# ---- block 1 ----
Fig. 1: block 1, congestion heat map
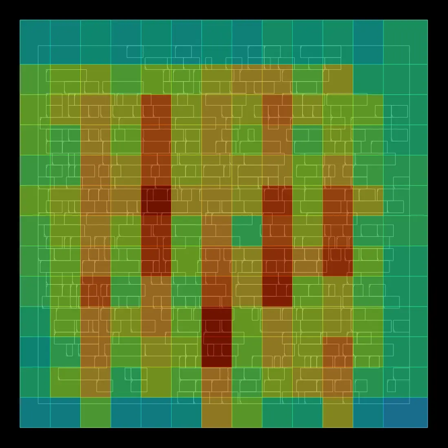
Fig. 2: block 1, the metal 1 layer
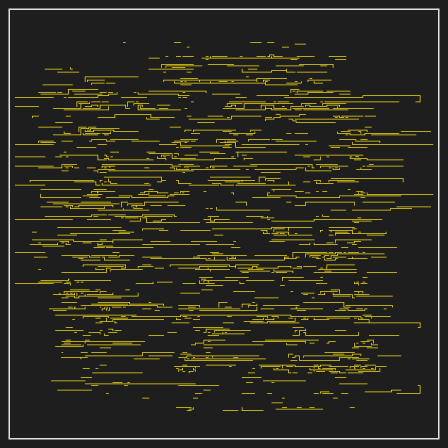
--- config.mk ---
export PLATFORM = sky130hd
export DESIGN_NAME = pipe_stage_skid
export DESIGN_NICKNAME = d
export VERILOG_FILES = /design/src/rtl/pipe_pkg.sv /design/src/rtl/pipe_sat_cnt.sv /design/src/rtl/pipe_stage_skid.sv
export SDC_FILE = /design/constraint.sdc
export NUM_CORES = 1
export LEC_CHECK = 0
export CAP_MARGIN = 25
export CORE_MARGIN = 4
export CORE_UTILIZATION = 45
export CTS_CLUSTER_SIZE = 20
export DETAILED_ROUTE_END_ITERATION = 6
export HOLD_SLACK_MARGIN = 0.12
export PLACE_DENSITY_LB_ADDON = 0.25
export RECOVER_POWER = 25
export SLEW_MARGIN = 25
export SYNTH_ARGS = -nofsm -noshare
export SYNTH_HDL_FRONTEND = slang
export SYNTH_SLANG_ARGS = --single-unit
--- constraint.sdc ---
create_clock -name clk -period 2.05 [get_ports clk]
set_input_delay 0.3075 -clock clk [delete_from_list [all_inputs] [get_ports clk]]
set_output_delay 0.3075 -clock clk [all_outputs]
set_load 0.005 [all_outputs]
--- src/rtl/pipe_pkg.sv ---
`default_nettype none
// ============================================================================
// Module      : pipe_pkg
// Description : Shared definitions for the generic pipeline-stage register.
//               - Skid-stage state encoding (EMPTY / FULL / SKID).
//               - Field widths, bit offsets and packed layout of the ID/EX
//                 payload, plus the keep mask that preserves save_pc across
//                 a flush.
//               Payload packing order (MSB .. LSB):
//                 pc | rd_data1 | rd_data2 | extended_addr | reg_addr_wr |
//                 immediate | alu_opcode | prediction | save_pc
// Revision    : 1.0 - initial release
// ============================================================================
package pipe_pkg;

   // -------------------------------------------------------------------------
   // Stage state encoding
   // -------------------------------------------------------------------------
   typedef enum logic [1:0] {
      EMPTY = 2'd0,
      FULL  = 2'd1,
      SKID  = 2'd2
   } pipe_state_e;

   // -------------------------------------------------------------------------
   // ID/EX field widths
   // -------------------------------------------------------------------------
   localparam int ID_EX_PC_W            = 32;
   localparam int ID_EX_RD_DATA1_W      = 32;
   localparam int ID_EX_RD_DATA2_W      = 32;
   localparam int ID_EX_EXTENDED_ADDR_W = 32;
   localparam int ID_EX_REG_ADDR_WR_W   = 5;
   localparam int ID_EX_IMMEDIATE_W     = 32;
   localparam int ID_EX_ALU_OPCODE_W    = 4;
   localparam int ID_EX_PREDICTION_W    = 1;
   localparam int ID_EX_SAVE_PC_W       = 32;

   // -------------------------------------------------------------------------
   // ID/EX field bit offsets (LSB position of each field)
   // -------------------------------------------------------------------------
   localparam int ID_EX_SAVE_PC_LSB       = 0;
   localparam int ID_EX_PREDICTION_LSB    = ID_EX_SAVE_PC_LSB       + ID_EX_SAVE_PC_W;
   localparam int ID_EX_ALU_OPCODE_LSB    = ID_EX_PREDICTION_LSB    + ID_EX_PREDICTION_W;
   localparam int ID_EX_IMMEDIATE_LSB     = ID_EX_ALU_OPCODE_LSB    + ID_EX_ALU_OPCODE_W;
   localparam int ID_EX_REG_ADDR_WR_LSB   = ID_EX_IMMEDIATE_LSB     + ID_EX_IMMEDIATE_W;
   localparam int ID_EX_EXTENDED_ADDR_LSB = ID_EX_REG_ADDR_WR_LSB   + ID_EX_REG_ADDR_WR_W;
   localparam int ID_EX_RD_DATA2_LSB      = ID_EX_EXTENDED_ADDR_LSB + ID_EX_EXTENDED_ADDR_W;
   localparam int ID_EX_RD_DATA1_LSB      = ID_EX_RD_DATA2_LSB      + ID_EX_RD_DATA2_W;
   localparam int ID_EX_PC_LSB            = ID_EX_RD_DATA1_LSB      + ID_EX_RD_DATA1_W;

   // Total packed width of the ID/EX payload
   localparam int ID_EX_W = ID_EX_PC_LSB + ID_EX_PC_W;

   // -------------------------------------------------------------------------
   // Packed ID/EX payload; member order matches the offsets above
   // -------------------------------------------------------------------------
   typedef struct packed {
      logic [ID_EX_PC_W-1:0]            pc;
      logic [ID_EX_RD_DATA1_W-1:0]      rd_data1;
      logic [ID_EX_RD_DATA2_W-1:0]      rd_data2;
      logic [ID_EX_EXTENDED_ADDR_W-1:0] extended_addr;
      logic [ID_EX_REG_ADDR_WR_W-1:0]   reg_addr_wr;
      logic [ID_EX_IMMEDIATE_W-1:0]     immediate;
      logic [ID_EX_ALU_OPCODE_W-1:0]    alu_opcode;
      logic [ID_EX_PREDICTION_W-1:0]    prediction;
      logic [ID_EX_SAVE_PC_W-1:0]       save_pc;
   } id_ex_t;

   // -------------------------------------------------------------------------
   // Builds a mask with ones over [lsb +: width] of an ID/EX payload
   // -------------------------------------------------------------------------
   function automatic logic [ID_EX_W-1:0] id_ex_field_mask(input int lsb,
                                                           input int width);
      logic [ID_EX_W-1:0] mask;
      mask = '0;
      for (int i = 0; i < ID_EX_W; i++) begin
         mask[i] = (i >= lsb) && (i < lsb + width);
      end
      return mask;
   endfunction

   // Only the saved PC survives a flush of the ID/EX stage
   localparam logic [ID_EX_W-1:0] ID_EX_KEEP_MASK =
      id_ex_field_mask(ID_EX_SAVE_PC_LSB, ID_EX_SAVE_PC_W);

endpackage : pipe_pkg
`default_nettype wire

--- src/rtl/pipe_sat_cnt.sv ---
`default_nettype none
// ============================================================================
// Module      : pipe_sat_cnt
// Description : Up-counter with enable that sticks at all-ones instead of
//               wrapping. Used for pipeline-stage statistics.
// Revision    : 1.0 - initial release
// ----------------------------------------------------------------------------
// Parameters
//   WIDTH    : counter width in bits (>= 1)
// Ports
//   clk      : in  rising-edge clock
//   reset    : in  asynchronous active-low reset (clears the count)
//   i_en     : in  count this cycle
//   o_count  : out current count (registered)
// ============================================================================
module pipe_sat_cnt #(
   parameter int WIDTH = 16
) (
   input  logic             clk,
   input  logic             reset,
   input  logic             i_en,
   output logic [WIDTH-1:0] o_count
);

   localparam logic [WIDTH-1:0] c_MAX = {WIDTH{1'b1}};
   localparam logic [WIDTH-1:0] c_ONE = WIDTH'(1);

   logic [WIDTH-1:0] r_count;

   always_ff @(posedge clk or negedge reset) begin
      if (!reset) begin
         r_count <= '0;
      end else if (i_en && (r_count != c_MAX)) begin
         r_count <= r_count + c_ONE;
      end
   end

   assign o_count = r_count;

endmodule : pipe_sat_cnt
`default_nettype wire

--- src/rtl/pipe_stage_skid.sv ---
`default_nettype none
// ============================================================================
// Module      : pipe_stage_skid
// Description : Generic pipeline-stage register with valid/ready handshake
//               and a 2-entry (main + skid) buffer. Back-pressure stalls
//               upstream one beat late without losing data, because the
//               skid register absorbs the beat accepted while in_ready was
//               still high. Flush empties the stage; payload bits set in
//               KEEP_MASK are loaded from in_data, all others are zeroed.
//               in_ready is registered, so out_ready never reaches in_ready
//               combinationally, and out_* are driven only from registers.
// Revision    : 1.0 - initial release
// ----------------------------------------------------------------------------
// Build option
//   PIPE_STAT_EN : when defined, adds saturating stall/flush counters and
//                  their output ports. Handshake and data are unaffected.
// Parameters
//   DATA_WIDTH   : payload width in bits (>= 1)
//   KEEP_MASK    : per-bit flush keep mask (1 = load from in_data on flush)
//   CNT_WIDTH    : statistics counter width (PIPE_STAT_EN only)
// Ports
//   clk          : in  rising-edge clock
//   reset        : in  asynchronous active-low reset
//   flush        : in  discard stage contents this cycle
//   in_valid     : in  upstream payload valid
//   in_ready     : out stage can accept (registered)
//   in_data      : in  upstream payload
//   out_valid    : out payload valid to downstream
//   out_ready    : in  downstream accepts
//   out_data     : out registered payload
//   stall_cnt    : out cycles with out_valid & !out_ready (PIPE_STAT_EN)
//   flush_cnt    : out cycles with flush asserted        (PIPE_STAT_EN)
// ============================================================================
module pipe_stage_skid
   import pipe_pkg::*;
#(
   parameter int                    DATA_WIDTH = 32,
   parameter logic [DATA_WIDTH-1:0] KEEP_MASK  = {DATA_WIDTH{1'b0}},
   parameter int                    CNT_WIDTH  = 16
) (
   input  logic                  clk,
   input  logic                  reset,
   input  logic                  flush,
   input  logic                  in_valid,
   output logic                  in_ready,
   input  logic [DATA_WIDTH-1:0] in_data,
   output logic                  out_valid,
   input  logic                  out_ready,
   output logic [DATA_WIDTH-1:0] out_data
`ifdef PIPE_STAT_EN
   ,
   output logic [CNT_WIDTH-1:0]  stall_cnt,
   output logic [CNT_WIDTH-1:0]  flush_cnt
`endif
);

   // -------------------------------------------------------------------------
   // Storage
   // -------------------------------------------------------------------------
   pipe_state_e           r_state;
   logic [DATA_WIDTH-1:0] r_main;
   logic [DATA_WIDTH-1:0] r_skid;
   logic                  r_in_ready;

   logic                  w_accept;
   logic                  w_deliver;

   assign w_accept  = in_valid  & r_in_ready;
   assign w_deliver = out_valid & out_ready;

   // -------------------------------------------------------------------------
   // Stage control and datapath
   //   in_ready drops only when a beat lands in the skid register, i.e. when
   //   both entries are occupied; every other next-state can take one more.
   //   Out of reset in_ready starts low and rises on the first clock edge.
   // -------------------------------------------------------------------------
   always_ff @(posedge clk or negedge reset) begin
      if (!reset) begin
         r_state    <= EMPTY;
         r_main     <= '0;
         r_skid     <= '0;
         r_in_ready <= 1'b0;
      end else if (flush) begin
         // Flush overrides the handshake: the beat on in_data is never
         // accepted, but its kept fields are captured for the next stage.
         r_state    <= EMPTY;
         r_main     <= in_data & KEEP_MASK;
         r_skid     <= '0;
         r_in_ready <= 1'b1;
      end else begin
         case (r_state)
            EMPTY: begin
               r_in_ready <= 1'b1;
               if (w_accept) begin
                  r_main  <= in_data;
                  r_state <= FULL;
               end
            end

            FULL: begin
               if (w_accept && w_deliver) begin
                  r_main     <= in_data;
                  r_in_ready <= 1'b1;
               end else if (w_deliver) begin
                  // main keeps its last value; out_valid masks it
                  r_state    <= EMPTY;
                  r_in_ready <= 1'b1;
               end else if (w_accept) begin
                  r_skid     <= in_data;
                  r_state    <= SKID;
                  r_in_ready <= 1'b0;
               end else begin
                  r_in_ready <= 1'b1;
               end
            end

            SKID: begin
               if (w_deliver) begin
                  r_main     <= r_skid;
                  r_state    <= FULL;
                  r_in_ready <= 1'b1;
               end else begin
                  r_in_ready <= 1'b0;
               end
            end

            default: begin
               // Unreachable encoding: recover to an empty stage
               r_state    <= EMPTY;
               r_in_ready <= 1'b1;
            end
         endcase
      end
   end

   assign out_valid = (r_state != EMPTY);
   assign out_data  = r_main;
   assign in_ready  = r_in_ready;

   // -------------------------------------------------------------------------
   // Optional statistics
   // -------------------------------------------------------------------------
`ifdef PIPE_STAT_EN
   logic w_stall;

   assign w_stall = out_valid & ~out_ready;

   pipe_sat_cnt #(
      .WIDTH   (CNT_WIDTH)
   ) u_stall_cnt (
      .clk     (clk),
      .reset   (reset),
      .i_en    (w_stall),
      .o_count (stall_cnt)
   );

   pipe_sat_cnt #(
      .WIDTH   (CNT_WIDTH)
   ) u_flush_cnt (
      .clk     (clk),
      .reset   (reset),
      .i_en    (flush),
      .o_count (flush_cnt)
   );
`else
   // Counter width has no effect without statistics
   logic w_unused_cnt_cfg;
   assign w_unused_cnt_cfg = (CNT_WIDTH > 0);
`endif

endmodule : pipe_stage_skid
`default_nettype wire

==> flow_metrics.tcl <==
# yosys + openroad results
set metrics [dict create \
    status "finished clean" \
    ys_sh_mux_pct 0.3086 \
    synthDistinctLibCells 30 \
    ff2ff_path_depth 7 \
    worst_pin_slew_ns 0.9086 \
    critPathCapture "out_valid" \
    clkPwrFrac_pct 21.5 \
    p_int_mw 3.363 \
    pwr.group.clock_mw 1.10 \
    syn-num-nets 327 \
    cts_tree "yes" \
    hold_end "r_skid[8]" \
    utilization_pct 62.66 \
    syn_to_final_growth_pct 33.45 \
    crit_chain "inv_1, ha_2, inv_1, clkdlybuf4s50_1" \
    crit_start "r_state[0]" \
    power_mw 5.114 \
    cts_resized 1 \
    hold_violations 0 \
    dp_hpwl_mm 5.102 \
    ios 71 \
    setup_viol 0 \
    crit_buf_inv 3 \
    synth_cells 285 \
]
Notes on Fig. 1 above:
GR Util met1: 26.34%
met3 usage: 3.899%
met2 GRT Util: 30.77%

Notes on Fig. 2 above:
The wires run mostly horizontal. The longest straight run is 23.9 um. 349 nets have wire on it. The layer holds 45% of the routed length. The layer carries 3,590 um of wire.
final wirelength: 8.034 mm
Vias: 2,572


# ---- block 2 ----
Fig. 3: block 2, port wiring
Bar = 20 um.
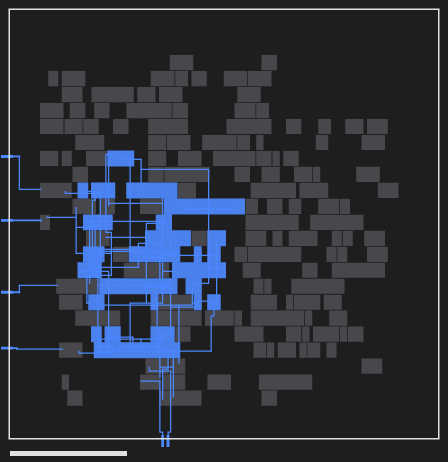
Fig. 4: block 2, where the registers sit
Other cells in gray.
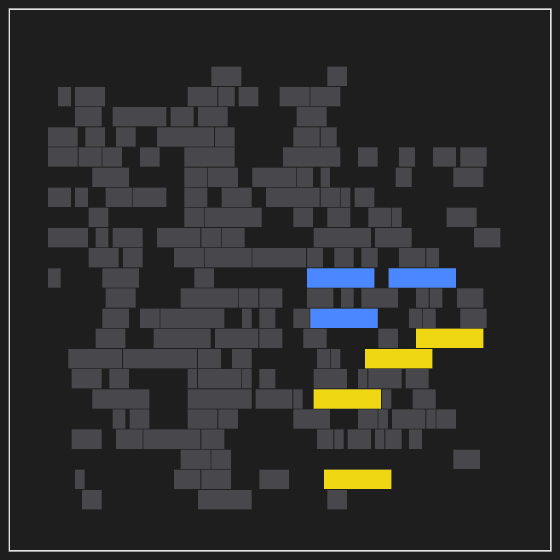
===== config.mk =====
export PLATFORM = sky130hd
export DESIGN_NAME = mc_ctrl
export DESIGN_NICKNAME = d
export VERILOG_FILES = /design/src/rtl/mc_pkg.sv /design/src/rtl/mc_ctrl.sv
export SDC_FILE = /design/constraint.sdc
export NUM_CORES = 1
export LEC_CHECK = 0
export CELL_PAD_IN_SITES_DETAIL_PLACEMENT = 0
export CELL_PAD_IN_SITES_GLOBAL_PLACEMENT = 1
export CORE_MARGIN = 5
export CORE_UTILIZATION = 23
export CTS_CLUSTER_SIZE = 28
export DETAILED_ROUTE_END_ITERATION = 16
export GPL_TIMING_DRIVEN = 0
export PLACE_DENSITY_LB_ADDON = 0.1
export SETUP_SLACK_MARGIN = 0.05
export SLEW_MARGIN = 20
export SYNTH_ARGS = -nofsm -noshare
export SYNTH_HDL_FRONTEND = slang
export SYNTH_SLANG_ARGS = --single-unit
export TNS_END_PERCENT = 50

===== constraint.sdc =====
create_clock -name clk -period 3.7 [get_ports clk]
set_clock_uncertainty 0.2 [all_clocks]
set_input_delay 1.11 -clock clk [delete_from_list [all_inputs] [get_ports clk]]
set_output_delay 1.11 -clock clk [all_outputs]
set_load 0.05 [all_outputs]

===== src/rtl/mc_pkg.sv =====
// Shared encodings for the MIPS-lite multi-cycle controller and its datapath muxes.
// Includes the opcode/funct to instruction-class decode used by mc_ctrl.
package mc_pkg;

   typedef enum logic [2:0] {
      S_FETCH  = 3'd0,
      S_DECODE = 3'd1,
      S_EXEC   = 3'd2,
      S_MEM    = 3'd3,
      S_WB     = 3'd4
   } state_t;

   localparam logic [5:0] OP_RTYPE = 6'h00;
   localparam logic [5:0] OP_J     = 6'h02;
   localparam logic [5:0] OP_JAL   = 6'h03;
   localparam logic [5:0] OP_BEQ   = 6'h04;
   localparam logic [5:0] OP_ORI   = 6'h0D;
   localparam logic [5:0] OP_LUI   = 6'h0F;
   localparam logic [5:0] OP_LW    = 6'h23;
   localparam logic [5:0] OP_SW    = 6'h2B;

   localparam logic [5:0] FN_JR    = 6'h08;
   localparam logic [5:0] FN_ADDU  = 6'h21;
   localparam logic [5:0] FN_SUBU  = 6'h23;

   localparam logic [2:0] ALU_ADD  = 3'b000;
   localparam logic [2:0] ALU_SUB  = 3'b001;
   localparam logic [2:0] ALU_OR   = 3'b010;

   localparam logic [1:0] EXT_ZERO = 2'b00;
   localparam logic [1:0] EXT_SIGN = 2'b01;
   localparam logic [1:0] EXT_LUI  = 2'b10;

   localparam logic [1:0] NPC_PC4  = 2'b00;
   localparam logic [1:0] NPC_BR   = 2'b01;
   localparam logic [1:0] NPC_ABS  = 2'b10;

   localparam logic [1:0] NPCIMM_EXT = 2'b00;
   localparam logic [1:0] NPCIMM_IDX = 2'b01;
   localparam logic [1:0] NPCIMM_RD1 = 2'b10;

   localparam logic [1:0] A3_RT    = 2'b00;
   localparam logic [1:0] A3_RD    = 2'b01;
   localparam logic [1:0] A3_RA    = 2'b10;

   localparam logic [1:0] WD_ALU   = 2'b00;
   localparam logic [1:0] WD_DM    = 2'b01;
   localparam logic [1:0] WD_EXT   = 2'b10;
   localparam logic [1:0] WD_PC4   = 2'b11;

   localparam logic       ALUB_EXT = 1'b0;
   localparam logic       ALUB_RD2 = 1'b1;

   typedef enum logic [3:0] {
      C_ADDU, C_SUBU, C_ORI, C_LW, C_SW, C_BEQ, C_LUI, C_JAL, C_J, C_JR, C_ILL
   } iclass_t;

   function automatic iclass_t decode_class(input logic [5:0] op, input logic [5:0] fn);
      iclass_t c;
      c = C_ILL;
      case (op)
         OP_RTYPE: begin
            case (fn)
               FN_ADDU: c = C_ADDU;
               FN_SUBU: c = C_SUBU;
               FN_JR:   c = C_JR;
               default: c = C_ILL;
            endcase
         end
         OP_ORI:  c = C_ORI;
         OP_LW:   c = C_LW;
         OP_SW:   c = C_SW;
         OP_BEQ:  c = C_BEQ;
         OP_LUI:  c = C_LUI;
         OP_JAL:  c = C_JAL;
         OP_J:    c = C_J;
         default: c = C_ILL;
      endcase
      return c;
   endfunction

endpackage


===== src/rtl/mc_ctrl.sv =====
// Multi-cycle main controller: FETCH/DECODE/EXEC/MEM/WB sequencing and datapath selects.
// Define MC_CTRL_RETIRE_CNT_EN to add the retire_cnt output (count of PC writes).
module mc_ctrl
   import mc_pkg::*;
#(
   parameter int MEM_LAT = 1
) (
   input  logic        clk,
   input  logic        reset,
   input  logic [5:0]  opcode,
   input  logic [5:0]  funct,
   input  logic        zero,
   output logic        PCWr,
   output logic        IRWr,
   output logic        GRFWr,
   output logic        DMWr,
   output logic [1:0]  NPCOp,
   output logic [1:0]  NPCIMM_MUXOp,
   output logic [1:0]  GRFA3_MUXOp,
   output logic [1:0]  GRFWD_MUXOp,
   output logic        ALUB_MUXOp,
   output logic [2:0]  ALUOp,
   output logic [1:0]  EXTOp,
   output logic [2:0]  state
`ifdef MC_CTRL_RETIRE_CNT_EN
   ,
   output logic [31:0] retire_cnt
`endif
);

   localparam logic [3:0] MEM_INIT = 4'(MEM_LAT - 1);

   state_t     r_state;
   state_t     w_next;
   logic [3:0] r_mem_cnt;
   iclass_t    w_cls;

   logic       w_pcwr, w_irwr, w_grfwr, w_dmwr;
   logic [1:0] w_npcop, w_npcimm, w_a3, w_wd, w_extop;
   logic       w_alub;
   logic [2:0] w_aluop;

   assign w_cls = decode_class(opcode, funct);

   always_ff @(posedge clk or negedge reset) begin
      if (!reset) begin
         r_state   <= S_FETCH;
         r_mem_cnt <= '0;
      end else begin
         r_state <= w_next;
         if (r_state == S_EXEC && w_next == S_MEM)
            r_mem_cnt <= MEM_INIT;
         else if (r_state == S_MEM && r_mem_cnt != 4'd0)
            r_mem_cnt <= r_mem_cnt - 4'd1;
      end
   end

   always_comb begin
      w_next   = S_FETCH;
      w_pcwr   = 1'b0;
      w_irwr   = 1'b0;
      w_grfwr  = 1'b0;
      w_dmwr   = 1'b0;
      w_npcop  = NPC_PC4;
      w_npcimm = NPCIMM_EXT;
      w_a3     = A3_RT;
      w_wd     = WD_ALU;
      w_alub   = ALUB_EXT;
      w_aluop  = ALU_ADD;
      w_extop  = EXT_ZERO;

      // ALU result is not registered, so its controls stay applied until the instruction retires.
      if (r_state == S_EXEC || r_state == S_MEM || r_state == S_WB) begin
         case (w_cls)
            C_ADDU: w_alub = ALUB_RD2;
            C_SUBU: begin w_alub = ALUB_RD2; w_aluop = ALU_SUB; end
            C_ORI:  w_aluop = ALU_OR;
            C_LW,
            C_SW:   w_extop = EXT_SIGN;
            C_BEQ:  begin w_alub = ALUB_RD2; w_aluop = ALU_SUB; w_extop = EXT_SIGN; end
            C_LUI:  w_extop = EXT_LUI;
            default: ;
         endcase
      end

      case (r_state)
         S_FETCH: begin
            w_irwr = 1'b1;
            w_next = S_DECODE;
         end
         S_DECODE: begin
            case (w_cls)
               C_ADDU, C_SUBU, C_ORI, C_LW, C_SW, C_BEQ: w_next = S_EXEC;
               C_LUI, C_JAL: w_next = S_WB;
               C_J: begin
                  w_pcwr   = 1'b1;
                  w_npcop  = NPC_ABS;
                  w_npcimm = NPCIMM_IDX;
               end
               C_JR: begin
                  w_pcwr   = 1'b1;
                  w_npcop  = NPC_ABS;
                  w_npcimm = NPCIMM_RD1;
               end
               default: w_pcwr = 1'b1;
            endcase
         end
         S_EXEC: begin
            case (w_cls)
               C_LW, C_SW: w_next = S_MEM;
               C_BEQ: begin
                  w_pcwr  = 1'b1;
                  w_npcop = zero ? NPC_BR : NPC_PC4;
               end
               default: w_next = S_WB;
            endcase
         end
         S_MEM: begin
            if (r_mem_cnt != 4'd0) begin
               w_next = S_MEM;
            end else if (w_cls == C_SW) begin
               w_dmwr = 1'b1;
               w_pcwr = 1'b1;
            end else begin
               w_next = S_WB;
            end
         end
         S_WB: begin
            w_grfwr = 1'b1;
            w_pcwr  = 1'b1;
            case (w_cls)
               C_ADDU, C_SUBU: w_a3 = A3_RD;
               C_LW:           w_wd = WD_DM;
               C_LUI:          w_wd = WD_EXT;
               C_JAL: begin
                  w_a3     = A3_RA;
                  w_wd     = WD_PC4;
                  w_npcimm = NPCIMM_IDX;
                  w_npcop  = NPC_ABS;
               end
               default: ;
            endcase
         end
         default: w_next = S_FETCH;
      endcase
   end

   assign PCWr         = w_pcwr  & reset;
   assign IRWr         = w_irwr  & reset;
   assign GRFWr        = w_grfwr & reset;
   assign DMWr         = w_dmwr  & reset;
   assign NPCOp        = w_npcop;
   assign NPCIMM_MUXOp = w_npcimm;
   assign GRFA3_MUXOp  = w_a3;
   assign GRFWD_MUXOp  = w_wd;
   assign ALUB_MUXOp   = w_alub;
   assign ALUOp        = w_aluop;
   assign EXTOp        = w_extop;
   assign state        = r_state;

`ifdef MC_CTRL_RETIRE_CNT_EN
   logic [31:0] r_retire_cnt;

   always_ff @(posedge clk or negedge reset) begin
      if (!reset)
         r_retire_cnt <= '0;
      else if (w_pcwr)
         r_retire_cnt <= r_retire_cnt + 32'd1;
   end

   assign retire_cnt = r_retire_cnt;
`endif

endmodule

==> flow_metrics.tcl <==
# yosys + openroad results
set metrics [dict create \
    status "finished, violations left" \
    violations "negative setup slack" \
    yosys_warnings 0 \
    routed_wl_mm 3.227 \
    routedWlPerCell_um 15.29 \
    seqPwrFrac_pct 23.5 \
    core_mm2 0.003744 \
    drt-vias-per-instance 5.223 \
    hold_class "register to register" \
    p_leak_nw 0.6829 \
    maxCapViolations 0 \
    synthTopCellsByCount "nor4_1, dfrtp_1, nor2_1" \
    syn_to_final_growth_pct 97.11 \
    antenna_found_initial 0 \
    power_mw 0.5903 \
    final-comb-area_um2 982.2 \
    synth_flops 7 \
    rrSetupSlack_ns 1.68 \
    logic_gates 96 \
    setup_slack_ns -0.3384 \
    setup_viol 13 \
    comb_share_pct 54.78 \
    syn-cell-area_um2 909.6 \
    place_ws_ns -1.481 \
    crit_buf_inv 3 \
    n_tap_cell 48 \
    p_comb_mw 0.342 \
    hold_end "r_mem_cnt[0]" \
    grt_overflow 0 \
    gp_congestion 0.7525 \
    met3_length_um 116 \
    crit_cells 7 \
    chip_area_mm2 0.005312 \
    layout.nonclk_buf_share_pct 28.82 \
    chipHeight_um 72.89 \
    most_common_cell "nor4_1" \
    nClkBuffers 4 \
    seq_power_mw 0.139 \
    cts_resized 176 \
    synth_cells 114 \
    seqCellArea_um2 175.2 \
    tns_ns -2.490 \
]
About Fig. 3:
opcode: drawn in blue, bits 6, direction input, edge 4 left, 2 bottom, end cells 31, buffers 11, wire 607 um.

About Fig. 4:
state: drawn in blue, placed flops 3. r_mem_cnt: drawn in yellow, placed flops 4.


# ---- block 3 ----
$ cat config.mk
export PLATFORM = sky130hd
export DESIGN_NAME = l1_snoop_responder
export DESIGN_NICKNAME = d
export VERILOG_FILES = /design/src/rtl/l1_snoop_responder.sv
export SDC_FILE = /design/constraint.sdc
export NUM_CORES = 1
export LEC_CHECK = 0
export CAP_MARGIN = 20
export CORE_MARGIN = 2
export CORE_UTILIZATION = 40
export DETAILED_ROUTE_END_ITERATION = 7
export GPL_ROUTABILITY_DRIVEN = 0
export PLACE_DENSITY = 0.73
export SYNTH_ARGS = -nofsm -noshare
export SYNTH_HDL_FRONTEND = slang
export SYNTH_SLANG_ARGS = --single-unit
$ cat constraint.sdc
create_clock -name clk -period 48.2 [get_ports clk]
set_input_delay 7.23 -clock clk [delete_from_list [all_inputs] [get_ports clk]]
set_output_delay 7.23 -clock clk [all_outputs]
set_load 0.05 [all_outputs]
$ cat src/rtl/l1_snoop_responder.sv
// Bus-side snoop responder for the L1 data cache: captures the snooped set,
// resolves HIT/HITM/NOHIT, writes back modified lines and returns the MESI-updated line.
package l1_snoop_pkg;

  typedef struct packed {
    logic [11:0] tag;
    logic [1:0]  mesi;
    logic [2:0]  lru;
    logic [31:0] data;
  } cache_line_t;

  localparam logic [1:0] MESI_I = 2'b00;
  localparam logic [1:0] MESI_S = 2'b01;
  localparam logic [1:0] MESI_E = 2'b10;
  localparam logic [1:0] MESI_M = 2'b11;

  localparam logic [1:0] OP_READ  = 2'b00;
  localparam logic [1:0] OP_WRITE = 2'b01;
  localparam logic [1:0] OP_INVAL = 2'b10;
  localparam logic [1:0] OP_RWIM  = 2'b11;

  localparam logic [1:0] RES_HIT   = 2'b00;
  localparam logic [1:0] RES_HITM  = 2'b01;
  localparam logic [1:0] RES_NOHIT = 2'b10;

endpackage

module l1_snoop_responder
  import l1_snoop_pkg::*;
#(
  parameter int WAYS  = 8,
  parameter int TAG_W = 12,
  localparam int WAY_W = $clog2(WAYS)
) (
  input  logic                         clk,
  input  logic                         rst,
  input  logic                         snoop_valid,
  output logic                         snoop_ready,
  input  logic [1:0]                   snoop_op,
  input  logic [TAG_W-1:0]             snoop_tag,
  input  cache_line_t [WAYS-1:0]       set_lines_i,
  output logic                         result_valid,
  output logic [1:0]                   snoop_result,
  output logic                         wb_valid,
  input  logic                         wb_ready,
  output cache_line_t                  wb_line,
  output logic                         upd_valid,
  output logic [WAY_W-1:0]             upd_way,
  output cache_line_t                  upd_line,
  output logic                         proto_err
);

  typedef enum logic [2:0] {
    S_IDLE    = 3'd0,
    S_LOOKUP  = 3'd1,
    S_RESPOND = 3'd2,
    S_WB      = 3'd3,
    S_UPDATE  = 3'd4
  } state_t;

  state_t                r_state;
  state_t                w_state_nxt;

  logic [1:0]            r_op;
  logic [TAG_W-1:0]      r_tag;
  cache_line_t [WAYS-1:0] r_lines;

  logic [WAY_W-1:0]      r_way;
  cache_line_t           r_line;
  logic [1:0]            r_result;
  logic                  r_need_wb;
  logic                  r_chg;
  logic [1:0]            r_new_mesi;
  logic                  r_perr;

  logic [WAYS-1:0]       w_hit_vec;
  logic [WAY_W-1:0]      w_way;
  logic                  w_any_hit;
  logic                  w_multi;
  cache_line_t           w_sel_line;
  logic [1:0]            w_result;
  logic                  w_need_wb;
  logic                  w_chg;
  logic [1:0]            w_new_mesi;
  logic                  w_perr;
  cache_line_t           w_upd_line;

  // State register
  always_ff @(posedge clk or posedge rst) begin
    if (rst) begin
      r_state <= S_IDLE;
    end else begin
      r_state <= w_state_nxt;
    end
  end

  // Next-state logic
  always_comb begin
    w_state_nxt = r_state;
    case (r_state)
      S_IDLE: begin
        if (snoop_valid) begin
          w_state_nxt = S_LOOKUP;
        end else begin
          w_state_nxt = S_IDLE;
        end
      end
      S_LOOKUP: begin
        w_state_nxt = S_RESPOND;
      end
      S_RESPOND: begin
        if (r_need_wb) begin
          w_state_nxt = S_WB;
        end else if (r_chg) begin
          w_state_nxt = S_UPDATE;
        end else begin
          w_state_nxt = S_IDLE;
        end
      end
      S_WB: begin
        if (wb_ready) begin
          w_state_nxt = S_UPDATE;
        end else begin
          w_state_nxt = S_WB;
        end
      end
      S_UPDATE: begin
        w_state_nxt = S_IDLE;
      end
      default: begin
        w_state_nxt = S_IDLE;
      end
    endcase
  end

  // Tag compare across captured ways; the lowest hitting way wins
  always_comb begin
    w_hit_vec = '0;
    w_way     = '0;
    for (int i = WAYS - 1; i >= 0; i--) begin
      if ((r_lines[i].tag == r_tag) && (r_lines[i].mesi != MESI_I)) begin
        w_hit_vec[i] = 1'b1;
        w_way        = WAY_W'(i);
      end else begin
        w_hit_vec[i] = 1'b0;
      end
    end
    w_any_hit  = |w_hit_vec;
    w_multi    = |(w_hit_vec & (w_hit_vec - WAYS'(1)));
    w_sel_line = r_lines[w_way];
  end

  // Snoop response and MESI transition for the selected way
  always_comb begin
    w_result   = RES_NOHIT;
    w_need_wb  = 1'b0;
    w_chg      = 1'b0;
    w_new_mesi = w_sel_line.mesi;
    w_perr     = w_multi;
    case (r_op)
      OP_READ: begin
        if (w_any_hit) begin
          case (w_sel_line.mesi)
            MESI_M: begin
              w_result   = RES_HITM;
              w_need_wb  = 1'b1;
              w_chg      = 1'b1;
              w_new_mesi = MESI_S;
            end
            MESI_E: begin
              w_result   = RES_HIT;
              w_chg      = 1'b1;
              w_new_mesi = MESI_S;
            end
            default: begin
              w_result   = RES_HIT;
            end
          endcase
        end else begin
          w_result = RES_NOHIT;
        end
      end
      OP_WRITE: begin
        // Another master writing a line we hold valid means coherence is broken
        if (w_any_hit) begin
          w_perr = 1'b1;
        end else begin
          w_perr = w_multi;
        end
      end
      OP_INVAL: begin
        if (w_any_hit) begin
          w_result   = RES_HIT;
          w_chg      = 1'b1;
          w_new_mesi = MESI_I;
          if (w_sel_line.mesi != MESI_S) begin
            w_perr = 1'b1;
          end else begin
            w_perr = w_multi;
          end
        end else begin
          w_result = RES_NOHIT;
        end
      end
      OP_RWIM: begin
        if (w_any_hit) begin
          w_chg      = 1'b1;
          w_new_mesi = MESI_I;
          if (w_sel_line.mesi == MESI_M) begin
            w_result  = RES_HITM;
            w_need_wb = 1'b1;
          end else begin
            w_result  = RES_HIT;
          end
        end else begin
          w_result = RES_NOHIT;
        end
      end
      default: begin
        w_result = RES_NOHIT;
      end
    endcase
  end

  // Request capture in IDLE and lookup result registration in LOOKUP
  always_ff @(posedge clk or posedge rst) begin
    if (rst) begin
      r_op       <= 2'b00;
      r_tag      <= '0;
      r_lines    <= '0;
      r_way      <= '0;
      r_line     <= '0;
      r_result   <= RES_NOHIT;
      r_need_wb  <= 1'b0;
      r_chg      <= 1'b0;
      r_new_mesi <= MESI_I;
      r_perr     <= 1'b0;
    end else begin
      if ((r_state == S_IDLE) && snoop_valid) begin
        r_op    <= snoop_op;
        r_tag   <= snoop_tag;
        r_lines <= set_lines_i;
      end
      if (r_state == S_LOOKUP) begin
        r_way      <= w_way;
        r_line     <= w_sel_line;
        r_result   <= w_result;
        r_need_wb  <= w_need_wb;
        r_chg      <= w_chg;
        r_new_mesi <= w_new_mesi;
        r_perr     <= w_perr;
      end
    end
  end

  // Updated line keeps tag, LRU and data; only MESI changes
  always_comb begin
    w_upd_line      = r_line;
    w_upd_line.mesi = r_new_mesi;
  end

  // Output decode from state
  always_comb begin
    snoop_ready  = 1'b0;
    result_valid = 1'b0;
    proto_err    = 1'b0;
    wb_valid     = 1'b0;
    wb_line      = '0;
    upd_valid    = 1'b0;
    upd_way      = '0;
    upd_line     = '0;
    case (r_state)
      S_IDLE: begin
        snoop_ready = ~rst;
      end
      S_RESPOND: begin
        result_valid = 1'b1;
        proto_err    = r_perr;
      end
      S_WB: begin
        wb_valid = 1'b1;
        wb_line  = r_line;
      end
      S_UPDATE: begin
        upd_valid = 1'b1;
        upd_way   = r_way;
        upd_line  = w_upd_line;
      end
      default: begin
        snoop_ready = 1'b0;
      end
    endcase
  end

  assign snoop_result = r_result;

endmodule

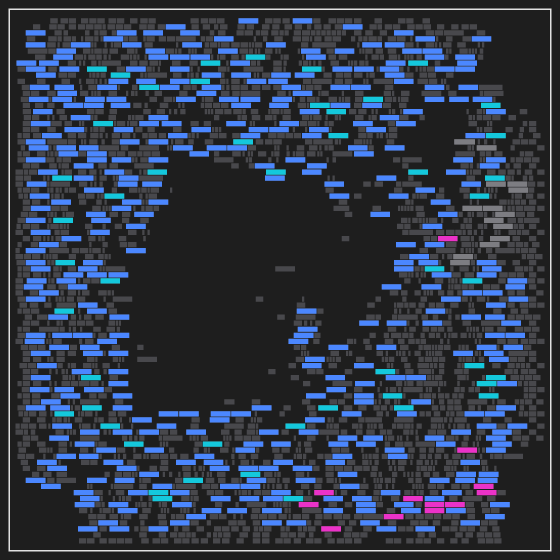
Fig. 5. Where the registers sit (block 3).
Other sequential cells in the stronger gray, the rest of the logic in the fainter gray.
r_tag: drawn in magenta, placed flops 12, where bottom right. r_line: drawn in cyan, placed flops 49, where spread over the die. r_lines: drawn in blue, placed flops 392, where spread over the die.
Another 14 sequential cells are not colored.
flop share of the area: 38.65%
P_seq: 0.761 mW
register area: 0.01169 mm2

==> flow_metrics.tcl <==
# yosys + openroad results
set metrics [dict create \
    tool_warnings 37 \
    fin_cells 3388 \
    p_int_mw 1.163 \
    hold_ws_ns 0.4727 \
    synth_cells 2147 \
    edf_count 0 \
    synthTopCellsByCount "nand2_1, dfrtp_1, mux2_2" \
    cts_sinks 467 \
    cpMaxStageDelayCell "clkdlybuf4s50_1" \
    nNonClkBuffers 539 \
    drt_iter0_drc 1380 \
    p_leak_nw 12.45 \
    busiest_layer "met2" \
    most_common_cell "nand2_1" \
    crit_start "rst" \
    tns_ns 0 \
    ios 518 \
    initCoreUtil_pct 40.47 \
    status "finished clean" \
    crit_buf_inv 2 \
    grt_overflow 0 \
    required_ns 40.97 \
    power_mw 1.782 \
    largest_reg_flops 392 \
    top_cell_area_share_pct 51.10 \
    arrival_ns 8.84 \
    layout-drive-gt1-share_pct 19.99 \
    ff2ff_path_depth 6 \
    ys_sh_mux_pct 19.69 \
]
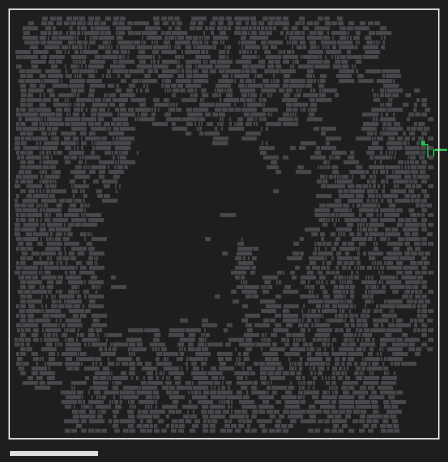
Fig. 6. Port wiring (block 3).
Bar = 50 um.
snoop_ready: drawn in green, bits 1, direction output, edge right, end cells 1, buffers 1, wire 16.0 um.


# ---- block 4 ----
Fig. 7: block 4, port wiring
Bar = 50 um.
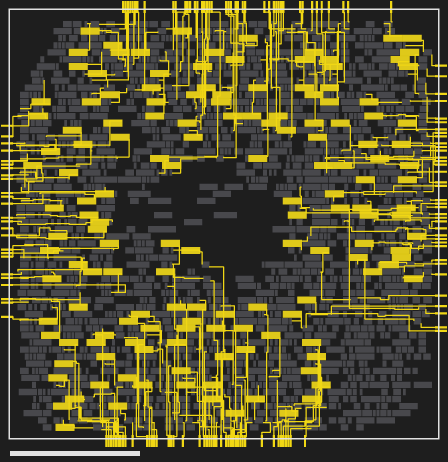
--- src/rtl/pipe_stage_skid.sv ---
// Elastic pipeline-stage register with valid/ready handshake, flush, optional 2-entry skid
// buffer and a saturating stall-cycle counter.
module pipe_stage_skid #(
  parameter int unsigned DATA_W = 150,
  parameter int unsigned CTRL_W = 5,
  parameter int unsigned SKID   = 1,
  parameter int unsigned CNT_W  = 16
) (
  input  logic              CLK,
  input  logic              RST,
  input  logic              flush,
  input  logic              in_valid,
  output logic              in_ready,
  input  logic [DATA_W-1:0] in_data,
  output logic              out_valid,
  input  logic              out_ready,
  output logic [DATA_W-1:0] out_data,
  output logic [CNT_W-1:0]  stall_cnt
);

  localparam logic [CNT_W-1:0] CNT_MAX = '1;

  logic              out_valid_q, out_valid_d;
  logic [DATA_W-1:0] out_data_q,  out_data_d;
  logic              sk_valid_q,  sk_valid_d;
  logic [DATA_W-1:0] sk_data_q,   sk_data_d;
  logic [CNT_W-1:0]  stall_cnt_q, stall_cnt_d;
  logic              accept;

  // With the skid entry, ready comes straight from a flop so out_ready never chains upstream.
  always_comb begin
    if (SKID != 0) begin
      in_ready = !sk_valid_q;
    end else begin
      in_ready = !out_valid_q || out_ready;
    end
  end

  always_comb begin
    out_valid_d = out_valid_q;
    out_data_d  = out_data_q;
    sk_valid_d  = sk_valid_q;
    sk_data_d   = sk_data_q;
    stall_cnt_d = stall_cnt_q;
    accept      = in_valid && in_ready;

    if (out_valid_q && !out_ready && (stall_cnt_q != CNT_MAX)) begin
      stall_cnt_d = stall_cnt_q + CNT_W'(1);
    end

    if (flush) begin
      // Kill held bundles; only the control enables are cleared, payload bits hold.
      out_valid_d                     = 1'b0;
      sk_valid_d                      = 1'b0;
      out_data_d[DATA_W-1 -: CTRL_W]  = '0;
    end else if (SKID != 0) begin
      if (!out_valid_q || out_ready) begin
        // Skid entry is older than anything on in_data, so it always goes first.
        if (sk_valid_q) begin
          out_valid_d = 1'b1;
          out_data_d  = sk_data_q;
          sk_valid_d  = 1'b0;
        end else if (accept) begin
          out_valid_d = 1'b1;
          out_data_d  = in_data;
        end else begin
          out_valid_d = 1'b0;
        end
      end else if (accept) begin
        sk_valid_d = 1'b1;
        sk_data_d  = in_data;
      end
    end else begin
      if (accept) begin
        out_valid_d = 1'b1;
        out_data_d  = in_data;
      end else begin
        out_valid_d = out_valid_q && !out_ready;
      end
    end
  end

  always_ff @(posedge CLK) begin
    if (RST) begin
      out_valid_q <= 1'b0;
      out_data_q  <= '0;
      sk_valid_q  <= 1'b0;
      sk_data_q   <= '0;
      stall_cnt_q <= '0;
    end else begin
      out_valid_q <= out_valid_d;
      out_data_q  <= out_data_d;
      sk_valid_q  <= sk_valid_d;
      sk_data_q   <= sk_data_d;
      stall_cnt_q <= stall_cnt_d;
    end
  end

  assign out_valid = out_valid_q;
  assign out_data  = out_data_q;
  assign stall_cnt = stall_cnt_q;

endmodule

--- config.mk ---
export PLATFORM = sky130hd
export DESIGN_NAME = pipe_stage_skid
export DESIGN_NICKNAME = d
export VERILOG_FILES = /design/src/rtl/pipe_stage_skid.sv
export SDC_FILE = /design/constraint.sdc
export NUM_CORES = 1
export LEC_CHECK = 0
export CAP_MARGIN = 20
export CORE_MARGIN = 2
export CORE_UTILIZATION = 49
export CTS_BUF_LIST = sky130_fd_sc_hd__clkbuf_16
export CTS_CLUSTER_SIZE = 14
export DETAILED_ROUTE_END_ITERATION = 7
export PLACE_DENSITY = 0.77
export SLEW_MARGIN = 30
export SYNTH_ARGS = -nofsm -noshare
export SYNTH_HDL_FRONTEND = slang
export SYNTH_SLANG_ARGS = --single-unit
--- constraint.sdc ---
create_clock -name CLK -period 2 [get_ports CLK]
set_input_delay 0.5 -clock CLK [delete_from_list [all_inputs] [get_ports CLK]]
set_output_delay 0.5 -clock CLK [all_outputs]
set_load 0.02 [all_outputs]
==> flow_metrics.tcl <==
# yosys + openroad results
set metrics [dict create \
    logic_gates 984 \
    hold_violations 0 \
    tns_ns 0 \
    met2_wirelength_mm 15.98 \
    syn-num-nets 1582 \
    busiest_layer "met2" \
    hold_class "primary input to register" \
    finalCriticalPeriod_ns 1.974 \
    layout.nonclk_buf_share_pct 22.34 \
    cts_tree "yes" \
    worst_pin_slew_ns 0.6399 \
    p_switching_mw 3.442 \
    fin_area_mm2 0.01745 \
    rrSetupSlack_ns 0.26 \
    syn-cell-area_mm2 0.01263 \
    hold_ws_ns 0.3984 \
    status "finished clean" \
    arrival_ns 1.47 \
    syn_to_final_growth_pct 38.24 \
]
Notes on Fig. 7 above:
out_data: drawn in yellow, bits 150, direction output, edge 45 bottom, 43 top, 37 right, 25 left, end cells 150, buffers 150, wire 5,980 um.
I/O pins: 323
Buffers on Ports: 322


# ---- block 5 ----
Fig. 8: block 5, clock wires, drivers and flops
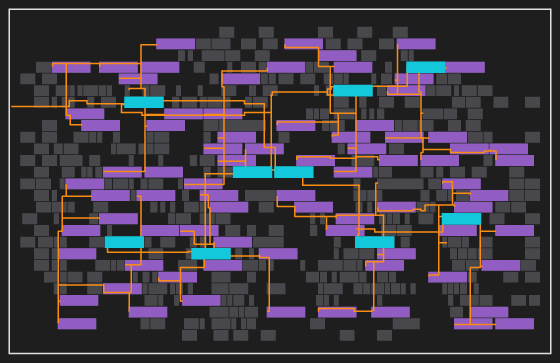
Fig. 9: block 5, where the registers sit
Other sequential cells in the stronger gray, the rest of the logic in the fainter gray.
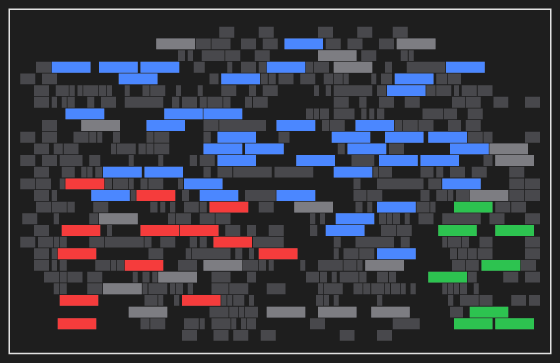
Fig. 10: block 5, the metal 1 layer
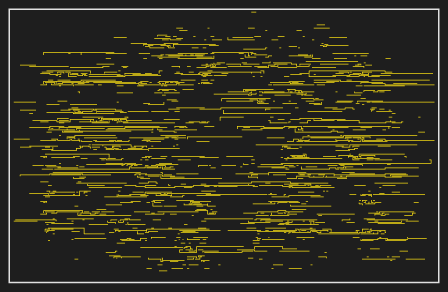
File: src/rtl/soc_frame_serializer.sv
// soc_frame_serializer
// Takes one parallel measurement set (pack current + four cell SoC codes),
// clamps the SoC codes, and sends them to the battery-management core as a
// bit-aligned LSB-first serial frame preceded by a one-cycle start pulse.
//
// state | meaning
// IDLE  | waiting for a handshake; req_ready follows core_ready
// START | one-cycle start pulse to the core
// LEAD  | LEAD_CYCLES quiet cycles before the first data bit
// SHIFT | 13 data cycles; SoC lanes carry 10 bits then 3 zero bits
module soc_frame_serializer #(
  parameter int LEAD_CYCLES = 2,
  parameter int SOC_MAX     = 1000
) (
  input  logic        clk,
  input  logic        rst_n,
  input  logic        req_valid,
  output logic        req_ready,
  input  logic [12:0] current_in,
  input  logic [9:0]  soc1_in,
  input  logic [9:0]  soc2_in,
  input  logic [9:0]  soc3_in,
  input  logic [9:0]  soc4_in,
  input  logic        core_ready,
  output logic        start,
  output logic        i,
  output logic        socin1,
  output logic        socin2,
  output logic        socin3,
  output logic        socin4,
  output logic        busy,
  output logic [3:0]  sat_flags,
  output logic [7:0]  frame_count
);

  localparam logic [2:0] LEAD_INIT = 3'(LEAD_CYCLES - 1);
  localparam logic [9:0] SOC_LIMIT = 10'(SOC_MAX);
  localparam logic [3:0] LAST_BIT  = 4'd12;
  localparam logic [3:0] LAST_SOC  = 4'd9;

  typedef enum logic [1:0] {IDLE, START, LEAD, SHIFT} state_t;

  state_t           state;
  state_t           state_nxt;
  logic [2:0]       lead_cnt;
  logic [3:0]       bit_cnt;
  logic [12:0]      cur_sh;
  logic [3:0][9:0]  soc_sh;
  logic [3:0][9:0]  soc_in_v;
  logic [3:0][9:0]  soc_clamped;
  logic [3:0]       clamp_hit;
  logic [3:0]       soc_q;
  logic             accept;
  logic             lead_done;
  logic             last_bit;
  logic             load_bit;
  logic             soc_bit_en;

  assign soc_in_v = {soc4_in, soc3_in, soc2_in, soc1_in};

  assign accept     = (state == IDLE) && req_valid && core_ready;
  assign lead_done  = (state == LEAD) && (lead_cnt == 3'd0);
  assign last_bit   = (state == SHIFT) && (bit_cnt == LAST_BIT);
  assign load_bit   = lead_done || ((state == SHIFT) && !last_bit);
  // SoC lanes carry data only for bit indices 0..9 of the frame.
  assign soc_bit_en = lead_done || (bit_cnt < LAST_SOC);

  assign socin1 = soc_q[0];
  assign socin2 = soc_q[1];
  assign socin3 = soc_q[2];
  assign socin4 = soc_q[3];

  // Unsigned clamp of each SoC code to the legal maximum.
  always_comb begin
    clamp_hit   = '0;
    soc_clamped = '0;
    for (int k = 0; k < 4; k++) begin
      clamp_hit[k]   = soc_in_v[k] > SOC_LIMIT;
      soc_clamped[k] = clamp_hit[k] ? SOC_LIMIT : soc_in_v[k];
    end
  end

  // State register.
  always_ff @(posedge clk or negedge rst_n) begin
    if (!rst_n) state <= IDLE;
    else        state <= state_nxt;
  end

  // Next-state and handshake/status outputs.
  always_comb begin
    state_nxt = state;
    start     = 1'b0;
    busy      = 1'b0;
    req_ready = 1'b0;
    case (state)
      IDLE: begin
        req_ready = core_ready;
        if (req_valid && core_ready) state_nxt = START;
      end
      START: begin
        start     = 1'b1;
        busy      = 1'b1;
        state_nxt = LEAD;
      end
      LEAD: begin
        busy = 1'b1;
        if (lead_cnt == 3'd0) state_nxt = SHIFT;
      end
      SHIFT: begin
        busy = 1'b1;
        if (bit_cnt == LAST_BIT) state_nxt = IDLE;
      end
      default: state_nxt = IDLE;
    endcase
  end

  // Lead-in down-counter and bit index counter.
  always_ff @(posedge clk or negedge rst_n) begin
    if (!rst_n) begin
      lead_cnt <= 3'd0;
      bit_cnt  <= 4'd0;
    end else begin
      if (state == START)
        lead_cnt <= LEAD_INIT;
      else if ((state == LEAD) && (lead_cnt != 3'd0))
        lead_cnt <= lead_cnt - 3'd1;

      if (lead_done)
        bit_cnt <= 4'd0;
      else if ((state == SHIFT) && !last_bit)
        bit_cnt <= bit_cnt + 4'd1;
    end
  end

  // Shadow registers: captured on acceptance, shifted right as bits go out.
  always_ff @(posedge clk or negedge rst_n) begin
    if (!rst_n) begin
      cur_sh <= '0;
      soc_sh <= '0;
    end else if (accept) begin
      cur_sh <= current_in;
      soc_sh <= soc_clamped;
    end else if (load_bit) begin
      cur_sh <= cur_sh >> 1;
      for (int k = 0; k < 4; k++) soc_sh[k] <= soc_sh[k] >> 1;
    end
  end

  // Registered serial lanes, loaded so bit n lines up with SHIFT step n.
  always_ff @(posedge clk or negedge rst_n) begin
    if (!rst_n) begin
      i     <= 1'b0;
      soc_q <= '0;
    end else if (load_bit) begin
      i <= cur_sh[0];
      for (int k = 0; k < 4; k++) soc_q[k] <= soc_sh[k][0] & soc_bit_en;
    end else begin
      i     <= 1'b0;
      soc_q <= '0;
    end
  end

  // Clamp flags of the accepted set and completed-frame counter.
  always_ff @(posedge clk or negedge rst_n) begin
    if (!rst_n) begin
      sat_flags   <= '0;
      frame_count <= '0;
    end else begin
      if (accept)   sat_flags   <= clamp_hit;
      if (last_bit) frame_count <= frame_count + 8'd1;
    end
  end

endmodule

File: config.mk
export PLATFORM = sky130hd
export DESIGN_NAME = soc_frame_serializer
export DESIGN_NICKNAME = d
export VERILOG_FILES = /design/src/rtl/soc_frame_serializer.sv
export SDC_FILE = /design/constraint.sdc
export NUM_CORES = 1
export LEC_CHECK = 0
export CORE_AREA = 2 2 124 78
export CTS_CLUSTER_SIZE = 20
export DETAILED_ROUTE_END_ITERATION = 8
export DIE_AREA = 0 0 126 80
export GPL_TIMING_DRIVEN = 1
export PLACE_DENSITY = 0.69
export SYNTH_ARGS = -nofsm -noshare
export SYNTH_HDL_FRONTEND = slang
export SYNTH_SLANG_ARGS = --single-unit
File: constraint.sdc
create_clock -name clk -period 4.1 [get_ports clk]
set_input_delay 0.82 -clock clk [delete_from_list [all_inputs] [get_ports clk]]
set_output_delay 0.82 -clock clk [all_outputs]
set_load 0.02 [all_outputs]
==> flow_metrics.tcl <==
# yosys + openroad results
set metrics [dict create \
    maxCapViolations 0 \
    finalCriticalPeriod_ns 2.926 \
    syn_area_per_cell_um2 10.77 \
    antenna_left 0 \
    drcViolationCount 0 \
    drt-vias-per-instance 5.123 \
    cts_buffers 9 \
    critPathCapture "req_ready" \
    chipHeight_um 80 \
    n_tap_cell 116 \
    fin_cells 553 \
    seqAreaFraction_pct 39.52 \
    period_used_pct 71.36 \
    status "finished clean" \
    p_per_area_mw_per_mm2 684.5 \
    busiest_layer "met2" \
    insertion_delay_ns 0.34 \
    clkTransAtPathRegs_ns 0.05 \
    use_met1_pct 23.42 \
    xor_area_share_pct 2.477 \
    grt_pass1_wl_mm 13.34 \
    nets 499 \
    tns_ns 0 \
    cts_setup_buffers 0 \
    cts_resized 0 \
]
About Fig. 8:
clock-net drivers: drawn in cyan, count 9. flip-flops: drawn in purple, count 79. clock wires: drawn in orange, length 1,020 um.
There are 10 routed clock nets. Position of the flops: spread over the die.

About Fig. 9:
frame_count: drawn in green, placed flops 8, where bottom right. cur_sh: drawn in red, placed flops 13. soc_sh: drawn in blue, placed flops 40.

About Fig. 10:
The layer holds 51% of the routed length. The layer carries 4,200 um of wire. The wires run mostly horizontal.


# ---- block 6 ----
Fig. 11: block 6, where the registers sit
Other sequential cells in the stronger gray, the rest of the logic in the fainter gray.
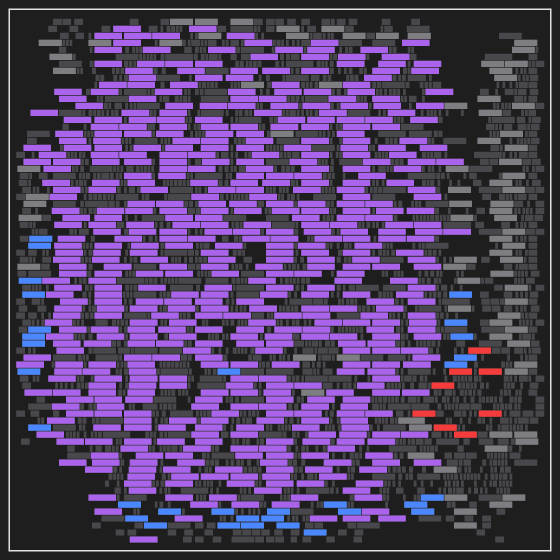
Fig. 12: block 6, clock wires, drivers and flops
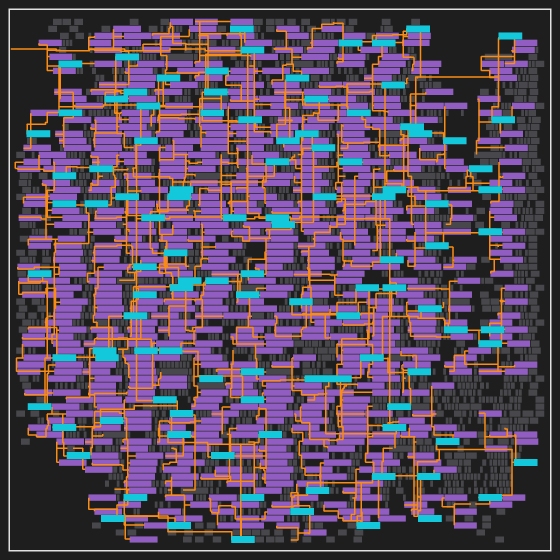
Fig. 13: block 6, congestion heat map
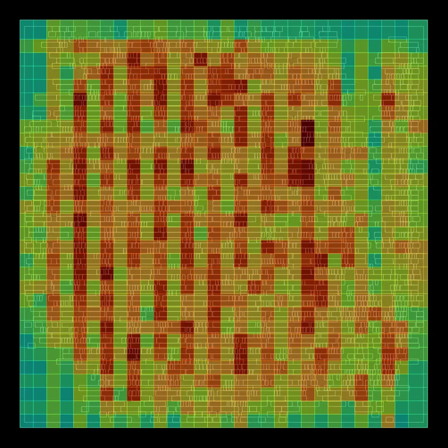
## src/rtl/sse_feeder.sv

```systemverilog
// Feeds queued (A,B) operand pairs to an SSE accumulator unit, one run per go,
// and captures the unit's result or flags a timeout when it never answers.
module sse_feeder #(
    parameter int DEPTH   = 8,
    parameter int TIMEOUT = 255
) (
    input  logic        clk,
    input  logic        rst,
    input  logic        wr_en,
    input  logic [31:0] wr_a,
    input  logic [31:0] wr_b,
    output logic        wr_full,
    input  logic        go,
    output logic        busy,
    output logic [31:0] sse_a,
    output logic [31:0] sse_b,
    output logic        sse_rst,
    output logic        sse_stop,
    input  logic        sse_next,
    input  logic        sse_ready,
    input  logic [31:0] sse_y,
    output logic [31:0] result,
    output logic        result_valid,
    output logic        timeout,
    output logic [1:0]  dbg_state_o
);

    localparam int AW = (DEPTH > 1) ? $clog2(DEPTH) : 1;
    localparam int CW = AW + 1;
    localparam int TW = (TIMEOUT > 1) ? $clog2(TIMEOUT + 1) : 1;
    localparam logic [CW-1:0] FULL_CNT = CW'(DEPTH);
    localparam logic [TW-1:0] TO_LAST  = TW'(TIMEOUT - 1);

    typedef enum logic [1:0] {
        S_IDLE  = 2'd0,
        S_CLEAR = 2'd1,
        S_FEED  = 2'd2,
        S_WAIT  = 2'd3
    } state_t;

    state_t        state_q, state_d;
    logic [AW-1:0] wr_ptr_q, wr_ptr_d;
    logic [AW-1:0] rd_ptr_q, rd_ptr_d;
    logic [CW-1:0] count_q, count_d;
    logic [CW-1:0] rem_q, rem_d;
    logic [TW-1:0] tcnt_q, tcnt_d;
    logic [31:0]   sse_a_q, sse_a_d;
    logic [31:0]   sse_b_q, sse_b_d;
    logic [31:0]   result_q, result_d;
    logic          valid_q, valid_d;
    logic          timeout_q, timeout_d;
    logic [63:0]   mem_q [DEPTH];
    logic [63:0]   head;
    logic          full;
    logic          push;
    logic          pop;

    // Full is a pure function of the registered count, so a push that
    // coincides with a pop while full is still refused.
    assign full = (count_q == FULL_CNT);
    assign push = wr_en && !full;
    assign head = mem_q[rd_ptr_q];

    always_comb begin
        state_d   = state_q;
        wr_ptr_d  = wr_ptr_q;
        rd_ptr_d  = rd_ptr_q;
        count_d   = count_q;
        rem_d     = rem_q;
        tcnt_d    = tcnt_q;
        sse_a_d   = sse_a_q;
        sse_b_d   = sse_b_q;
        result_d  = result_q;
        valid_d   = valid_q;
        timeout_d = timeout_q;
        pop       = 1'b0;

        case (state_q)
            S_IDLE: begin
                if (go && (count_q != '0)) begin
                    rem_d     = count_q;
                    valid_d   = 1'b0;
                    timeout_d = 1'b0;
                    state_d   = S_CLEAR;
                end
            end
            S_CLEAR: begin
                pop     = 1'b1;
                rem_d   = rem_q - CW'(1);
                state_d = S_FEED;
            end
            S_FEED: begin
                if (sse_next) begin
                    if (rem_q != '0) begin
                        pop   = 1'b1;
                        rem_d = rem_q - CW'(1);
                    end else begin
                        tcnt_d  = '0;
                        state_d = S_WAIT;
                    end
                end
            end
            S_WAIT: begin
                if (sse_ready) begin
                    result_d = sse_y;
                    valid_d  = 1'b1;
                    state_d  = S_IDLE;
                end else if (tcnt_q == TO_LAST) begin
                    timeout_d = 1'b1;
                    state_d   = S_IDLE;
                end else begin
                    tcnt_d = tcnt_q + TW'(1);
                end
            end
            default: state_d = S_IDLE;
        endcase

        if (pop) begin
            sse_a_d  = head[63:32];
            sse_b_d  = head[31:0];
            rd_ptr_d = rd_ptr_q + AW'(1);
        end
        if (push) begin
            wr_ptr_d = wr_ptr_q + AW'(1);
        end
        case ({push, pop})
            2'b10:   count_d = count_q + CW'(1);
            2'b01:   count_d = count_q - CW'(1);
            default: count_d = count_q;
        endcase
    end

    always_ff @(posedge clk or posedge rst) begin
        if (rst) begin
            state_q   <= S_IDLE;
            wr_ptr_q  <= '0;
            rd_ptr_q  <= '0;
            count_q   <= '0;
            rem_q     <= '0;
            tcnt_q    <= '0;
            sse_a_q   <= '0;
            sse_b_q   <= '0;
            result_q  <= '0;
            valid_q   <= 1'b0;
            timeout_q <= 1'b0;
        end else begin
            state_q   <= state_d;
            wr_ptr_q  <= wr_ptr_d;
            rd_ptr_q  <= rd_ptr_d;
            count_q   <= count_d;
            rem_q     <= rem_d;
            tcnt_q    <= tcnt_d;
            sse_a_q   <= sse_a_d;
            sse_b_q   <= sse_b_d;
            result_q  <= result_d;
            valid_q   <= valid_d;
            timeout_q <= timeout_d;
        end
    end

    // Storage needs no reset: the pointers and count define what is valid.
    always_ff @(posedge clk) begin
        if (push) begin
            mem_q[wr_ptr_q] <= {wr_a, wr_b};
        end
    end

    assign wr_full      = full;
    assign busy         = (state_q != S_IDLE);
    assign sse_rst      = (state_q == S_CLEAR);
    assign sse_stop     = (state_q == S_WAIT);
    assign sse_a        = sse_a_q;
    assign sse_b        = sse_b_q;
    assign result       = result_q;
    assign result_valid = valid_q;
    assign timeout      = timeout_q;
    assign dbg_state_o  = state_q;

endmodule

```

## config.mk

```make
export PLATFORM = sky130hd
export DESIGN_NAME = sse_feeder
export DESIGN_NICKNAME = d
export VERILOG_FILES = /design/src/rtl/sse_feeder.sv
export SDC_FILE = /design/constraint.sdc
export NUM_CORES = 1
export LEC_CHECK = 0
export ABC_AREA = 1
export CORE_MARGIN = 2
export CORE_UTILIZATION = 60
export CTS_CLUSTER_DIAMETER = 30
export CTS_CLUSTER_SIZE = 24
export DETAILED_ROUTE_END_ITERATION = 10
export PLACE_DENSITY = 0.81
export SYNTH_ARGS = -nofsm -noshare
export SYNTH_HDL_FRONTEND = slang
export SYNTH_SLANG_ARGS = --single-unit
```

## constraint.sdc

```tcl
create_clock -name clk -period 6.35 [get_ports clk]
set_clock_uncertainty 0.15 [all_clocks]
set_input_delay 0.635 -clock clk [delete_from_list [all_inputs] [get_ports clk]]
set_output_delay 0.635 -clock clk [all_outputs]
set_load 0.02 [all_outputs]
```

==> flow_metrics.tcl <==
# yosys + openroad results
set metrics [dict create \
    status "finished clean" \
    grt_pass1_wl_mm 96.01 \
    crit_chain "clkinv_2, nand3_1, nand3_1, nand2_1" \
    gp_congestion 0.7417 \
    via_count 17850 \
    chip_area_mm2 0.04410 \
    max-clock-path-buffers 3 \
    xor_area_share_pct 0.2408 \
    drcViolationCount 0 \
    slew_headroom_pct 15.10 \
    largest_reg_flops 512 \
    postSynth.asyncResetShare_pct 19.24 \
    drt-met1-wl_mm 23.29 \
    fmax_ghz 0.2873 \
    post_dp_cell_area_mm2 0.02772 \
    tns_ns 0 \
    critPathCapture "sse_a[29]" \
    top_cell_area_share_pct 60.38 \
]
Notes on Fig. 11 above:
sse_a: drawn in blue, placed flops 32. tcnt_q: drawn in red, placed flops 8, where bottom right. mem_q: drawn in purple, placed flops 512.
Another 82 sequential cells are not colored.
register area: 0.01844 mm2
flop share of the area: 58.50%
Final Util: 75.13%

Notes on Fig. 12 above:
clock wires: drawn in orange, length 7,800 um. clock-net drivers: drawn in cyan, count 107. flip-flops: drawn in purple, count 634.
There are 108 routed clock nets. Position of the flops: spread over the die.

Notes on Fig. 13 above:
GRT busiest layer: met2
met2 GRT Util: 47.51%
WL per Instance: 19.48 um
GRT Util Overall: 27.85%


# ---- block 7 ----
Fig. 14: block 7, port wiring
Bar = 20 um.
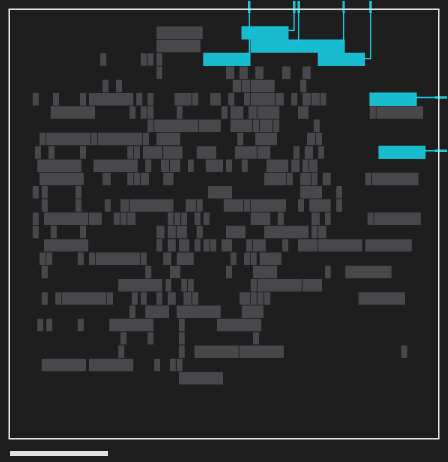
Fig. 15: block 7, congestion heat map
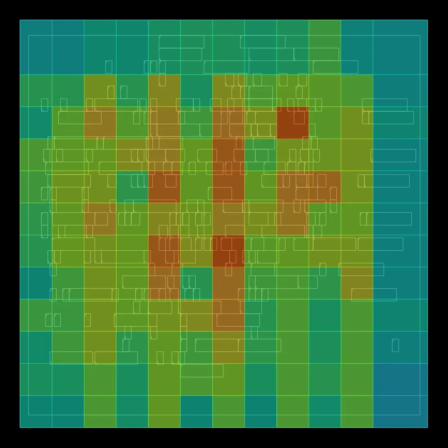
Fig. 16: block 7, the metal 1 layer
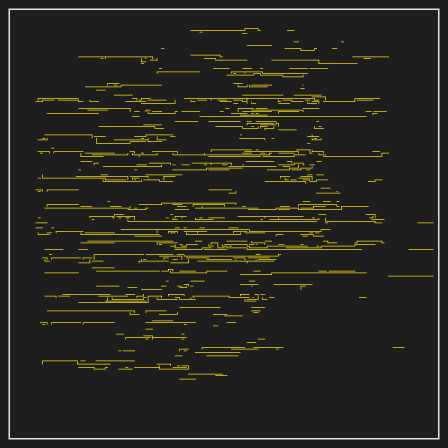
===== src/rtl/dc_pkg.sv =====
`default_nettype none
// +-----------------------------------------------------------------------+
// | Module   : dc_pkg                                                     |
// | Purpose  : Shared constants for the digital-clock display scanner:    |
// |            digit count, digit index map, seven-segment patterns.      |
// | Revision : 1.0  initial release                                       |
// +-----------------------------------------------------------------------+
package dc_pkg;

  localparam int NUM_DIGITS = 6;

  // Digit index map, rightmost digit (seconds units) is index 0
  localparam logic [2:0] DIG_SEC_U  = 3'd0;
  localparam logic [2:0] DIG_SEC_T  = 3'd1;
  localparam logic [2:0] DIG_MIN_U  = 3'd2;
  localparam logic [2:0] DIG_MIN_T  = 3'd3;
  localparam logic [2:0] DIG_HOUR_U = 3'd4;
  localparam logic [2:0] DIG_HOUR_T = 3'd5;

  // Largest legal BCD value per digit kind
  localparam logic [3:0] MAX_UNIT   = 4'd9;
  localparam logic [3:0] MAX_TEN_MS = 4'd5;
  localparam logic [3:0] MAX_TEN_H  = 4'd2;

  // Active-low patterns, bit order {g,f,e,d,c,b,a}
  localparam logic [6:0] SEG_BLANK = 7'b1111111;
  localparam logic [6:0] SEG_DASH  = 7'b0111111;
  localparam logic [6:0] SEG_0     = 7'b1000000;
  localparam logic [6:0] SEG_1     = 7'b1111001;
  localparam logic [6:0] SEG_2     = 7'b0100100;
  localparam logic [6:0] SEG_3     = 7'b0110000;
  localparam logic [6:0] SEG_4     = 7'b0011001;
  localparam logic [6:0] SEG_5     = 7'b0010010;
  localparam logic [6:0] SEG_6     = 7'b0000010;
  localparam logic [6:0] SEG_7     = 7'b1111000;
  localparam logic [6:0] SEG_8     = 7'b0000000;
  localparam logic [6:0] SEG_9     = 7'b0010000;

  // The colon sits in the decimal points of the minutes and hours units
  function automatic logic is_colon(input logic [2:0] idx);
    return (idx == DIG_MIN_U) || (idx == DIG_HOUR_U);
  endfunction

endpackage
`default_nettype wire


===== src/rtl/bcd_to_seg7.sv =====
`default_nettype none
// +-----------------------------------------------------------------------+
// | Module   : bcd_to_seg7                                                |
// | Purpose  : Combinational BCD to active-low seven-segment encoder.     |
// |            Values above the supplied bound (or above 9) show a dash.  |
// | Revision : 1.0  initial release                                       |
// +-----------------------------------------------------------------------+
module bcd_to_seg7
  import dc_pkg::*;
(
  input  logic [3:0] i_value,
  input  logic [3:0] i_max,
  output logic [6:0] o_seg
);

  // Pattern lookup; anything outside 0..i_max falls through to the dash
  always_comb begin
    o_seg = SEG_DASH;
    if (i_value <= i_max) begin
      case (i_value)
        4'd0:    o_seg = SEG_0;
        4'd1:    o_seg = SEG_1;
        4'd2:    o_seg = SEG_2;
        4'd3:    o_seg = SEG_3;
        4'd4:    o_seg = SEG_4;
        4'd5:    o_seg = SEG_5;
        4'd6:    o_seg = SEG_6;
        4'd7:    o_seg = SEG_7;
        4'd8:    o_seg = SEG_8;
        4'd9:    o_seg = SEG_9;
        default: o_seg = SEG_DASH;
      endcase
    end
  end

endmodule
`default_nettype wire


===== src/rtl/dc_display_scan.sv =====
`default_nettype none
// +-----------------------------------------------------------------------+
// | Module   : dc_display_scan                                            |
// | Purpose  : 6-digit multiplexed common-anode display driver for the    |
// |            BCD time bus. Captures a whole-frame snapshot at the end   |
// |            of each scan so a frame never shows a torn time.           |
// | Options  : DC_COLON_BLINK_EN - colon follows snapshot sec_unit[0]     |
// |            (lit on even seconds) instead of being steady.             |
// | Revision : 1.0  initial release                                       |
// +-----------------------------------------------------------------------+
module dc_display_scan
  import dc_pkg::*;
#(
  parameter int SCAN_DIV = 4
) (
  input  logic       clk,
  input  logic       reset,
  input  logic [3:0] sec_unit,
  input  logic [2:0] sec_ten,
  input  logic [3:0] min_unit,
  input  logic [2:0] min_ten,
  input  logic [3:0] hour_unit,
  input  logic [1:0] hour_ten,
  output logic [5:0] an,
  output logic [6:0] seg,
  output logic       dp,
  output logic       frame_start
);

  localparam int               CNT_W    = (SCAN_DIV > 1) ? $clog2(SCAN_DIV) : 1;
  localparam logic [CNT_W-1:0] CNT_LAST = CNT_W'(SCAN_DIV - 1);
  localparam logic [CNT_W-1:0] CNT_ONE  = CNT_W'(1);
  localparam logic [NUM_DIGITS-1:0] AN_ONE = {{(NUM_DIGITS-1){1'b0}}, 1'b1};

  logic [CNT_W-1:0] cnt_q, cnt_d;
  logic [2:0]       idx_q, idx_d;

  logic [3:0] snap_su_q, snap_su_d;
  logic [2:0] snap_st_q, snap_st_d;
  logic [3:0] snap_mu_q, snap_mu_d;
  logic [2:0] snap_mt_q, snap_mt_d;
  logic [3:0] snap_hu_q, snap_hu_d;
  logic [1:0] snap_ht_q, snap_ht_d;

  logic [NUM_DIGITS-1:0] an_q, an_d;
  logic [6:0]            seg_q, seg_d;
  logic                  dp_q, dp_d;
  logic                  fs_q, fs_d;

  logic       w_tick;
  logic       w_capture;
  logic [3:0] w_dig_val;
  logic [3:0] w_dig_max;
  logic [6:0] w_enc_seg;

  // Prescaler and digit index: idx moves on once every SCAN_DIV cycles
  always_comb begin
    w_tick    = (cnt_q == CNT_LAST);
    w_capture = w_tick && (idx_q == DIG_HOUR_T);
    cnt_d     = w_tick ? '0 : cnt_q + CNT_ONE;
    idx_d     = idx_q;
    if (w_tick) begin
      idx_d = (idx_q == DIG_HOUR_T) ? DIG_SEC_U : idx_q + 3'd1;
    end
  end

  // Snapshot load at the end of the last digit slot of a frame
  always_comb begin
    snap_su_d = snap_su_q;
    snap_st_d = snap_st_q;
    snap_mu_d = snap_mu_q;
    snap_mt_d = snap_mt_q;
    snap_hu_d = snap_hu_q;
    snap_ht_d = snap_ht_q;
    if (w_capture) begin
      snap_su_d = sec_unit;
      snap_st_d = sec_ten;
      snap_mu_d = min_unit;
      snap_mt_d = min_ten;
      snap_hu_d = hour_unit;
      snap_ht_d = hour_ten;
    end
  end

  // Select the current digit's value and its legal upper bound
  always_comb begin
    w_dig_val = 4'd0;
    w_dig_max = MAX_UNIT;
    case (idx_q)
      DIG_SEC_U:  begin w_dig_val = snap_su_q;          w_dig_max = MAX_UNIT;   end
      DIG_SEC_T:  begin w_dig_val = {1'b0, snap_st_q};  w_dig_max = MAX_TEN_MS; end
      DIG_MIN_U:  begin w_dig_val = snap_mu_q;          w_dig_max = MAX_UNIT;   end
      DIG_MIN_T:  begin w_dig_val = {1'b0, snap_mt_q};  w_dig_max = MAX_TEN_MS; end
      DIG_HOUR_U: begin w_dig_val = snap_hu_q;          w_dig_max = MAX_UNIT;   end
      DIG_HOUR_T: begin w_dig_val = {2'b00, snap_ht_q}; w_dig_max = MAX_TEN_H;  end
      default:    begin w_dig_val = 4'd0;               w_dig_max = MAX_UNIT;   end
    endcase
  end

  bcd_to_seg7 u_enc (
    .i_value (w_dig_val),
    .i_max   (w_dig_max),
    .o_seg   (w_enc_seg)
  );

  // Next pin values; anode and segments are registered together to avoid ghosting
  always_comb begin
    an_d  = ~(AN_ONE << idx_q);
    seg_d = w_enc_seg;
    if ((idx_q == DIG_HOUR_T) && (snap_ht_q == 2'd0)) begin
      seg_d = SEG_BLANK;
    end
`ifdef DC_COLON_BLINK_EN
    dp_d = ~(is_colon(idx_q) && !snap_su_q[0]);
`else
    dp_d = ~is_colon(idx_q);
`endif
    fs_d = w_capture;
  end

  // Scan timing state
  always_ff @(posedge clk or posedge reset) begin
    if (reset) begin
      cnt_q <= '0;
      idx_q <= DIG_SEC_U;
    end else begin
      cnt_q <= cnt_d;
      idx_q <= idx_d;
    end
  end

  // Frame snapshot registers
  always_ff @(posedge clk or posedge reset) begin
    if (reset) begin
      snap_su_q <= '0;
      snap_st_q <= '0;
      snap_mu_q <= '0;
      snap_mt_q <= '0;
      snap_hu_q <= '0;
      snap_ht_q <= '0;
    end else begin
      snap_su_q <= snap_su_d;
      snap_st_q <= snap_st_d;
      snap_mu_q <= snap_mu_d;
      snap_mt_q <= snap_mt_d;
      snap_hu_q <= snap_hu_d;
      snap_ht_q <= snap_ht_d;
    end
  end

  // Output pin registers, display dark while in reset
  always_ff @(posedge clk or posedge reset) begin
    if (reset) begin
      an_q  <= '1;
      seg_q <= SEG_BLANK;
      dp_q  <= 1'b1;
      fs_q  <= 1'b0;
    end else begin
      an_q  <= an_d;
      seg_q <= seg_d;
      dp_q  <= dp_d;
      fs_q  <= fs_d;
    end
  end

  assign an          = an_q;
  assign seg         = seg_q;
  assign dp          = dp_q;
  assign frame_start = fs_q;

endmodule
`default_nettype wire


===== config.mk =====
export PLATFORM = sky130hd
export DESIGN_NAME = dc_display_scan
export DESIGN_NICKNAME = d
export VERILOG_FILES = /design/src/rtl/dc_pkg.sv /design/src/rtl/bcd_to_seg7.sv /design/src/rtl/dc_display_scan.sv
export SDC_FILE = /design/constraint.sdc
export NUM_CORES = 1
export LEC_CHECK = 0
export ABC_AREA = 1
export CAP_MARGIN = 0
export CORE_MARGIN = 1.5
export CORE_UTILIZATION = 28
export CTS_CLUSTER_DIAMETER = 150
export DETAILED_ROUTE_END_ITERATION = 10
export DONT_BUFFER_PORTS = 1
export GPL_TIMING_DRIVEN = 0
export PLACE_DENSITY = 0.48
export SLEW_MARGIN = 0
export SYNTH_ARGS = -nofsm -noshare
export SYNTH_HDL_FRONTEND = slang
export SYNTH_SLANG_ARGS = --single-unit

===== constraint.sdc =====
create_clock -name clk -period 4 [get_ports clk]
set_clock_uncertainty 0.05 [all_clocks]
set_input_delay 0.6 -clock clk [delete_from_list [all_inputs] [get_ports clk]]
set_output_delay 0.6 -clock clk [all_outputs]
set_load 0.05 [all_outputs]

==> flow_metrics.tcl <==
# yosys + openroad results
set metrics [dict create \
    status "finished clean" \
    antenna_left 0 \
    gp_congestion 0.7673 \
    p_int_mw 0.5839 \
    largest_reg_flops 7 \
    end_kind "register" \
    reg2reg_from "idx_q[0]" \
    drt_pre_antenna_iters 4 \
    grt_pass1_vias 1457 \
    hold_violations 0 \
    h-tree-depth 2 \
    final-clk-cell-share_pct 4.065 \
    yosys_warnings 0 \
    topCellsByArea "dfrtp_1, dfstp_2, nand2_1" \
    insertion_delay_ns 0.30 \
    compound_area_share_pct 4.304 \
    most_common_cell "nand2_1" \
    n_all_inverters 28 \
    cts_buffers 5 \
    nClkBuffers 8 \
    layout.nonclk_buf_share_pct 1.807 \
    p_per_area_mw_per_mm2 353.6 \
    nets 270 \
    arrival_ns 2.61 \
    cts_tree "yes" \
    crit_start "idx_q[0]" \
    dp.cells 326 \
    num_rows 30 \
    seqPwrFrac_pct 58.7 \
    place_ws_ns 1.600 \
    largest_cell_class "registers" \
    maxCapViolations 0 \
    syn_to_final_growth_pct 10.48 \
]
Notes on Fig. 14 above:
seg: drawn in cyan, bits 7, direction output, edge 5 top, 2 right, end cells 7, buffers 0, wire 46.7 um.
Buffers on Ports: 0
I/O pins: 37

Notes on Fig. 15 above:
GR Util met1: 16.89%
met3 usage: 3.582%
Final Util: 32.26%

Notes on Fig. 16 above:
The wires run mostly horizontal. 227 nets have wire on it.
final wirelength: 4.078 mm
Vias: 1,405


# ---- block 8 ----
Fig. 17: block 8, the metal 1 layer
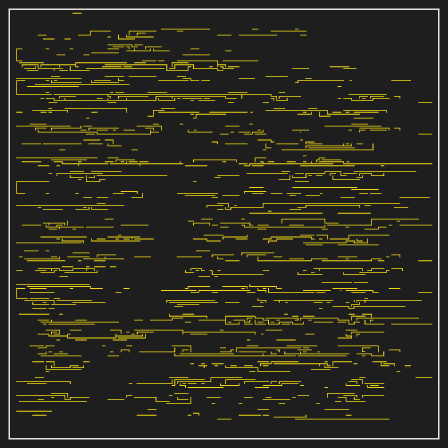
[src/rtl/sram_arbiter.sv]
// sram_arbiter: two-port arbiter in front of a single-port asynchronous-read SRAM.
// One access per cycle; grants are combinational, read data is captured at the
// grant edge and presented with a one-cycle rvalid pulse on the requesting port.
// Build option: define SRAM_ARB_ROUND_ROBIN_EN for alternating grants on
// contention; otherwise port 0 has fixed priority.
module sram_arbiter #(
  parameter int ADDR_WIDTH = 8,
  parameter int DATA_WIDTH = 16
) (
  input  logic                  clk,
  input  logic                  rst,
  input  logic                  p0_req,
  input  logic                  p0_we,
  input  logic [ADDR_WIDTH-1:0] p0_addr,
  input  logic [DATA_WIDTH-1:0] p0_wdata,
  output logic                  p0_gnt,
  output logic                  p0_rvalid,
  output logic [DATA_WIDTH-1:0] p0_rdata,
  input  logic                  p1_req,
  input  logic                  p1_we,
  input  logic [ADDR_WIDTH-1:0] p1_addr,
  input  logic [DATA_WIDTH-1:0] p1_wdata,
  output logic                  p1_gnt,
  output logic                  p1_rvalid,
  output logic [DATA_WIDTH-1:0] p1_rdata,
  output logic [ADDR_WIDTH-1:0] mem_addr,
  output logic [DATA_WIDTH-1:0] mem_din,
  output logic                  mem_we,
  output logic                  mem_cs,
  input  logic [DATA_WIDTH-1:0] mem_dout
);

  typedef enum logic {
    PORT0 = 1'b0,
    PORT1 = 1'b1
  } port_e;

  port_e                 last_grant_q, last_grant_d;
  logic                  p0_rvalid_q, p0_rvalid_d;
  logic                  p1_rvalid_q, p1_rvalid_d;
  logic [DATA_WIDTH-1:0] p0_rdata_q, p0_rdata_d;
  logic [DATA_WIDTH-1:0] p1_rdata_q, p1_rdata_d;
  logic                  gnt0, gnt1;

  // Arbitration: single requester always wins; contention resolved by build option.
  always_comb begin
    gnt0 = 1'b0;
    gnt1 = 1'b0;
    if (!rst) begin
      if (p0_req && p1_req) begin
`ifdef SRAM_ARB_ROUND_ROBIN_EN
        if (last_grant_q == PORT1) gnt0 = 1'b1;
        else                       gnt1 = 1'b1;
`else
        gnt0 = 1'b1;
`endif
      end else begin
        gnt0 = p0_req;
        gnt1 = p1_req;
      end
    end
  end

  // SRAM command mux: granted port drives the bus, idle bus is all zero.
  always_comb begin
    mem_cs   = 1'b0;
    mem_we   = 1'b0;
    mem_addr = '0;
    mem_din  = '0;
    if (gnt0) begin
      mem_cs   = 1'b1;
      mem_we   = p0_we;
      mem_addr = p0_addr;
      mem_din  = p0_wdata;
    end else if (gnt1) begin
      mem_cs   = 1'b1;
      mem_we   = p1_we;
      mem_addr = p1_addr;
      mem_din  = p1_wdata;
    end
  end

  // Next-state: grant history, read-data capture and one-cycle rvalid pulses.
  always_comb begin
    last_grant_d = last_grant_q;
    if (gnt0)      last_grant_d = PORT0;
    else if (gnt1) last_grant_d = PORT1;

    p0_rvalid_d = gnt0 && !p0_we;
    p1_rvalid_d = gnt1 && !p1_we;
    p0_rdata_d  = p0_rvalid_d ? mem_dout : p0_rdata_q;
    p1_rdata_d  = p1_rvalid_d ? mem_dout : p1_rdata_q;
  end

  // State registers with synchronous reset; last_grant resets to port 1 so port 0 wins first.
  always_ff @(posedge clk) begin
    if (rst) begin
      last_grant_q <= PORT1;
      p0_rvalid_q  <= 1'b0;
      p1_rvalid_q  <= 1'b0;
      p0_rdata_q   <= '0;
      p1_rdata_q   <= '0;
    end else begin
      last_grant_q <= last_grant_d;
      p0_rvalid_q  <= p0_rvalid_d;
      p1_rvalid_q  <= p1_rvalid_d;
      p0_rdata_q   <= p0_rdata_d;
      p1_rdata_q   <= p1_rdata_d;
    end
  end

  // Read-side outputs are masked while rst is high so a read granted just
  // before reset never shows up as valid, even before the reset edge lands.
  assign p0_gnt    = gnt0;
  assign p1_gnt    = gnt1;
  assign p0_rvalid = p0_rvalid_q && !rst;
  assign p1_rvalid = p1_rvalid_q && !rst;
  assign p0_rdata  = rst ? '0 : p0_rdata_q;
  assign p1_rdata  = rst ? '0 : p1_rdata_q;

endmodule

[config.mk]
export PLATFORM = sky130hd
export DESIGN_NAME = sram_arbiter
export DESIGN_NICKNAME = d
export VERILOG_FILES = /design/src/rtl/sram_arbiter.sv
export SDC_FILE = /design/constraint.sdc
export NUM_CORES = 1
export LEC_CHECK = 0
export CAP_MARGIN = 10
export CORE_UTILIZATION = 39
export DETAILED_ROUTE_END_ITERATION = 7
export MAX_ROUTING_LAYER = met4
export PLACE_DENSITY = 0.84
export SLEW_MARGIN = 10
export SYNTH_ARGS = -nofsm -noshare
export SYNTH_HDL_FRONTEND = slang
export SYNTH_SLANG_ARGS = --single-unit
[constraint.sdc]
create_clock -name clk -period 2.21 [get_ports clk]
set_input_delay 0.221 -clock clk [delete_from_list [all_inputs] [get_ports clk]]
set_output_delay 0.221 -clock clk [all_outputs]
set_load 0.005 [all_outputs]
==> flow_metrics.tcl <==
# yosys + openroad results
set metrics [dict create \
    status "finished clean" \
    layout-drive-gt1-share_pct 7.125 \
    final-clk-cell-share_pct 3.242 \
    hold_violations 0 \
    drt-met1-wl_mm 2.427 \
    syn_to_final_growth_pct 70.37 \
    antenna_left 0 \
    dp.cells 452 \
    ff2ff_path_depth 2 \
    busiest_layer "met2" \
    most_common_cell "nand2_1" \
    syn-num-nets 345 \
    clkPwrFrac_pct 34.0 \
    seq_cells 34 \
    ys_sh_mux_pct 0 \
    core_mm2 0.004817 \
    p_sw_share_pct 24.14 \
    fin_cells 460 \
    worst_pin_slew_ns 0.6218 \
    groute.usage.overall_pct 23.01 \
    xor_area_share_pct 0 \
    met2_usage_pct 40.27 \
    cts_buffers 5 \
]
## Picture notes: Fig. 17
The wires run mostly horizontal. The layer holds 40% of the routed length. The layer carries 2,430 um of wire. 397 nets have wire on it. The longest straight run is 37.3 um.
Vias: 2,221
final wirelength: 6.063 mm
GR Util met1: 25.55%


# ---- block 9 ----
<file path="src/rtl/alu_issue_queue.sv">
// -----------------------------------------------------------------------------
// alu_issue_queue
//   Command FIFO in front of the 16-bit ALU. Accepts {a, b, sel} commands over
//   a valid/ready handshake and presents the head command show-ahead style.
//   Illegal commands are screened at push time. They are accepted by the
//   handshake but never stored, and each one is reported by a one-cycle
//   pulse on rej together with a held reason code.
//     - opcode all-ones                       -> rej_code 01
//     - DIVISION (0011) / MODULUS (0100), b==0 -> rej_code 10
//
// Ports
//   clk, rst              rising-edge clock, asynchronous active-high reset
//   flush                 synchronous clear; push/pop in that cycle ignored
//   in_valid/in_ready     producer handshake (in_ready = !full)
//   in_a, in_b, in_sel    command operands and opcode
//   out_valid/out_ready   consumer handshake (out_valid = count != 0)
//   out_a, out_b, out_sel head command, forced to 0 when empty
//   count                 stored entries, 0..DEPTH
//   rej, rej_code         drop pulse and reason of the most recent drop
//
// Configuration
//   ALU_ISSUE_STATS_EN    adds hwm (max count since reset/flush) and rej_cnt
//                         (saturating drop counter; cleared by rst only).
// -----------------------------------------------------------------------------
module alu_issue_queue #(
  parameter int DEPTH = 8,
  parameter int W     = 16,
  parameter int OPW   = 4
) (
  input  logic                     clk,
  input  logic                     rst,
  input  logic                     flush,
  input  logic                     in_valid,
  output logic                     in_ready,
  input  logic [W-1:0]             in_a,
  input  logic [W-1:0]             in_b,
  input  logic [OPW-1:0]           in_sel,
  output logic                     out_valid,
  input  logic                     out_ready,
  output logic [W-1:0]             out_a,
  output logic [W-1:0]             out_b,
  output logic [OPW-1:0]           out_sel,
  output logic [$clog2(DEPTH):0]   count,
  output logic                     rej,
  output logic [1:0]               rej_code
`ifdef ALU_ISSUE_STATS_EN
  ,
  output logic [$clog2(DEPTH):0]   hwm,
  output logic [15:0]              rej_cnt
`endif
);

  localparam int AW = $clog2(DEPTH);
  localparam int CW = AW + 1;

  localparam logic [OPW-1:0] OP_DIV     = OPW'(3);
  localparam logic [OPW-1:0] OP_MOD     = OPW'(4);
  localparam logic [OPW-1:0] OP_ILLEGAL = '1;

  localparam logic [1:0] REJ_OPCODE = 2'b01;
  localparam logic [1:0] REJ_DIV0   = 2'b10;

  typedef struct packed {
    logic [W-1:0]   a;
    logic [W-1:0]   b;
    logic [OPW-1:0] sel;
  } cmd_t;

  cmd_t          mem [DEPTH];
  logic [AW-1:0] wr_ptr;
  logic [AW-1:0] rd_ptr;
  logic [CW-1:0] count_next;
  cmd_t          head;

  logic full;
  logic push_fire;   // handshake completes, legal or not
  logic bad_opcode;
  logic div_by_zero;
  logic illegal;
  logic push_legal;
  logic pop;

  // ---------------------------------------------------------------------------
  // Handshake and screening
  // ---------------------------------------------------------------------------
  assign full      = (count == CW'(DEPTH));
  // A pop in the same cycle does not open a slot: no full-bypass.
  assign in_ready  = !full;
  assign out_valid = (count != '0);

  assign bad_opcode  = (in_sel == OP_ILLEGAL);
  assign div_by_zero = ((in_sel == OP_DIV) || (in_sel == OP_MOD)) && (in_b == '0);
  assign illegal     = bad_opcode || div_by_zero;

  // flush suppresses every state change that the handshake would cause,
  // including the reject report.
  assign push_fire  = in_valid && in_ready && !flush;
  assign push_legal = push_fire && !illegal;
  assign pop        = out_valid && out_ready && !flush;

  always_comb begin
    count_next = count;
    if (flush) begin
      count_next = '0;
    end else begin
      unique case ({push_legal, pop})
        2'b10:   count_next = count + CW'(1);
        2'b01:   count_next = count - CW'(1);
        default: count_next = count;
      endcase
    end
  end

  // ---------------------------------------------------------------------------
  // Control state
  // ---------------------------------------------------------------------------
  // NOTE: sequential state uses non-blocking assignments only, so every
  // always_ff reads the pre-edge values of the others regardless of order.
  always_ff @(posedge clk or posedge rst) begin
    if (rst) begin
      wr_ptr   <= '0;
      rd_ptr   <= '0;
      count    <= '0;
      rej      <= 1'b0;
      rej_code <= 2'b00;
    end else begin
      count <= count_next;
      rej   <= push_fire && illegal;
      if (flush) begin
        wr_ptr <= '0;
        rd_ptr <= '0;
      end else begin
        // Pointers wrap naturally because DEPTH is a power of two.
        if (push_legal) wr_ptr <= wr_ptr + AW'(1);
        if (pop)        rd_ptr <= rd_ptr + AW'(1);
      end
      if (push_fire && illegal) begin
        rej_code <= bad_opcode ? REJ_OPCODE : REJ_DIV0;
      end
    end
  end

  // ---------------------------------------------------------------------------
  // Storage
  // ---------------------------------------------------------------------------
  // NOTE: the payload array has no reset; an entry is only ever observed
  // after it was written, and out_* is masked to 0 while the queue is empty.
  always_ff @(posedge clk) begin
    if (push_legal) begin
      mem[wr_ptr] <= '{a: in_a, b: in_b, sel: in_sel};
    end
  end

  // Show-ahead read; no same-cycle bypass from the input when empty.
  assign head    = mem[rd_ptr];
  assign out_a   = out_valid ? head.a   : '0;
  assign out_b   = out_valid ? head.b   : '0;
  assign out_sel = out_valid ? head.sel : '0;

`ifdef ALU_ISSUE_STATS_EN
  // ---------------------------------------------------------------------------
  // Statistics
  // ---------------------------------------------------------------------------
  // hwm tracks count_next so it moves in the same cycle as count.
  always_ff @(posedge clk or posedge rst) begin
    if (rst) begin
      hwm     <= '0;
      rej_cnt <= '0;
    end else begin
      if (flush) begin
        hwm <= '0;
      end else if (count_next > hwm) begin
        hwm <= count_next;
      end
      // Counted when the pulse is scheduled, so it updates alongside rej.
      if (push_fire && illegal && (rej_cnt != 16'hFFFF)) begin
        rej_cnt <= rej_cnt + 16'd1;
      end
    end
  end
`endif

endmodule
</file>
<file path="config.mk">
export PLATFORM = sky130hd
export DESIGN_NAME = alu_issue_queue
export DESIGN_NICKNAME = d
export VERILOG_FILES = /design/src/rtl/alu_issue_queue.sv
export SDC_FILE = /design/constraint.sdc
export NUM_CORES = 1
export LEC_CHECK = 0
export CAP_MARGIN = 20
export CORE_MARGIN = 2
export CORE_UTILIZATION = 55
export CTS_CLUSTER_SIZE = 10
export DETAILED_ROUTE_END_ITERATION = 10
export GPL_ROUTABILITY_DRIVEN = 0
export PLACE_DENSITY = 0.75
export SKIP_LAST_GASP = 1
export SLEW_MARGIN = 10
export SYNTH_ARGS = -nofsm -noshare
export SYNTH_HDL_FRONTEND = slang
export SYNTH_SLANG_ARGS = --single-unit
</file>
<file path="constraint.sdc">
create_clock -name clk -period 5.47 [get_ports clk]
set_input_delay 1.094 -clock clk [delete_from_list [all_inputs] [get_ports clk]]
set_output_delay 1.094 -clock clk [all_outputs]
set_load 0.02 [all_outputs]
</file>
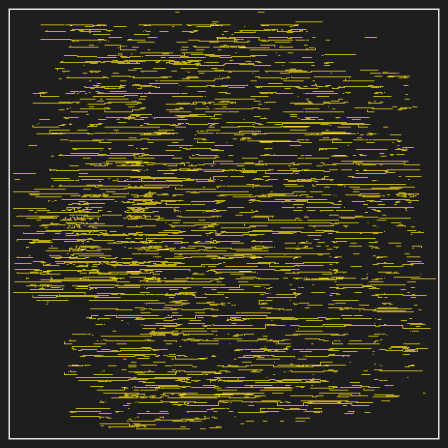
Fig. 18. The metal 1 layer (block 9).
The longest straight run is 54.7 um. 667 nets have wire on it.
final wirelength: 24.41 mm
Vias: 5,855
GR Util met1: 29.41%

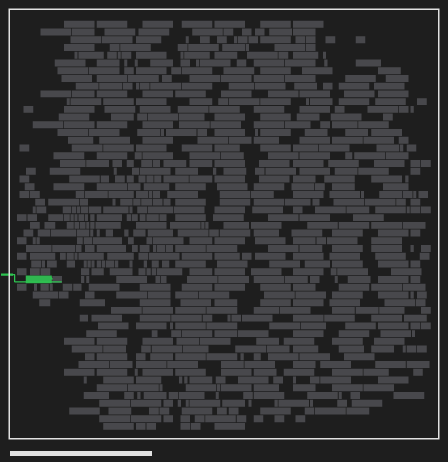
Fig. 19. Port wiring (block 9).
Bar = 50 um.
rej: drawn in green, bits 1, direction output, edge left, end cells 1, buffers 1, wire 21.4 um.
I/O pins: 86
Buffers on Ports: 85

==> flow_metrics.tcl <==
# yosys + openroad results
set metrics [dict create \
    dr.max_layer_used "met4" \
    die-width_um 150.5 \
    seq_power_mw 2.79 \
    crit_path_start_kind "register" \
    seqCellArea_mm2 0.008982 \
    hold_ws_ns 0.5207 \
    antenna_found_initial 0 \
    grt_overflow 0 \
    cts_setup_buffers 0 \
    drcViolationCount 0 \
    yosys_most_used_dff "edfxtp_1" \
    utilization_pct 66.79 \
    max_stage_delay_ns 0.88 \
    cts_tree "yes" \
    seqAreaFraction_pct 63.97 \
    status "finished clean" \
    n_antenna_cell 0 \
    dp.cells 910 \
]

# ---- block 10 ----
`src/rtl/scb_pkg.sv`:
```
// Shared widths, FSM state codes and the bus wait-timeout limit for the SCB initiator.
package scb_pkg;

    localparam int unsigned SCB_A = 11;
    localparam int unsigned SCB_D = 16;
    localparam int unsigned SCB_B = SCB_D / 8;

    localparam logic [7:0] SCB_TIMEOUT = 8'd255;

    typedef logic [2:0] scb_state_t;

    localparam scb_state_t S_IDLE = 3'd0;
    localparam scb_state_t S_CYC1 = 3'd1;
    localparam scb_state_t S_DAT1 = 3'd2;
    localparam scb_state_t S_CYC2 = 3'd3;
    localparam scb_state_t S_DAT2 = 3'd4;
    localparam scb_state_t S_RSP  = 3'd5;

endpackage

```
`src/rtl/scb_lane_mux.sv`:
```
// Byte-lane steering for the next SCB bus cycle and read-lane extraction
// for the cycle just completed.
module scb_lane_mux
    import scb_pkg::*;
#(
    parameter int unsigned D = SCB_D,
    parameter int unsigned B = SCB_B
) (
    input  logic         word_i,
    input  logic         odd_i,
    input  logic         hi_phase_i,
    input  logic [D-1:0] wdata_i,
    output logic [B-1:0] stb_o,
    output logic [D-1:0] wdata_o,
    input  logic         cap_word_i,
    input  logic         cap_odd_i,
    input  logic [D-1:0] bus_rdata_i,
    output logic [D-1:0] cap_o
);

    logic [7:0] wbyte;
    logic [7:0] rbyte;

    always_comb begin
        // the second half of a split word carries the request's high byte
        wbyte = hi_phase_i ? wdata_i[15:8] : wdata_i[7:0];
        if (word_i) begin
            stb_o   = '1;
            wdata_o = wdata_i;
        end else begin
            stb_o   = odd_i ? B'(2) : B'(1);
            wdata_o = {B{wbyte}};
        end
    end

    always_comb begin
        rbyte = cap_odd_i ? bus_rdata_i[15:8] : bus_rdata_i[7:0];
        if (cap_word_i) begin
            cap_o = bus_rdata_i;
        end else begin
            cap_o = {{(D-8){1'b0}}, rbyte};
        end
    end

endmodule

```
`src/rtl/scb_initiator.sv`:
```
// Request/response front end driving SCB byte/word bus cycles with a wait timeout.
// Define SCB_INIT_SPLIT_EN to split odd-address word accesses into two byte cycles.
module scb_initiator
    import scb_pkg::*;
#(
    parameter int unsigned A = SCB_A,
    parameter int unsigned D = SCB_D,
    parameter int unsigned B = SCB_B
) (
    input  logic         clk_i,
    input  logic         rst_i,
    input  logic         req_valid_i,
    output logic         req_ready_o,
    input  logic         req_wr_i,
    input  logic         req_word_i,
    input  logic [A-1:0] req_addr_i,
    input  logic [D-1:0] req_wdata_i,
    output logic         rsp_valid_o,
    output logic [D-1:0] rsp_rdata_o,
    output logic         rsp_err_o,
    output logic [A-1:0] scb_Addr_o,
    output logic [D-1:0] scb_Data_o,
    input  logic [D-1:0] scb_Data_i,
    output logic [B-1:0] scb_stb_o,
    output logic         scb_ce_o,
    output logic         scb_rd_o,
    output logic         scb_wr_o,
    input  logic         scb_rdy_i
);

`ifdef SCB_INIT_SPLIT_EN
    localparam logic SPLIT_EN = 1'b1;
`else
    localparam logic SPLIT_EN = 1'b0;
`endif

    scb_state_t   state_q;
    logic         wr_q;
    logic         split_q;
    logic [A-1:0] addr_q;
    logic [D-1:0] wdata_q;
    logic [7:0]   lo_q;
    logic [7:0]   wait_q;
    logic         cyc_word_q;

    logic         odd_word_req;
    logic         in_cyc;
    logic         timeout;
    logic         load_cyc;
    logic         drop_cyc;
    logic         cyc_wr;
    logic         nxt_word;
    logic         nxt_hi;
    logic [A-1:0] nxt_addr;
    logic [D-1:0] nxt_wdata;
    logic [B-1:0] nxt_stb;
    logic [D-1:0] nxt_bus_wdata;
    logic [D-1:0] cap_data;

    assign req_ready_o  = (state_q == S_IDLE);
    assign odd_word_req = req_word_i & req_addr_i[0];
    assign in_cyc       = (state_q == S_CYC1) || (state_q == S_CYC2);
    assign timeout      = in_cyc && !scb_rdy_i && (wait_q == SCB_TIMEOUT - 8'd1);

    // A new bus cycle starts on accept, or for the second half of a split word.
    always_comb begin
        load_cyc = 1'b0;
        case (state_q)
            S_IDLE:  load_cyc = req_valid_i && !(odd_word_req && !SPLIT_EN);
            S_CYC1:  load_cyc = scb_rdy_i && wr_q && split_q;
            S_DAT1:  load_cyc = split_q;
            default: load_cyc = 1'b0;
        endcase
        drop_cyc = in_cyc && (scb_rdy_i || timeout) && !load_cyc;
    end

    always_comb begin
        if (state_q == S_IDLE) begin
            nxt_addr  = req_addr_i;
            nxt_word  = req_word_i & ~req_addr_i[0];
            nxt_hi    = 1'b0;
            nxt_wdata = req_wdata_i;
            cyc_wr    = req_wr_i;
        end else begin
            nxt_addr  = addr_q + A'(1);
            nxt_word  = 1'b0;
            nxt_hi    = 1'b1;
            nxt_wdata = wdata_q;
            cyc_wr    = wr_q;
        end
    end

    scb_lane_mux #(
        .D(D),
        .B(B)
    ) u_lane_mux (
        .word_i      (nxt_word),
        .odd_i       (nxt_addr[0]),
        .hi_phase_i  (nxt_hi),
        .wdata_i     (nxt_wdata),
        .stb_o       (nxt_stb),
        .wdata_o     (nxt_bus_wdata),
        .cap_word_i  (cyc_word_q),
        .cap_odd_i   (scb_Addr_o[0]),
        .bus_rdata_i (scb_Data_i),
        .cap_o       (cap_data)
    );

    always_ff @(posedge clk_i) begin
        if (rst_i) begin
            scb_Addr_o <= '0;
            scb_Data_o <= '0;
            scb_stb_o  <= '0;
            scb_ce_o   <= 1'b0;
            scb_rd_o   <= 1'b0;
            scb_wr_o   <= 1'b0;
            cyc_word_q <= 1'b0;
            wait_q     <= '0;
        end else if (load_cyc) begin
            scb_Addr_o <= nxt_addr;
            scb_Data_o <= cyc_wr ? nxt_bus_wdata : '0;
            scb_stb_o  <= nxt_stb;
            scb_ce_o   <= 1'b1;
            scb_rd_o   <= ~cyc_wr;
            scb_wr_o   <= cyc_wr;
            cyc_word_q <= nxt_word;
            wait_q     <= '0;
        end else begin
            if (drop_cyc) begin
                scb_stb_o <= '0;
                scb_ce_o  <= 1'b0;
                scb_rd_o  <= 1'b0;
                scb_wr_o  <= 1'b0;
            end
            if (in_cyc && !scb_rdy_i && !timeout) begin
                wait_q <= wait_q + 8'd1;
            end
        end
    end

    always_ff @(posedge clk_i) begin
        if (rst_i) begin
            state_q     <= S_IDLE;
            wr_q        <= 1'b0;
            split_q     <= 1'b0;
            addr_q      <= '0;
            wdata_q     <= '0;
            lo_q        <= '0;
            rsp_valid_o <= 1'b0;
            rsp_rdata_o <= '0;
            rsp_err_o   <= 1'b0;
        end else begin
            case (state_q)
                S_IDLE: begin
                    if (req_valid_i) begin
                        wr_q    <= req_wr_i;
                        addr_q  <= req_addr_i;
                        wdata_q <= req_wdata_i;
                        split_q <= odd_word_req & SPLIT_EN;
                        if (odd_word_req && !SPLIT_EN) begin
                            state_q     <= S_RSP;
                            rsp_valid_o <= 1'b1;
                            rsp_err_o   <= 1'b1;
                            rsp_rdata_o <= '0;
                        end else begin
                            state_q <= S_CYC1;
                        end
                    end
                end
                S_CYC1, S_CYC2: begin
                    if (scb_rdy_i) begin
                        if (!wr_q) begin
                            state_q <= (state_q == S_CYC1) ? S_DAT1 : S_DAT2;
                        end else if (state_q == S_CYC1 && split_q) begin
                            state_q <= S_CYC2;
                        end else begin
                            state_q     <= S_RSP;
                            rsp_valid_o <= 1'b1;
                            rsp_err_o   <= 1'b0;
                            rsp_rdata_o <= '0;
                        end
                    end else if (timeout) begin
                        state_q     <= S_RSP;
                        rsp_valid_o <= 1'b1;
                        rsp_err_o   <= 1'b1;
                        rsp_rdata_o <= '0;
                    end
                end
                S_DAT1: begin
                    if (split_q) begin
                        lo_q    <= cap_data[7:0];
                        state_q <= S_CYC2;
                    end else begin
                        state_q     <= S_RSP;
                        rsp_valid_o <= 1'b1;
                        rsp_err_o   <= 1'b0;
                        rsp_rdata_o <= cap_data;
                    end
                end
                S_DAT2: begin
                    state_q     <= S_RSP;
                    rsp_valid_o <= 1'b1;
                    rsp_err_o   <= 1'b0;
                    rsp_rdata_o <= {cap_data[7:0], lo_q};
                end
                default: begin
                    state_q     <= S_IDLE;
                    rsp_valid_o <= 1'b0;
                    rsp_err_o   <= 1'b0;
                    rsp_rdata_o <= '0;
                end
            endcase
        end
    end

endmodule

```
`config.mk`:
```
export PLATFORM = sky130hd
export DESIGN_NAME = scb_initiator
export DESIGN_NICKNAME = d
export VERILOG_FILES = /design/src/rtl/scb_pkg.sv /design/src/rtl/scb_lane_mux.sv /design/src/rtl/scb_initiator.sv
export SDC_FILE = /design/constraint.sdc
export NUM_CORES = 1
export LEC_CHECK = 0
export ABC_AREA = 1
export CORE_UTILIZATION = 35
export DETAILED_ROUTE_END_ITERATION = 12
export SYNTH_ARGS = -nofsm -noshare
export SYNTH_HDL_FRONTEND = slang
export SYNTH_SLANG_ARGS = --single-unit
```
`constraint.sdc`:
```
create_clock -name clk_i -period 1.86 [get_ports clk_i]
set_clock_uncertainty 0.15 [all_clocks]
set_input_delay 0.279 -clock clk_i [delete_from_list [all_inputs] [get_ports clk_i]]
set_output_delay 0.279 -clock clk_i [all_outputs]
set_load 0.005 [all_outputs]
```
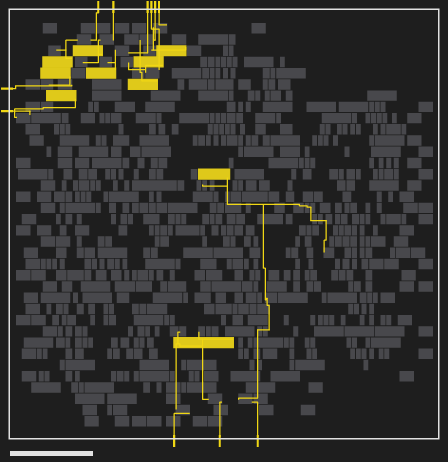
Fig. 20. Port wiring (block 10).
Bar = 20 um.
scb_Addr_o: drawn in yellow, bits 11, direction output, edge 6 top, 3 bottom, 2 left, end cells 11, buffers 11, wire 360 um.

==> flow_metrics.tcl <==
# yosys + openroad results
set metrics [dict create \
    status "finished clean" \
    p_int_mw 3.876 \
    syn_to_final_growth_pct 42.47 \
    end_kind "output port" \
    path_max_fanout 3 \
    fmax_ghz 0.5578 \
    reg.largest.list "rsp_rdata_o: 16 flops, scb_Data_o: 16 flops, scb_Addr_o: 11 flops" \
    comb_share_pct 33.76 \
    min_from "wdata_q[8]" \
    n_all_inverters 78 \
    gp_congestion 0.8424 \
    topCellsByArea "dfxtp_1, nand2_1, inv_1" \
    final-clk-cell-share_pct 3.905 \
    dp.cells 776 \
    maxCapViolations 0 \
    most_common_cell "nand2_1" \
    crit_path_start_kind "register" \
    seq_cells 72 \
    seqPwrFrac_pct 33.5 \
    p_per_area_mw_per_mm2 1195 \
    tool_warnings 28 \
    nets 708 \
    cts_hold_buf 0 \
    dp_hpwl_mm 7.062 \
    drt_pre_antenna_iters 4 \
    critPathCapture "req_ready_o" \
    p_switching_mw 2.289 \
    met3_length_um 582 \
    met2_usage_pct 30.35 \
    routed_wl_mm 9.844 \
    hold_violations 0 \
    layout-drive-gt1-share_pct 12.86 \
    path_delay_family "buffers and inverters" \
    hold_end "wdata_q[8]" \
    synthTopCellsByCount "nand2_1, dfxtp_1, inv_1" \
    hold_ws_ns 0.3064 \
    place_ws_ns -0.7128 \
    yosys_most_used_dff "dfxtp_1" \
    insertion_delay_ns 0.36 \
    seq_power_mw 2.06 \
    edf_count 0 \
    largest_cell_class "combinational gates" \
    die-width_um 103.7 \
    yosys_warnings 0 \
    groute.usage.overall_pct 18.30 \
]

# ---- block 11 ----
Fig. 21: block 11, where the registers sit
Other sequential cells in the stronger gray, the rest of the logic in the fainter gray.
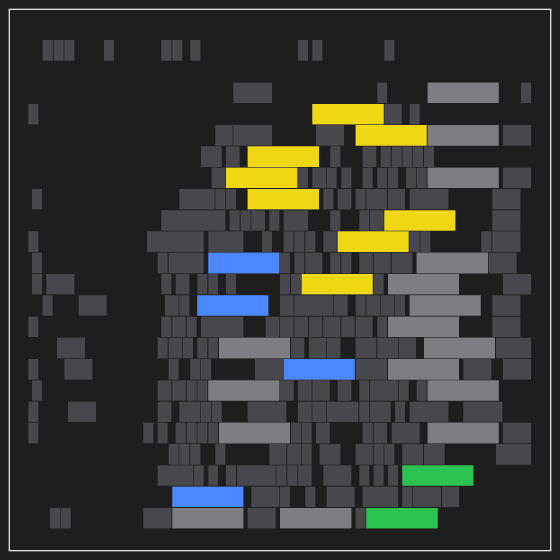
Fig. 22: block 11, clock wires, drivers and flops
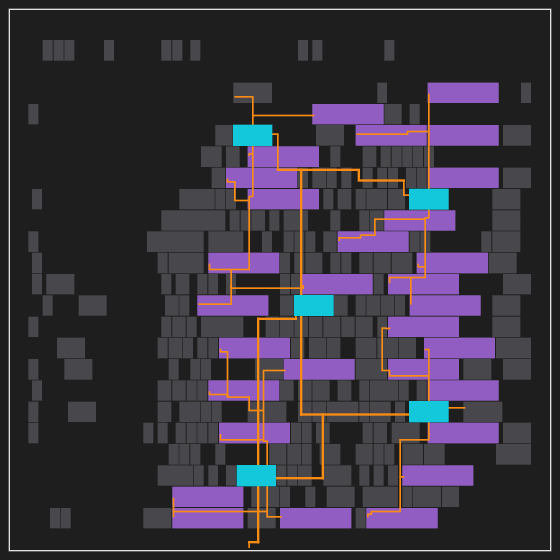
**src/rtl/timer_irq_ctrl_pkg.sv**
```systemverilog
// rtl/timer_irq_ctrl_pkg.sv - shared constants, types and helpers for timer_irq_ctrl
// Purpose: register word addresses, bus FSM state enum, register select struct,
//          reset values, OVR/COAL widths, and small saturating-arithmetic helpers.
// Ports:   none (package).
package timer_irq_pkg;

    localparam int ADDR_PEND  = 0;
    localparam int ADDR_MASK  = 1;
    localparam int ADDR_FORCE = 2;
    localparam int ADDR_OVR   = 3;
    localparam int ADDR_COAL  = 4;

    localparam int OVR_W  = 8;
    localparam int COAL_W = 8;

    localparam logic [OVR_W-1:0]  OVR_RST  = 8'd0;
    localparam logic [COAL_W-1:0] COAL_RST = 8'd1;

    typedef enum logic [1:0] {
        ST_IDLE   = 2'd0,
        ST_ACCESS = 2'd1,
        ST_RESP   = 2'd2
    } bus_state_e;

    typedef struct packed {
        logic pend;
        logic mask;
        logic frc;
        logic ovr;
        logic coal;
    } reg_sel_t;

    function automatic logic [3:0] count_ones(input logic [7:0] v);
        logic [3:0] c;
        c = '0;
        for (int i = 0; i < 8; i++) begin
            c = c + {3'b000, v[i]};
        end
        return c;
    endfunction

    // 8-bit add that sticks at 8'hFF instead of wrapping
    function automatic logic [7:0] sat_add8(input logic [7:0] a, input logic [3:0] b);
        logic [8:0] s;
        s = {1'b0, a} + {5'b00000, b};
        return s[8] ? 8'hFF : s[7:0];
    endfunction

endpackage

```
**src/rtl/timer_irq_ctrl_if.sv**
```systemverilog
// rtl/timer_irq_ctrl_if.sv - req/gnt register bus interface for timer_irq_ctrl
// Purpose: bundles the software register bus shared with the timer block.
// Ports:   req_i/wr_i/addr_i/wdata_i (master -> slave),
//          gnt_o/rvalid_o/rdata_o/err_o (slave -> master).
interface timer_irq_ctrl_if #(
    parameter int ADDR_W = 4,
    parameter int DATA_W = 32
);
    logic              req_i;
    logic              wr_i;
    logic [ADDR_W-1:0] addr_i;
    logic [DATA_W-1:0] wdata_i;
    logic              gnt_o;
    logic              rvalid_o;
    logic [DATA_W-1:0] rdata_o;
    logic              err_o;

    modport master (
        output req_i, wr_i, addr_i, wdata_i,
        input  gnt_o, rvalid_o, rdata_o, err_o
    );

    modport slave (
        input  req_i, wr_i, addr_i, wdata_i,
        output gnt_o, rvalid_o, rdata_o, err_o
    );
endinterface

```
**src/rtl/timer_irq_ctrl_bus_if.sv**
```systemverilog
// rtl/timer_irq_ctrl_bus_if.sv - req/gnt/rvalid bus FSM and address decode
// Purpose: IDLE -> ACCESS (gnt_o) -> RESP (rvalid_o) sequencer; emits one-cycle
//          wr_stb/rd_stb during ACCESS plus per-register selects; registers the
//          read data / error into the response.
// Ports:   clk, rst (async active-high), bus (slave modport), rd_data (register
//          mux from the top), wr_stb, rd_stb, sel.
// Config:  IRQ_COALESCE_EN maps the COAL register at word address 0x4.
module timer_irq_bus_if
    import timer_irq_pkg::*;
#(
    parameter int ADDR_W = 4,
    parameter int DATA_W = 32
) (
    input  logic                clk,
    input  logic                rst,
    timer_irq_ctrl_if.slave     bus,
    input  logic [DATA_W-1:0]   rd_data,
    output logic                wr_stb,
    output logic                rd_stb,
    output reg_sel_t            sel
);

    bus_state_e state;
    logic       mapped;

    // addr_i is held by the master through the ACCESS cycle, so decode it live
    always_comb begin
        sel      = '0;
        sel.pend = (bus.addr_i == ADDR_W'(ADDR_PEND));
        sel.mask = (bus.addr_i == ADDR_W'(ADDR_MASK));
        sel.frc  = (bus.addr_i == ADDR_W'(ADDR_FORCE));
        sel.ovr  = (bus.addr_i == ADDR_W'(ADDR_OVR));
`ifdef IRQ_COALESCE_EN
        sel.coal = (bus.addr_i == ADDR_W'(ADDR_COAL));
`endif
    end

    assign mapped = |sel;
    assign wr_stb = (state == ST_ACCESS) &&  bus.wr_i;
    assign rd_stb = (state == ST_ACCESS) && !bus.wr_i;

    always_ff @(posedge clk or posedge rst) begin
        if (rst) begin
            state       <= ST_IDLE;
            bus.gnt_o    <= 1'b0;
            bus.rvalid_o <= 1'b0;
            bus.rdata_o  <= '0;
            bus.err_o    <= 1'b0;
        end else begin
            bus.gnt_o    <= 1'b0;
            bus.rvalid_o <= 1'b0;
            bus.rdata_o  <= '0;
            bus.err_o    <= 1'b0;
            case (state)
                ST_IDLE: begin
                    if (bus.req_i) begin
                        state     <= ST_ACCESS;
                        bus.gnt_o <= 1'b1;
                    end
                end
                ST_ACCESS: begin
                    // capture pre-update register contents (clear-on-read sees old OVR)
                    state        <= ST_RESP;
                    bus.rvalid_o <= 1'b1;
                    bus.err_o    <= !mapped;
                    bus.rdata_o  <= (!bus.wr_i && mapped) ? rd_data : '0;
                end
                ST_RESP: begin
                    state <= ST_IDLE;
                end
                default: begin
                    state <= ST_IDLE;
                end
            endcase
        end
    end

endmodule

```
**src/rtl/timer_irq_ctrl.sv**
```systemverilog
// rtl/timer_irq_ctrl.sv - timer interrupt controller: pending/mask/force/overrun, level IRQ
// Purpose: latches timer expiry pulses into PEND, counts overruns in OVR (clear on
//          read, saturating), masks with MASK and drives a registered level irq_o.
// Ports:   clk, rst (async active-high), evt_i[N_SRC] expiry pulses,
//          bus (slave modport of timer_irq_ctrl_if), irq_o level interrupt.
// Config:  IRQ_COALESCE_EN adds COAL (0x4) and an event counter gating irq_o.
module timer_irq_ctrl
    import timer_irq_pkg::*;
#(
    parameter int N_SRC  = 4,
    parameter int ADDR_W = 4,
    parameter int DATA_W = 32
) (
    input  logic               clk,
    input  logic               rst,
    input  logic [N_SRC-1:0]   evt_i,
    timer_irq_ctrl_if.slave    bus,
    output logic               irq_o
);

    logic [N_SRC-1:0] pend_q, mask_q, pend_next, mask_next;
    logic [N_SRC-1:0] w1c, fset, ovr_hits, wdata_src;
    logic [OVR_W-1:0] ovr_q, ovr_next;
    logic [7:0]       hits8;
    logic [DATA_W-1:0] rd_data;
    logic             wr_stb, rd_stb, irq_next;
    reg_sel_t         sel;
    logic             unused_wdata;

    timer_irq_bus_if #(.ADDR_W(ADDR_W), .DATA_W(DATA_W)) u_bus (
        .clk     (clk),
        .rst     (rst),
        .bus     (bus),
        .rd_data (rd_data),
        .wr_stb  (wr_stb),
        .rd_stb  (rd_stb),
        .sel     (sel)
    );

    assign wdata_src    = bus.wdata_i[N_SRC-1:0];
    assign unused_wdata = &{1'b0, bus.wdata_i};

    always_comb begin
        w1c       = (wr_stb && sel.pend) ? wdata_src : '0;
        fset      = (wr_stb && sel.frc)  ? wdata_src : '0;
        // event set wins over a same-edge W1C
        pend_next = (pend_q & ~w1c) | fset | evt_i;
        mask_next = (wr_stb && sel.mask) ? wdata_src : mask_q;
        // a bit being cleared and re-set at the same edge is not an overrun
        ovr_hits  = evt_i & pend_q & ~w1c;
        hits8     = '0;
        hits8[N_SRC-1:0] = ovr_hits;
        ovr_next  = sat_add8((rd_stb && sel.ovr) ? OVR_RST : ovr_q, count_ones(hits8));
    end

`ifdef IRQ_COALESCE_EN
    logic [COAL_W-1:0] coal_q, coal_next, coal_eff, cnt_q, cnt_next;
    logic [7:0]        evt8;

    always_comb begin
        coal_next = (wr_stb && sel.coal) ? bus.wdata_i[COAL_W-1:0] : coal_q;
        coal_eff  = (coal_next == '0) ? 8'd1 : coal_next;
        evt8      = '0;
        evt8[N_SRC-1:0] = evt_i & mask_next;
        cnt_next  = (pend_next == '0) ? '0 : sat_add8(cnt_q, count_ones(evt8));
        irq_next  = (|(pend_next & mask_next)) && (cnt_next >= coal_eff);
    end

    always_ff @(posedge clk or posedge rst) begin
        if (rst) begin
            coal_q <= COAL_RST;
            cnt_q  <= '0;
        end else begin
            coal_q <= coal_next;
            cnt_q  <= cnt_next;
        end
    end
`else
    logic unused_coal_sel;
    assign unused_coal_sel = sel.coal;
    assign irq_next        = |(pend_next & mask_next);
`endif

    always_comb begin
        rd_data = '0;
        if (sel.pend) rd_data[N_SRC-1:0] = pend_q;
        if (sel.mask) rd_data[N_SRC-1:0] = mask_q;
        if (sel.ovr)  rd_data[OVR_W-1:0] = ovr_q;
`ifdef IRQ_COALESCE_EN
        if (sel.coal) rd_data[COAL_W-1:0] = coal_q;
`endif
    end

    always_ff @(posedge clk or posedge rst) begin
        if (rst) begin
            pend_q <= '0;
            mask_q <= '0;
            ovr_q  <= OVR_RST;
            irq_o  <= 1'b0;
        end else begin
            pend_q <= pend_next;
            mask_q <= mask_next;
            ovr_q  <= ovr_next;
            irq_o  <= irq_next;
        end
    end

endmodule

```
**src/flat_wrapper.sv**
```systemverilog
// flat-port wrapper written by rule: the top's interface ports become plain ports
module timer_irq_ctrl_flat import timer_irq_pkg::*;
#(
    parameter int N_SRC  = 4,
    parameter int ADDR_W = 4,
    parameter int DATA_W = 32
)
  (clk, rst, evt_i, irq_o, bus_req_i, bus_wr_i, bus_addr_i, bus_wdata_i, bus_gnt_o, bus_rvalid_o, bus_rdata_o, bus_err_o);
  timer_irq_ctrl_if #(.ADDR_W(ADDR_W), .DATA_W(DATA_W)) bus_i ();
  input  logic clk;
  input  logic rst;
  input  logic [N_SRC-1:0] evt_i;
  output logic irq_o;
  input wire logic [$bits(bus_i.req_i)-1:0] bus_req_i;
  input wire logic [$bits(bus_i.wr_i)-1:0] bus_wr_i;
  input wire logic [$bits(bus_i.addr_i)-1:0] bus_addr_i;
  input wire logic [$bits(bus_i.wdata_i)-1:0] bus_wdata_i;
  output wire logic [$bits(bus_i.gnt_o)-1:0] bus_gnt_o;
  output wire logic [$bits(bus_i.rvalid_o)-1:0] bus_rvalid_o;
  output wire logic [$bits(bus_i.rdata_o)-1:0] bus_rdata_o;
  output wire logic [$bits(bus_i.err_o)-1:0] bus_err_o;
  assign bus_i.req_i = bus_req_i;
  assign bus_i.wr_i = bus_wr_i;
  assign bus_i.addr_i = bus_addr_i;
  assign bus_i.wdata_i = bus_wdata_i;
  assign bus_gnt_o = bus_i.gnt_o;
  assign bus_rvalid_o = bus_i.rvalid_o;
  assign bus_rdata_o = bus_i.rdata_o;
  assign bus_err_o = bus_i.err_o;
  timer_irq_ctrl #(.N_SRC(N_SRC), .ADDR_W(ADDR_W), .DATA_W(DATA_W)) u_core (.clk(clk), .rst(rst), .evt_i(evt_i), .bus(bus_i), .irq_o(irq_o));
endmodule
```
**config.mk**
```make
export PLATFORM = sky130hd
export DESIGN_NAME = timer_irq_ctrl_flat
export DESIGN_NICKNAME = d
export VERILOG_FILES = /design/src/rtl/timer_irq_ctrl_pkg.sv /design/src/rtl/timer_irq_ctrl_if.sv /design/src/rtl/timer_irq_ctrl_bus_if.sv /design/src/rtl/timer_irq_ctrl.sv /design/src/flat_wrapper.sv
export SDC_FILE = /design/constraint.sdc
export NUM_CORES = 1
export LEC_CHECK = 0
export ABC_AREA = 1
export CAP_MARGIN = 20
export CORE_MARGIN = 2
export CORE_UTILIZATION = 41
export CTS_BUF_LIST = sky130_fd_sc_hd__clkbuf_4 sky130_fd_sc_hd__clkbuf_8 sky130_fd_sc_hd__clkbuf_16
export DETAILED_ROUTE_END_ITERATION = 8
export PLACE_DENSITY = 0.91
export SETUP_SLACK_MARGIN = 0.2
export SLEW_MARGIN = 20
export SYNTH_ARGS = -nofsm -noshare
export SYNTH_HDL_FRONTEND = slang
export SYNTH_SLANG_ARGS = --single-unit
```
**constraint.sdc**
```tcl
create_clock -name clk -period 4.3 [get_ports clk]
set_clock_uncertainty 0.2 [all_clocks]
set_input_delay 0.86 -clock clk [delete_from_list [all_inputs] [get_ports clk]]
set_output_delay 0.86 -clock clk [all_outputs]
set_load 0.01 [all_outputs]
```
==> flow_metrics.tcl <==
# yosys + openroad results
set metrics [dict create \
    p_switching_mw 0.3149 \
    initCoreUtil_pct 43.11 \
    routed_wl_mm 3.353 \
    drt-met1-wl_mm 1.363 \
    crit_cells 19 \
    final-comb-area_um2 775.7 \
    power_frac_comb_pct 32.1 \
    status "finished clean" \
    topCellsByArea "dfrtp_1, buf_4, nand2_1" \
    met3_usage_pct 3.509 \
    largest_cell_class "combinational gates" \
    tns_ns 0 \
    hold_violations 0 \
    fin_area_mm2 0.002150 \
    seq_cells 30 \
    crit_buf_inv 3 \
    yosys_warnings 0 \
    clkTransAtPathRegs_ns 0.06 \
    worst_pin_slew_ns 0.6035 \
    xor_area_share_pct 0.5043 \
    n_antenna_cell 0 \
    p_int_mw 0.6236 \
    fin_cells 305 \
    core_mm2 0.004029 \
]
About Fig. 21:
u_core.pend_q: drawn in blue, placed flops 4. u_core.ovr_q: drawn in yellow, placed flops 8. u_core.u_bus.state: drawn in green, placed flops 2.
Another 16 sequential cells are not colored.

About Fig. 22:
clock wires: drawn in orange, length 367 um. clock-net drivers: drawn in cyan, count 5. flip-flops: drawn in purple, count 30.
There are 6 routed clock nets.
Clock power frac: 28.2%
clk pwr: 0.264 mW
clk latency late pin: 0.28 ns



==> gallery <==
Congestion heat map.
picture 1
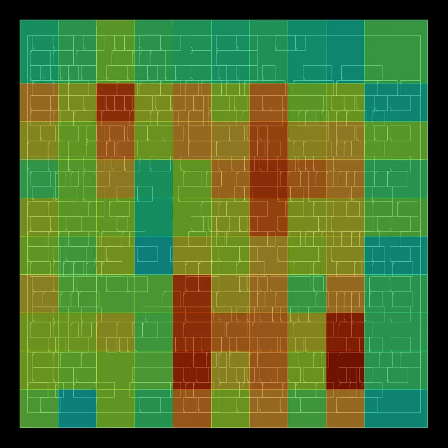
picture 2
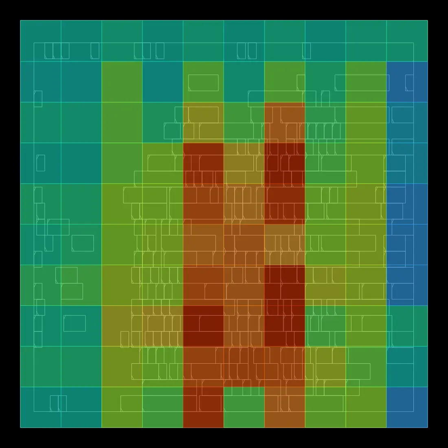
picture 3
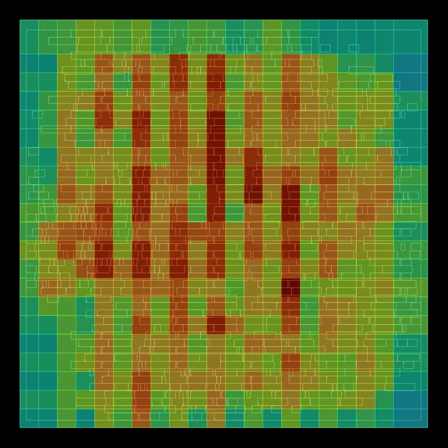
picture 4
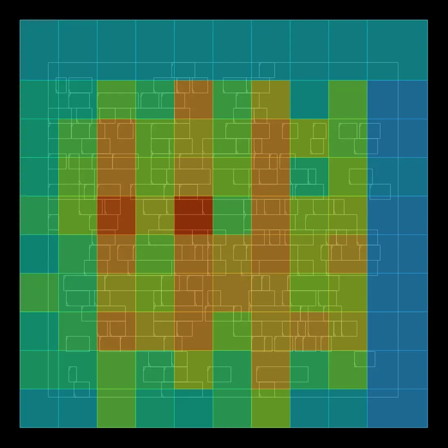
picture 5
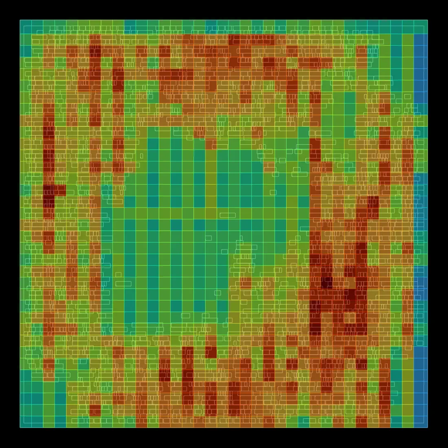
picture 6
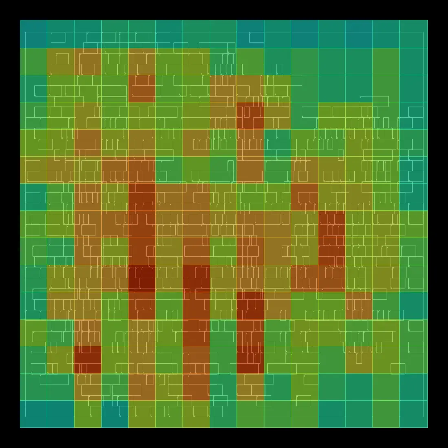
picture 1 -> block 8
picture 4 -> block 2
picture 6 -> block 10
picture 2 -> block 11
picture 5 -> block 3
picture 3 -> block 9


==> layout pictures side by side <==
Where the registers sit.
Other sequential cells in the stronger gray, the rest of the logic in the fainter gray.
image #1
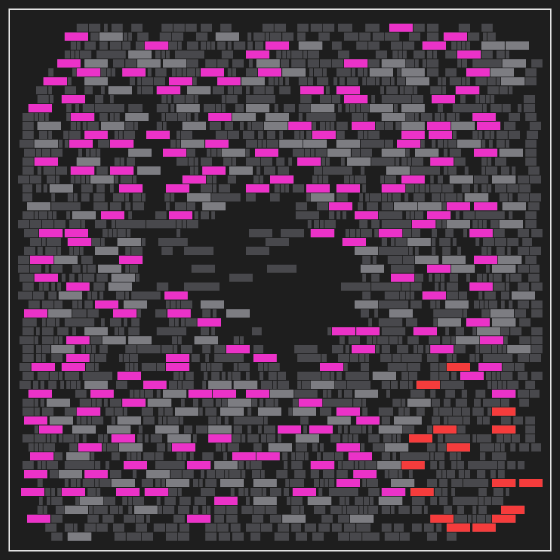
image #2
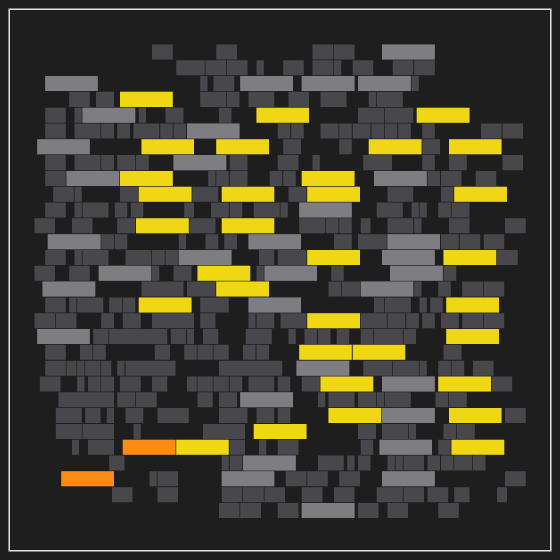
image #3
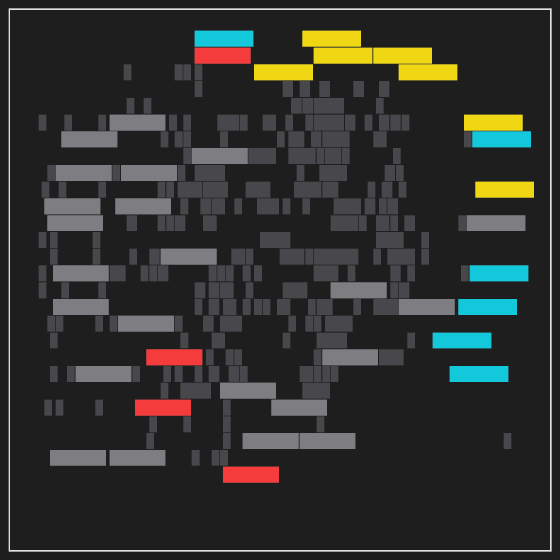
image #4
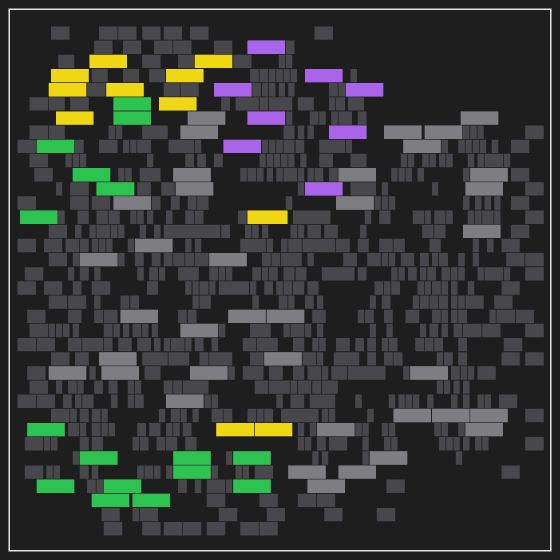
image #5
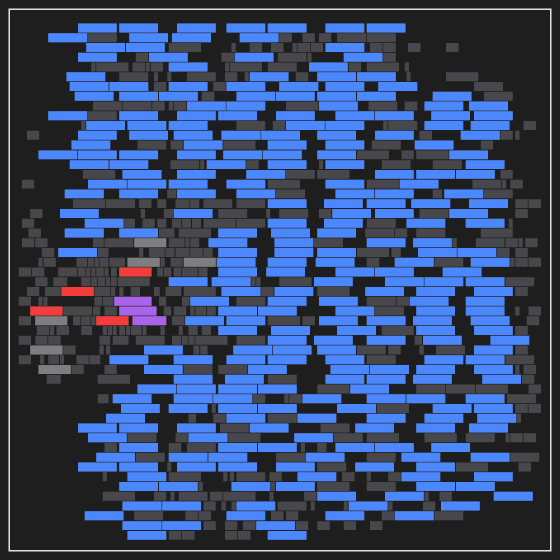
For block 1, see image #2.
For block 10, see image #4.
For block 7, see image #3.
For block 4, see image #1.
For block 9, see image #5.
- most cells: image #1
- fewest sequential cells: image #3

Key to image #1:
stall_cnt: drawn in red, placed flops 16, where bottom right. sk_data_q: drawn in magenta, placed flops 150, where spread over the die.

Power is estimated from default activity; no workload was simulated.
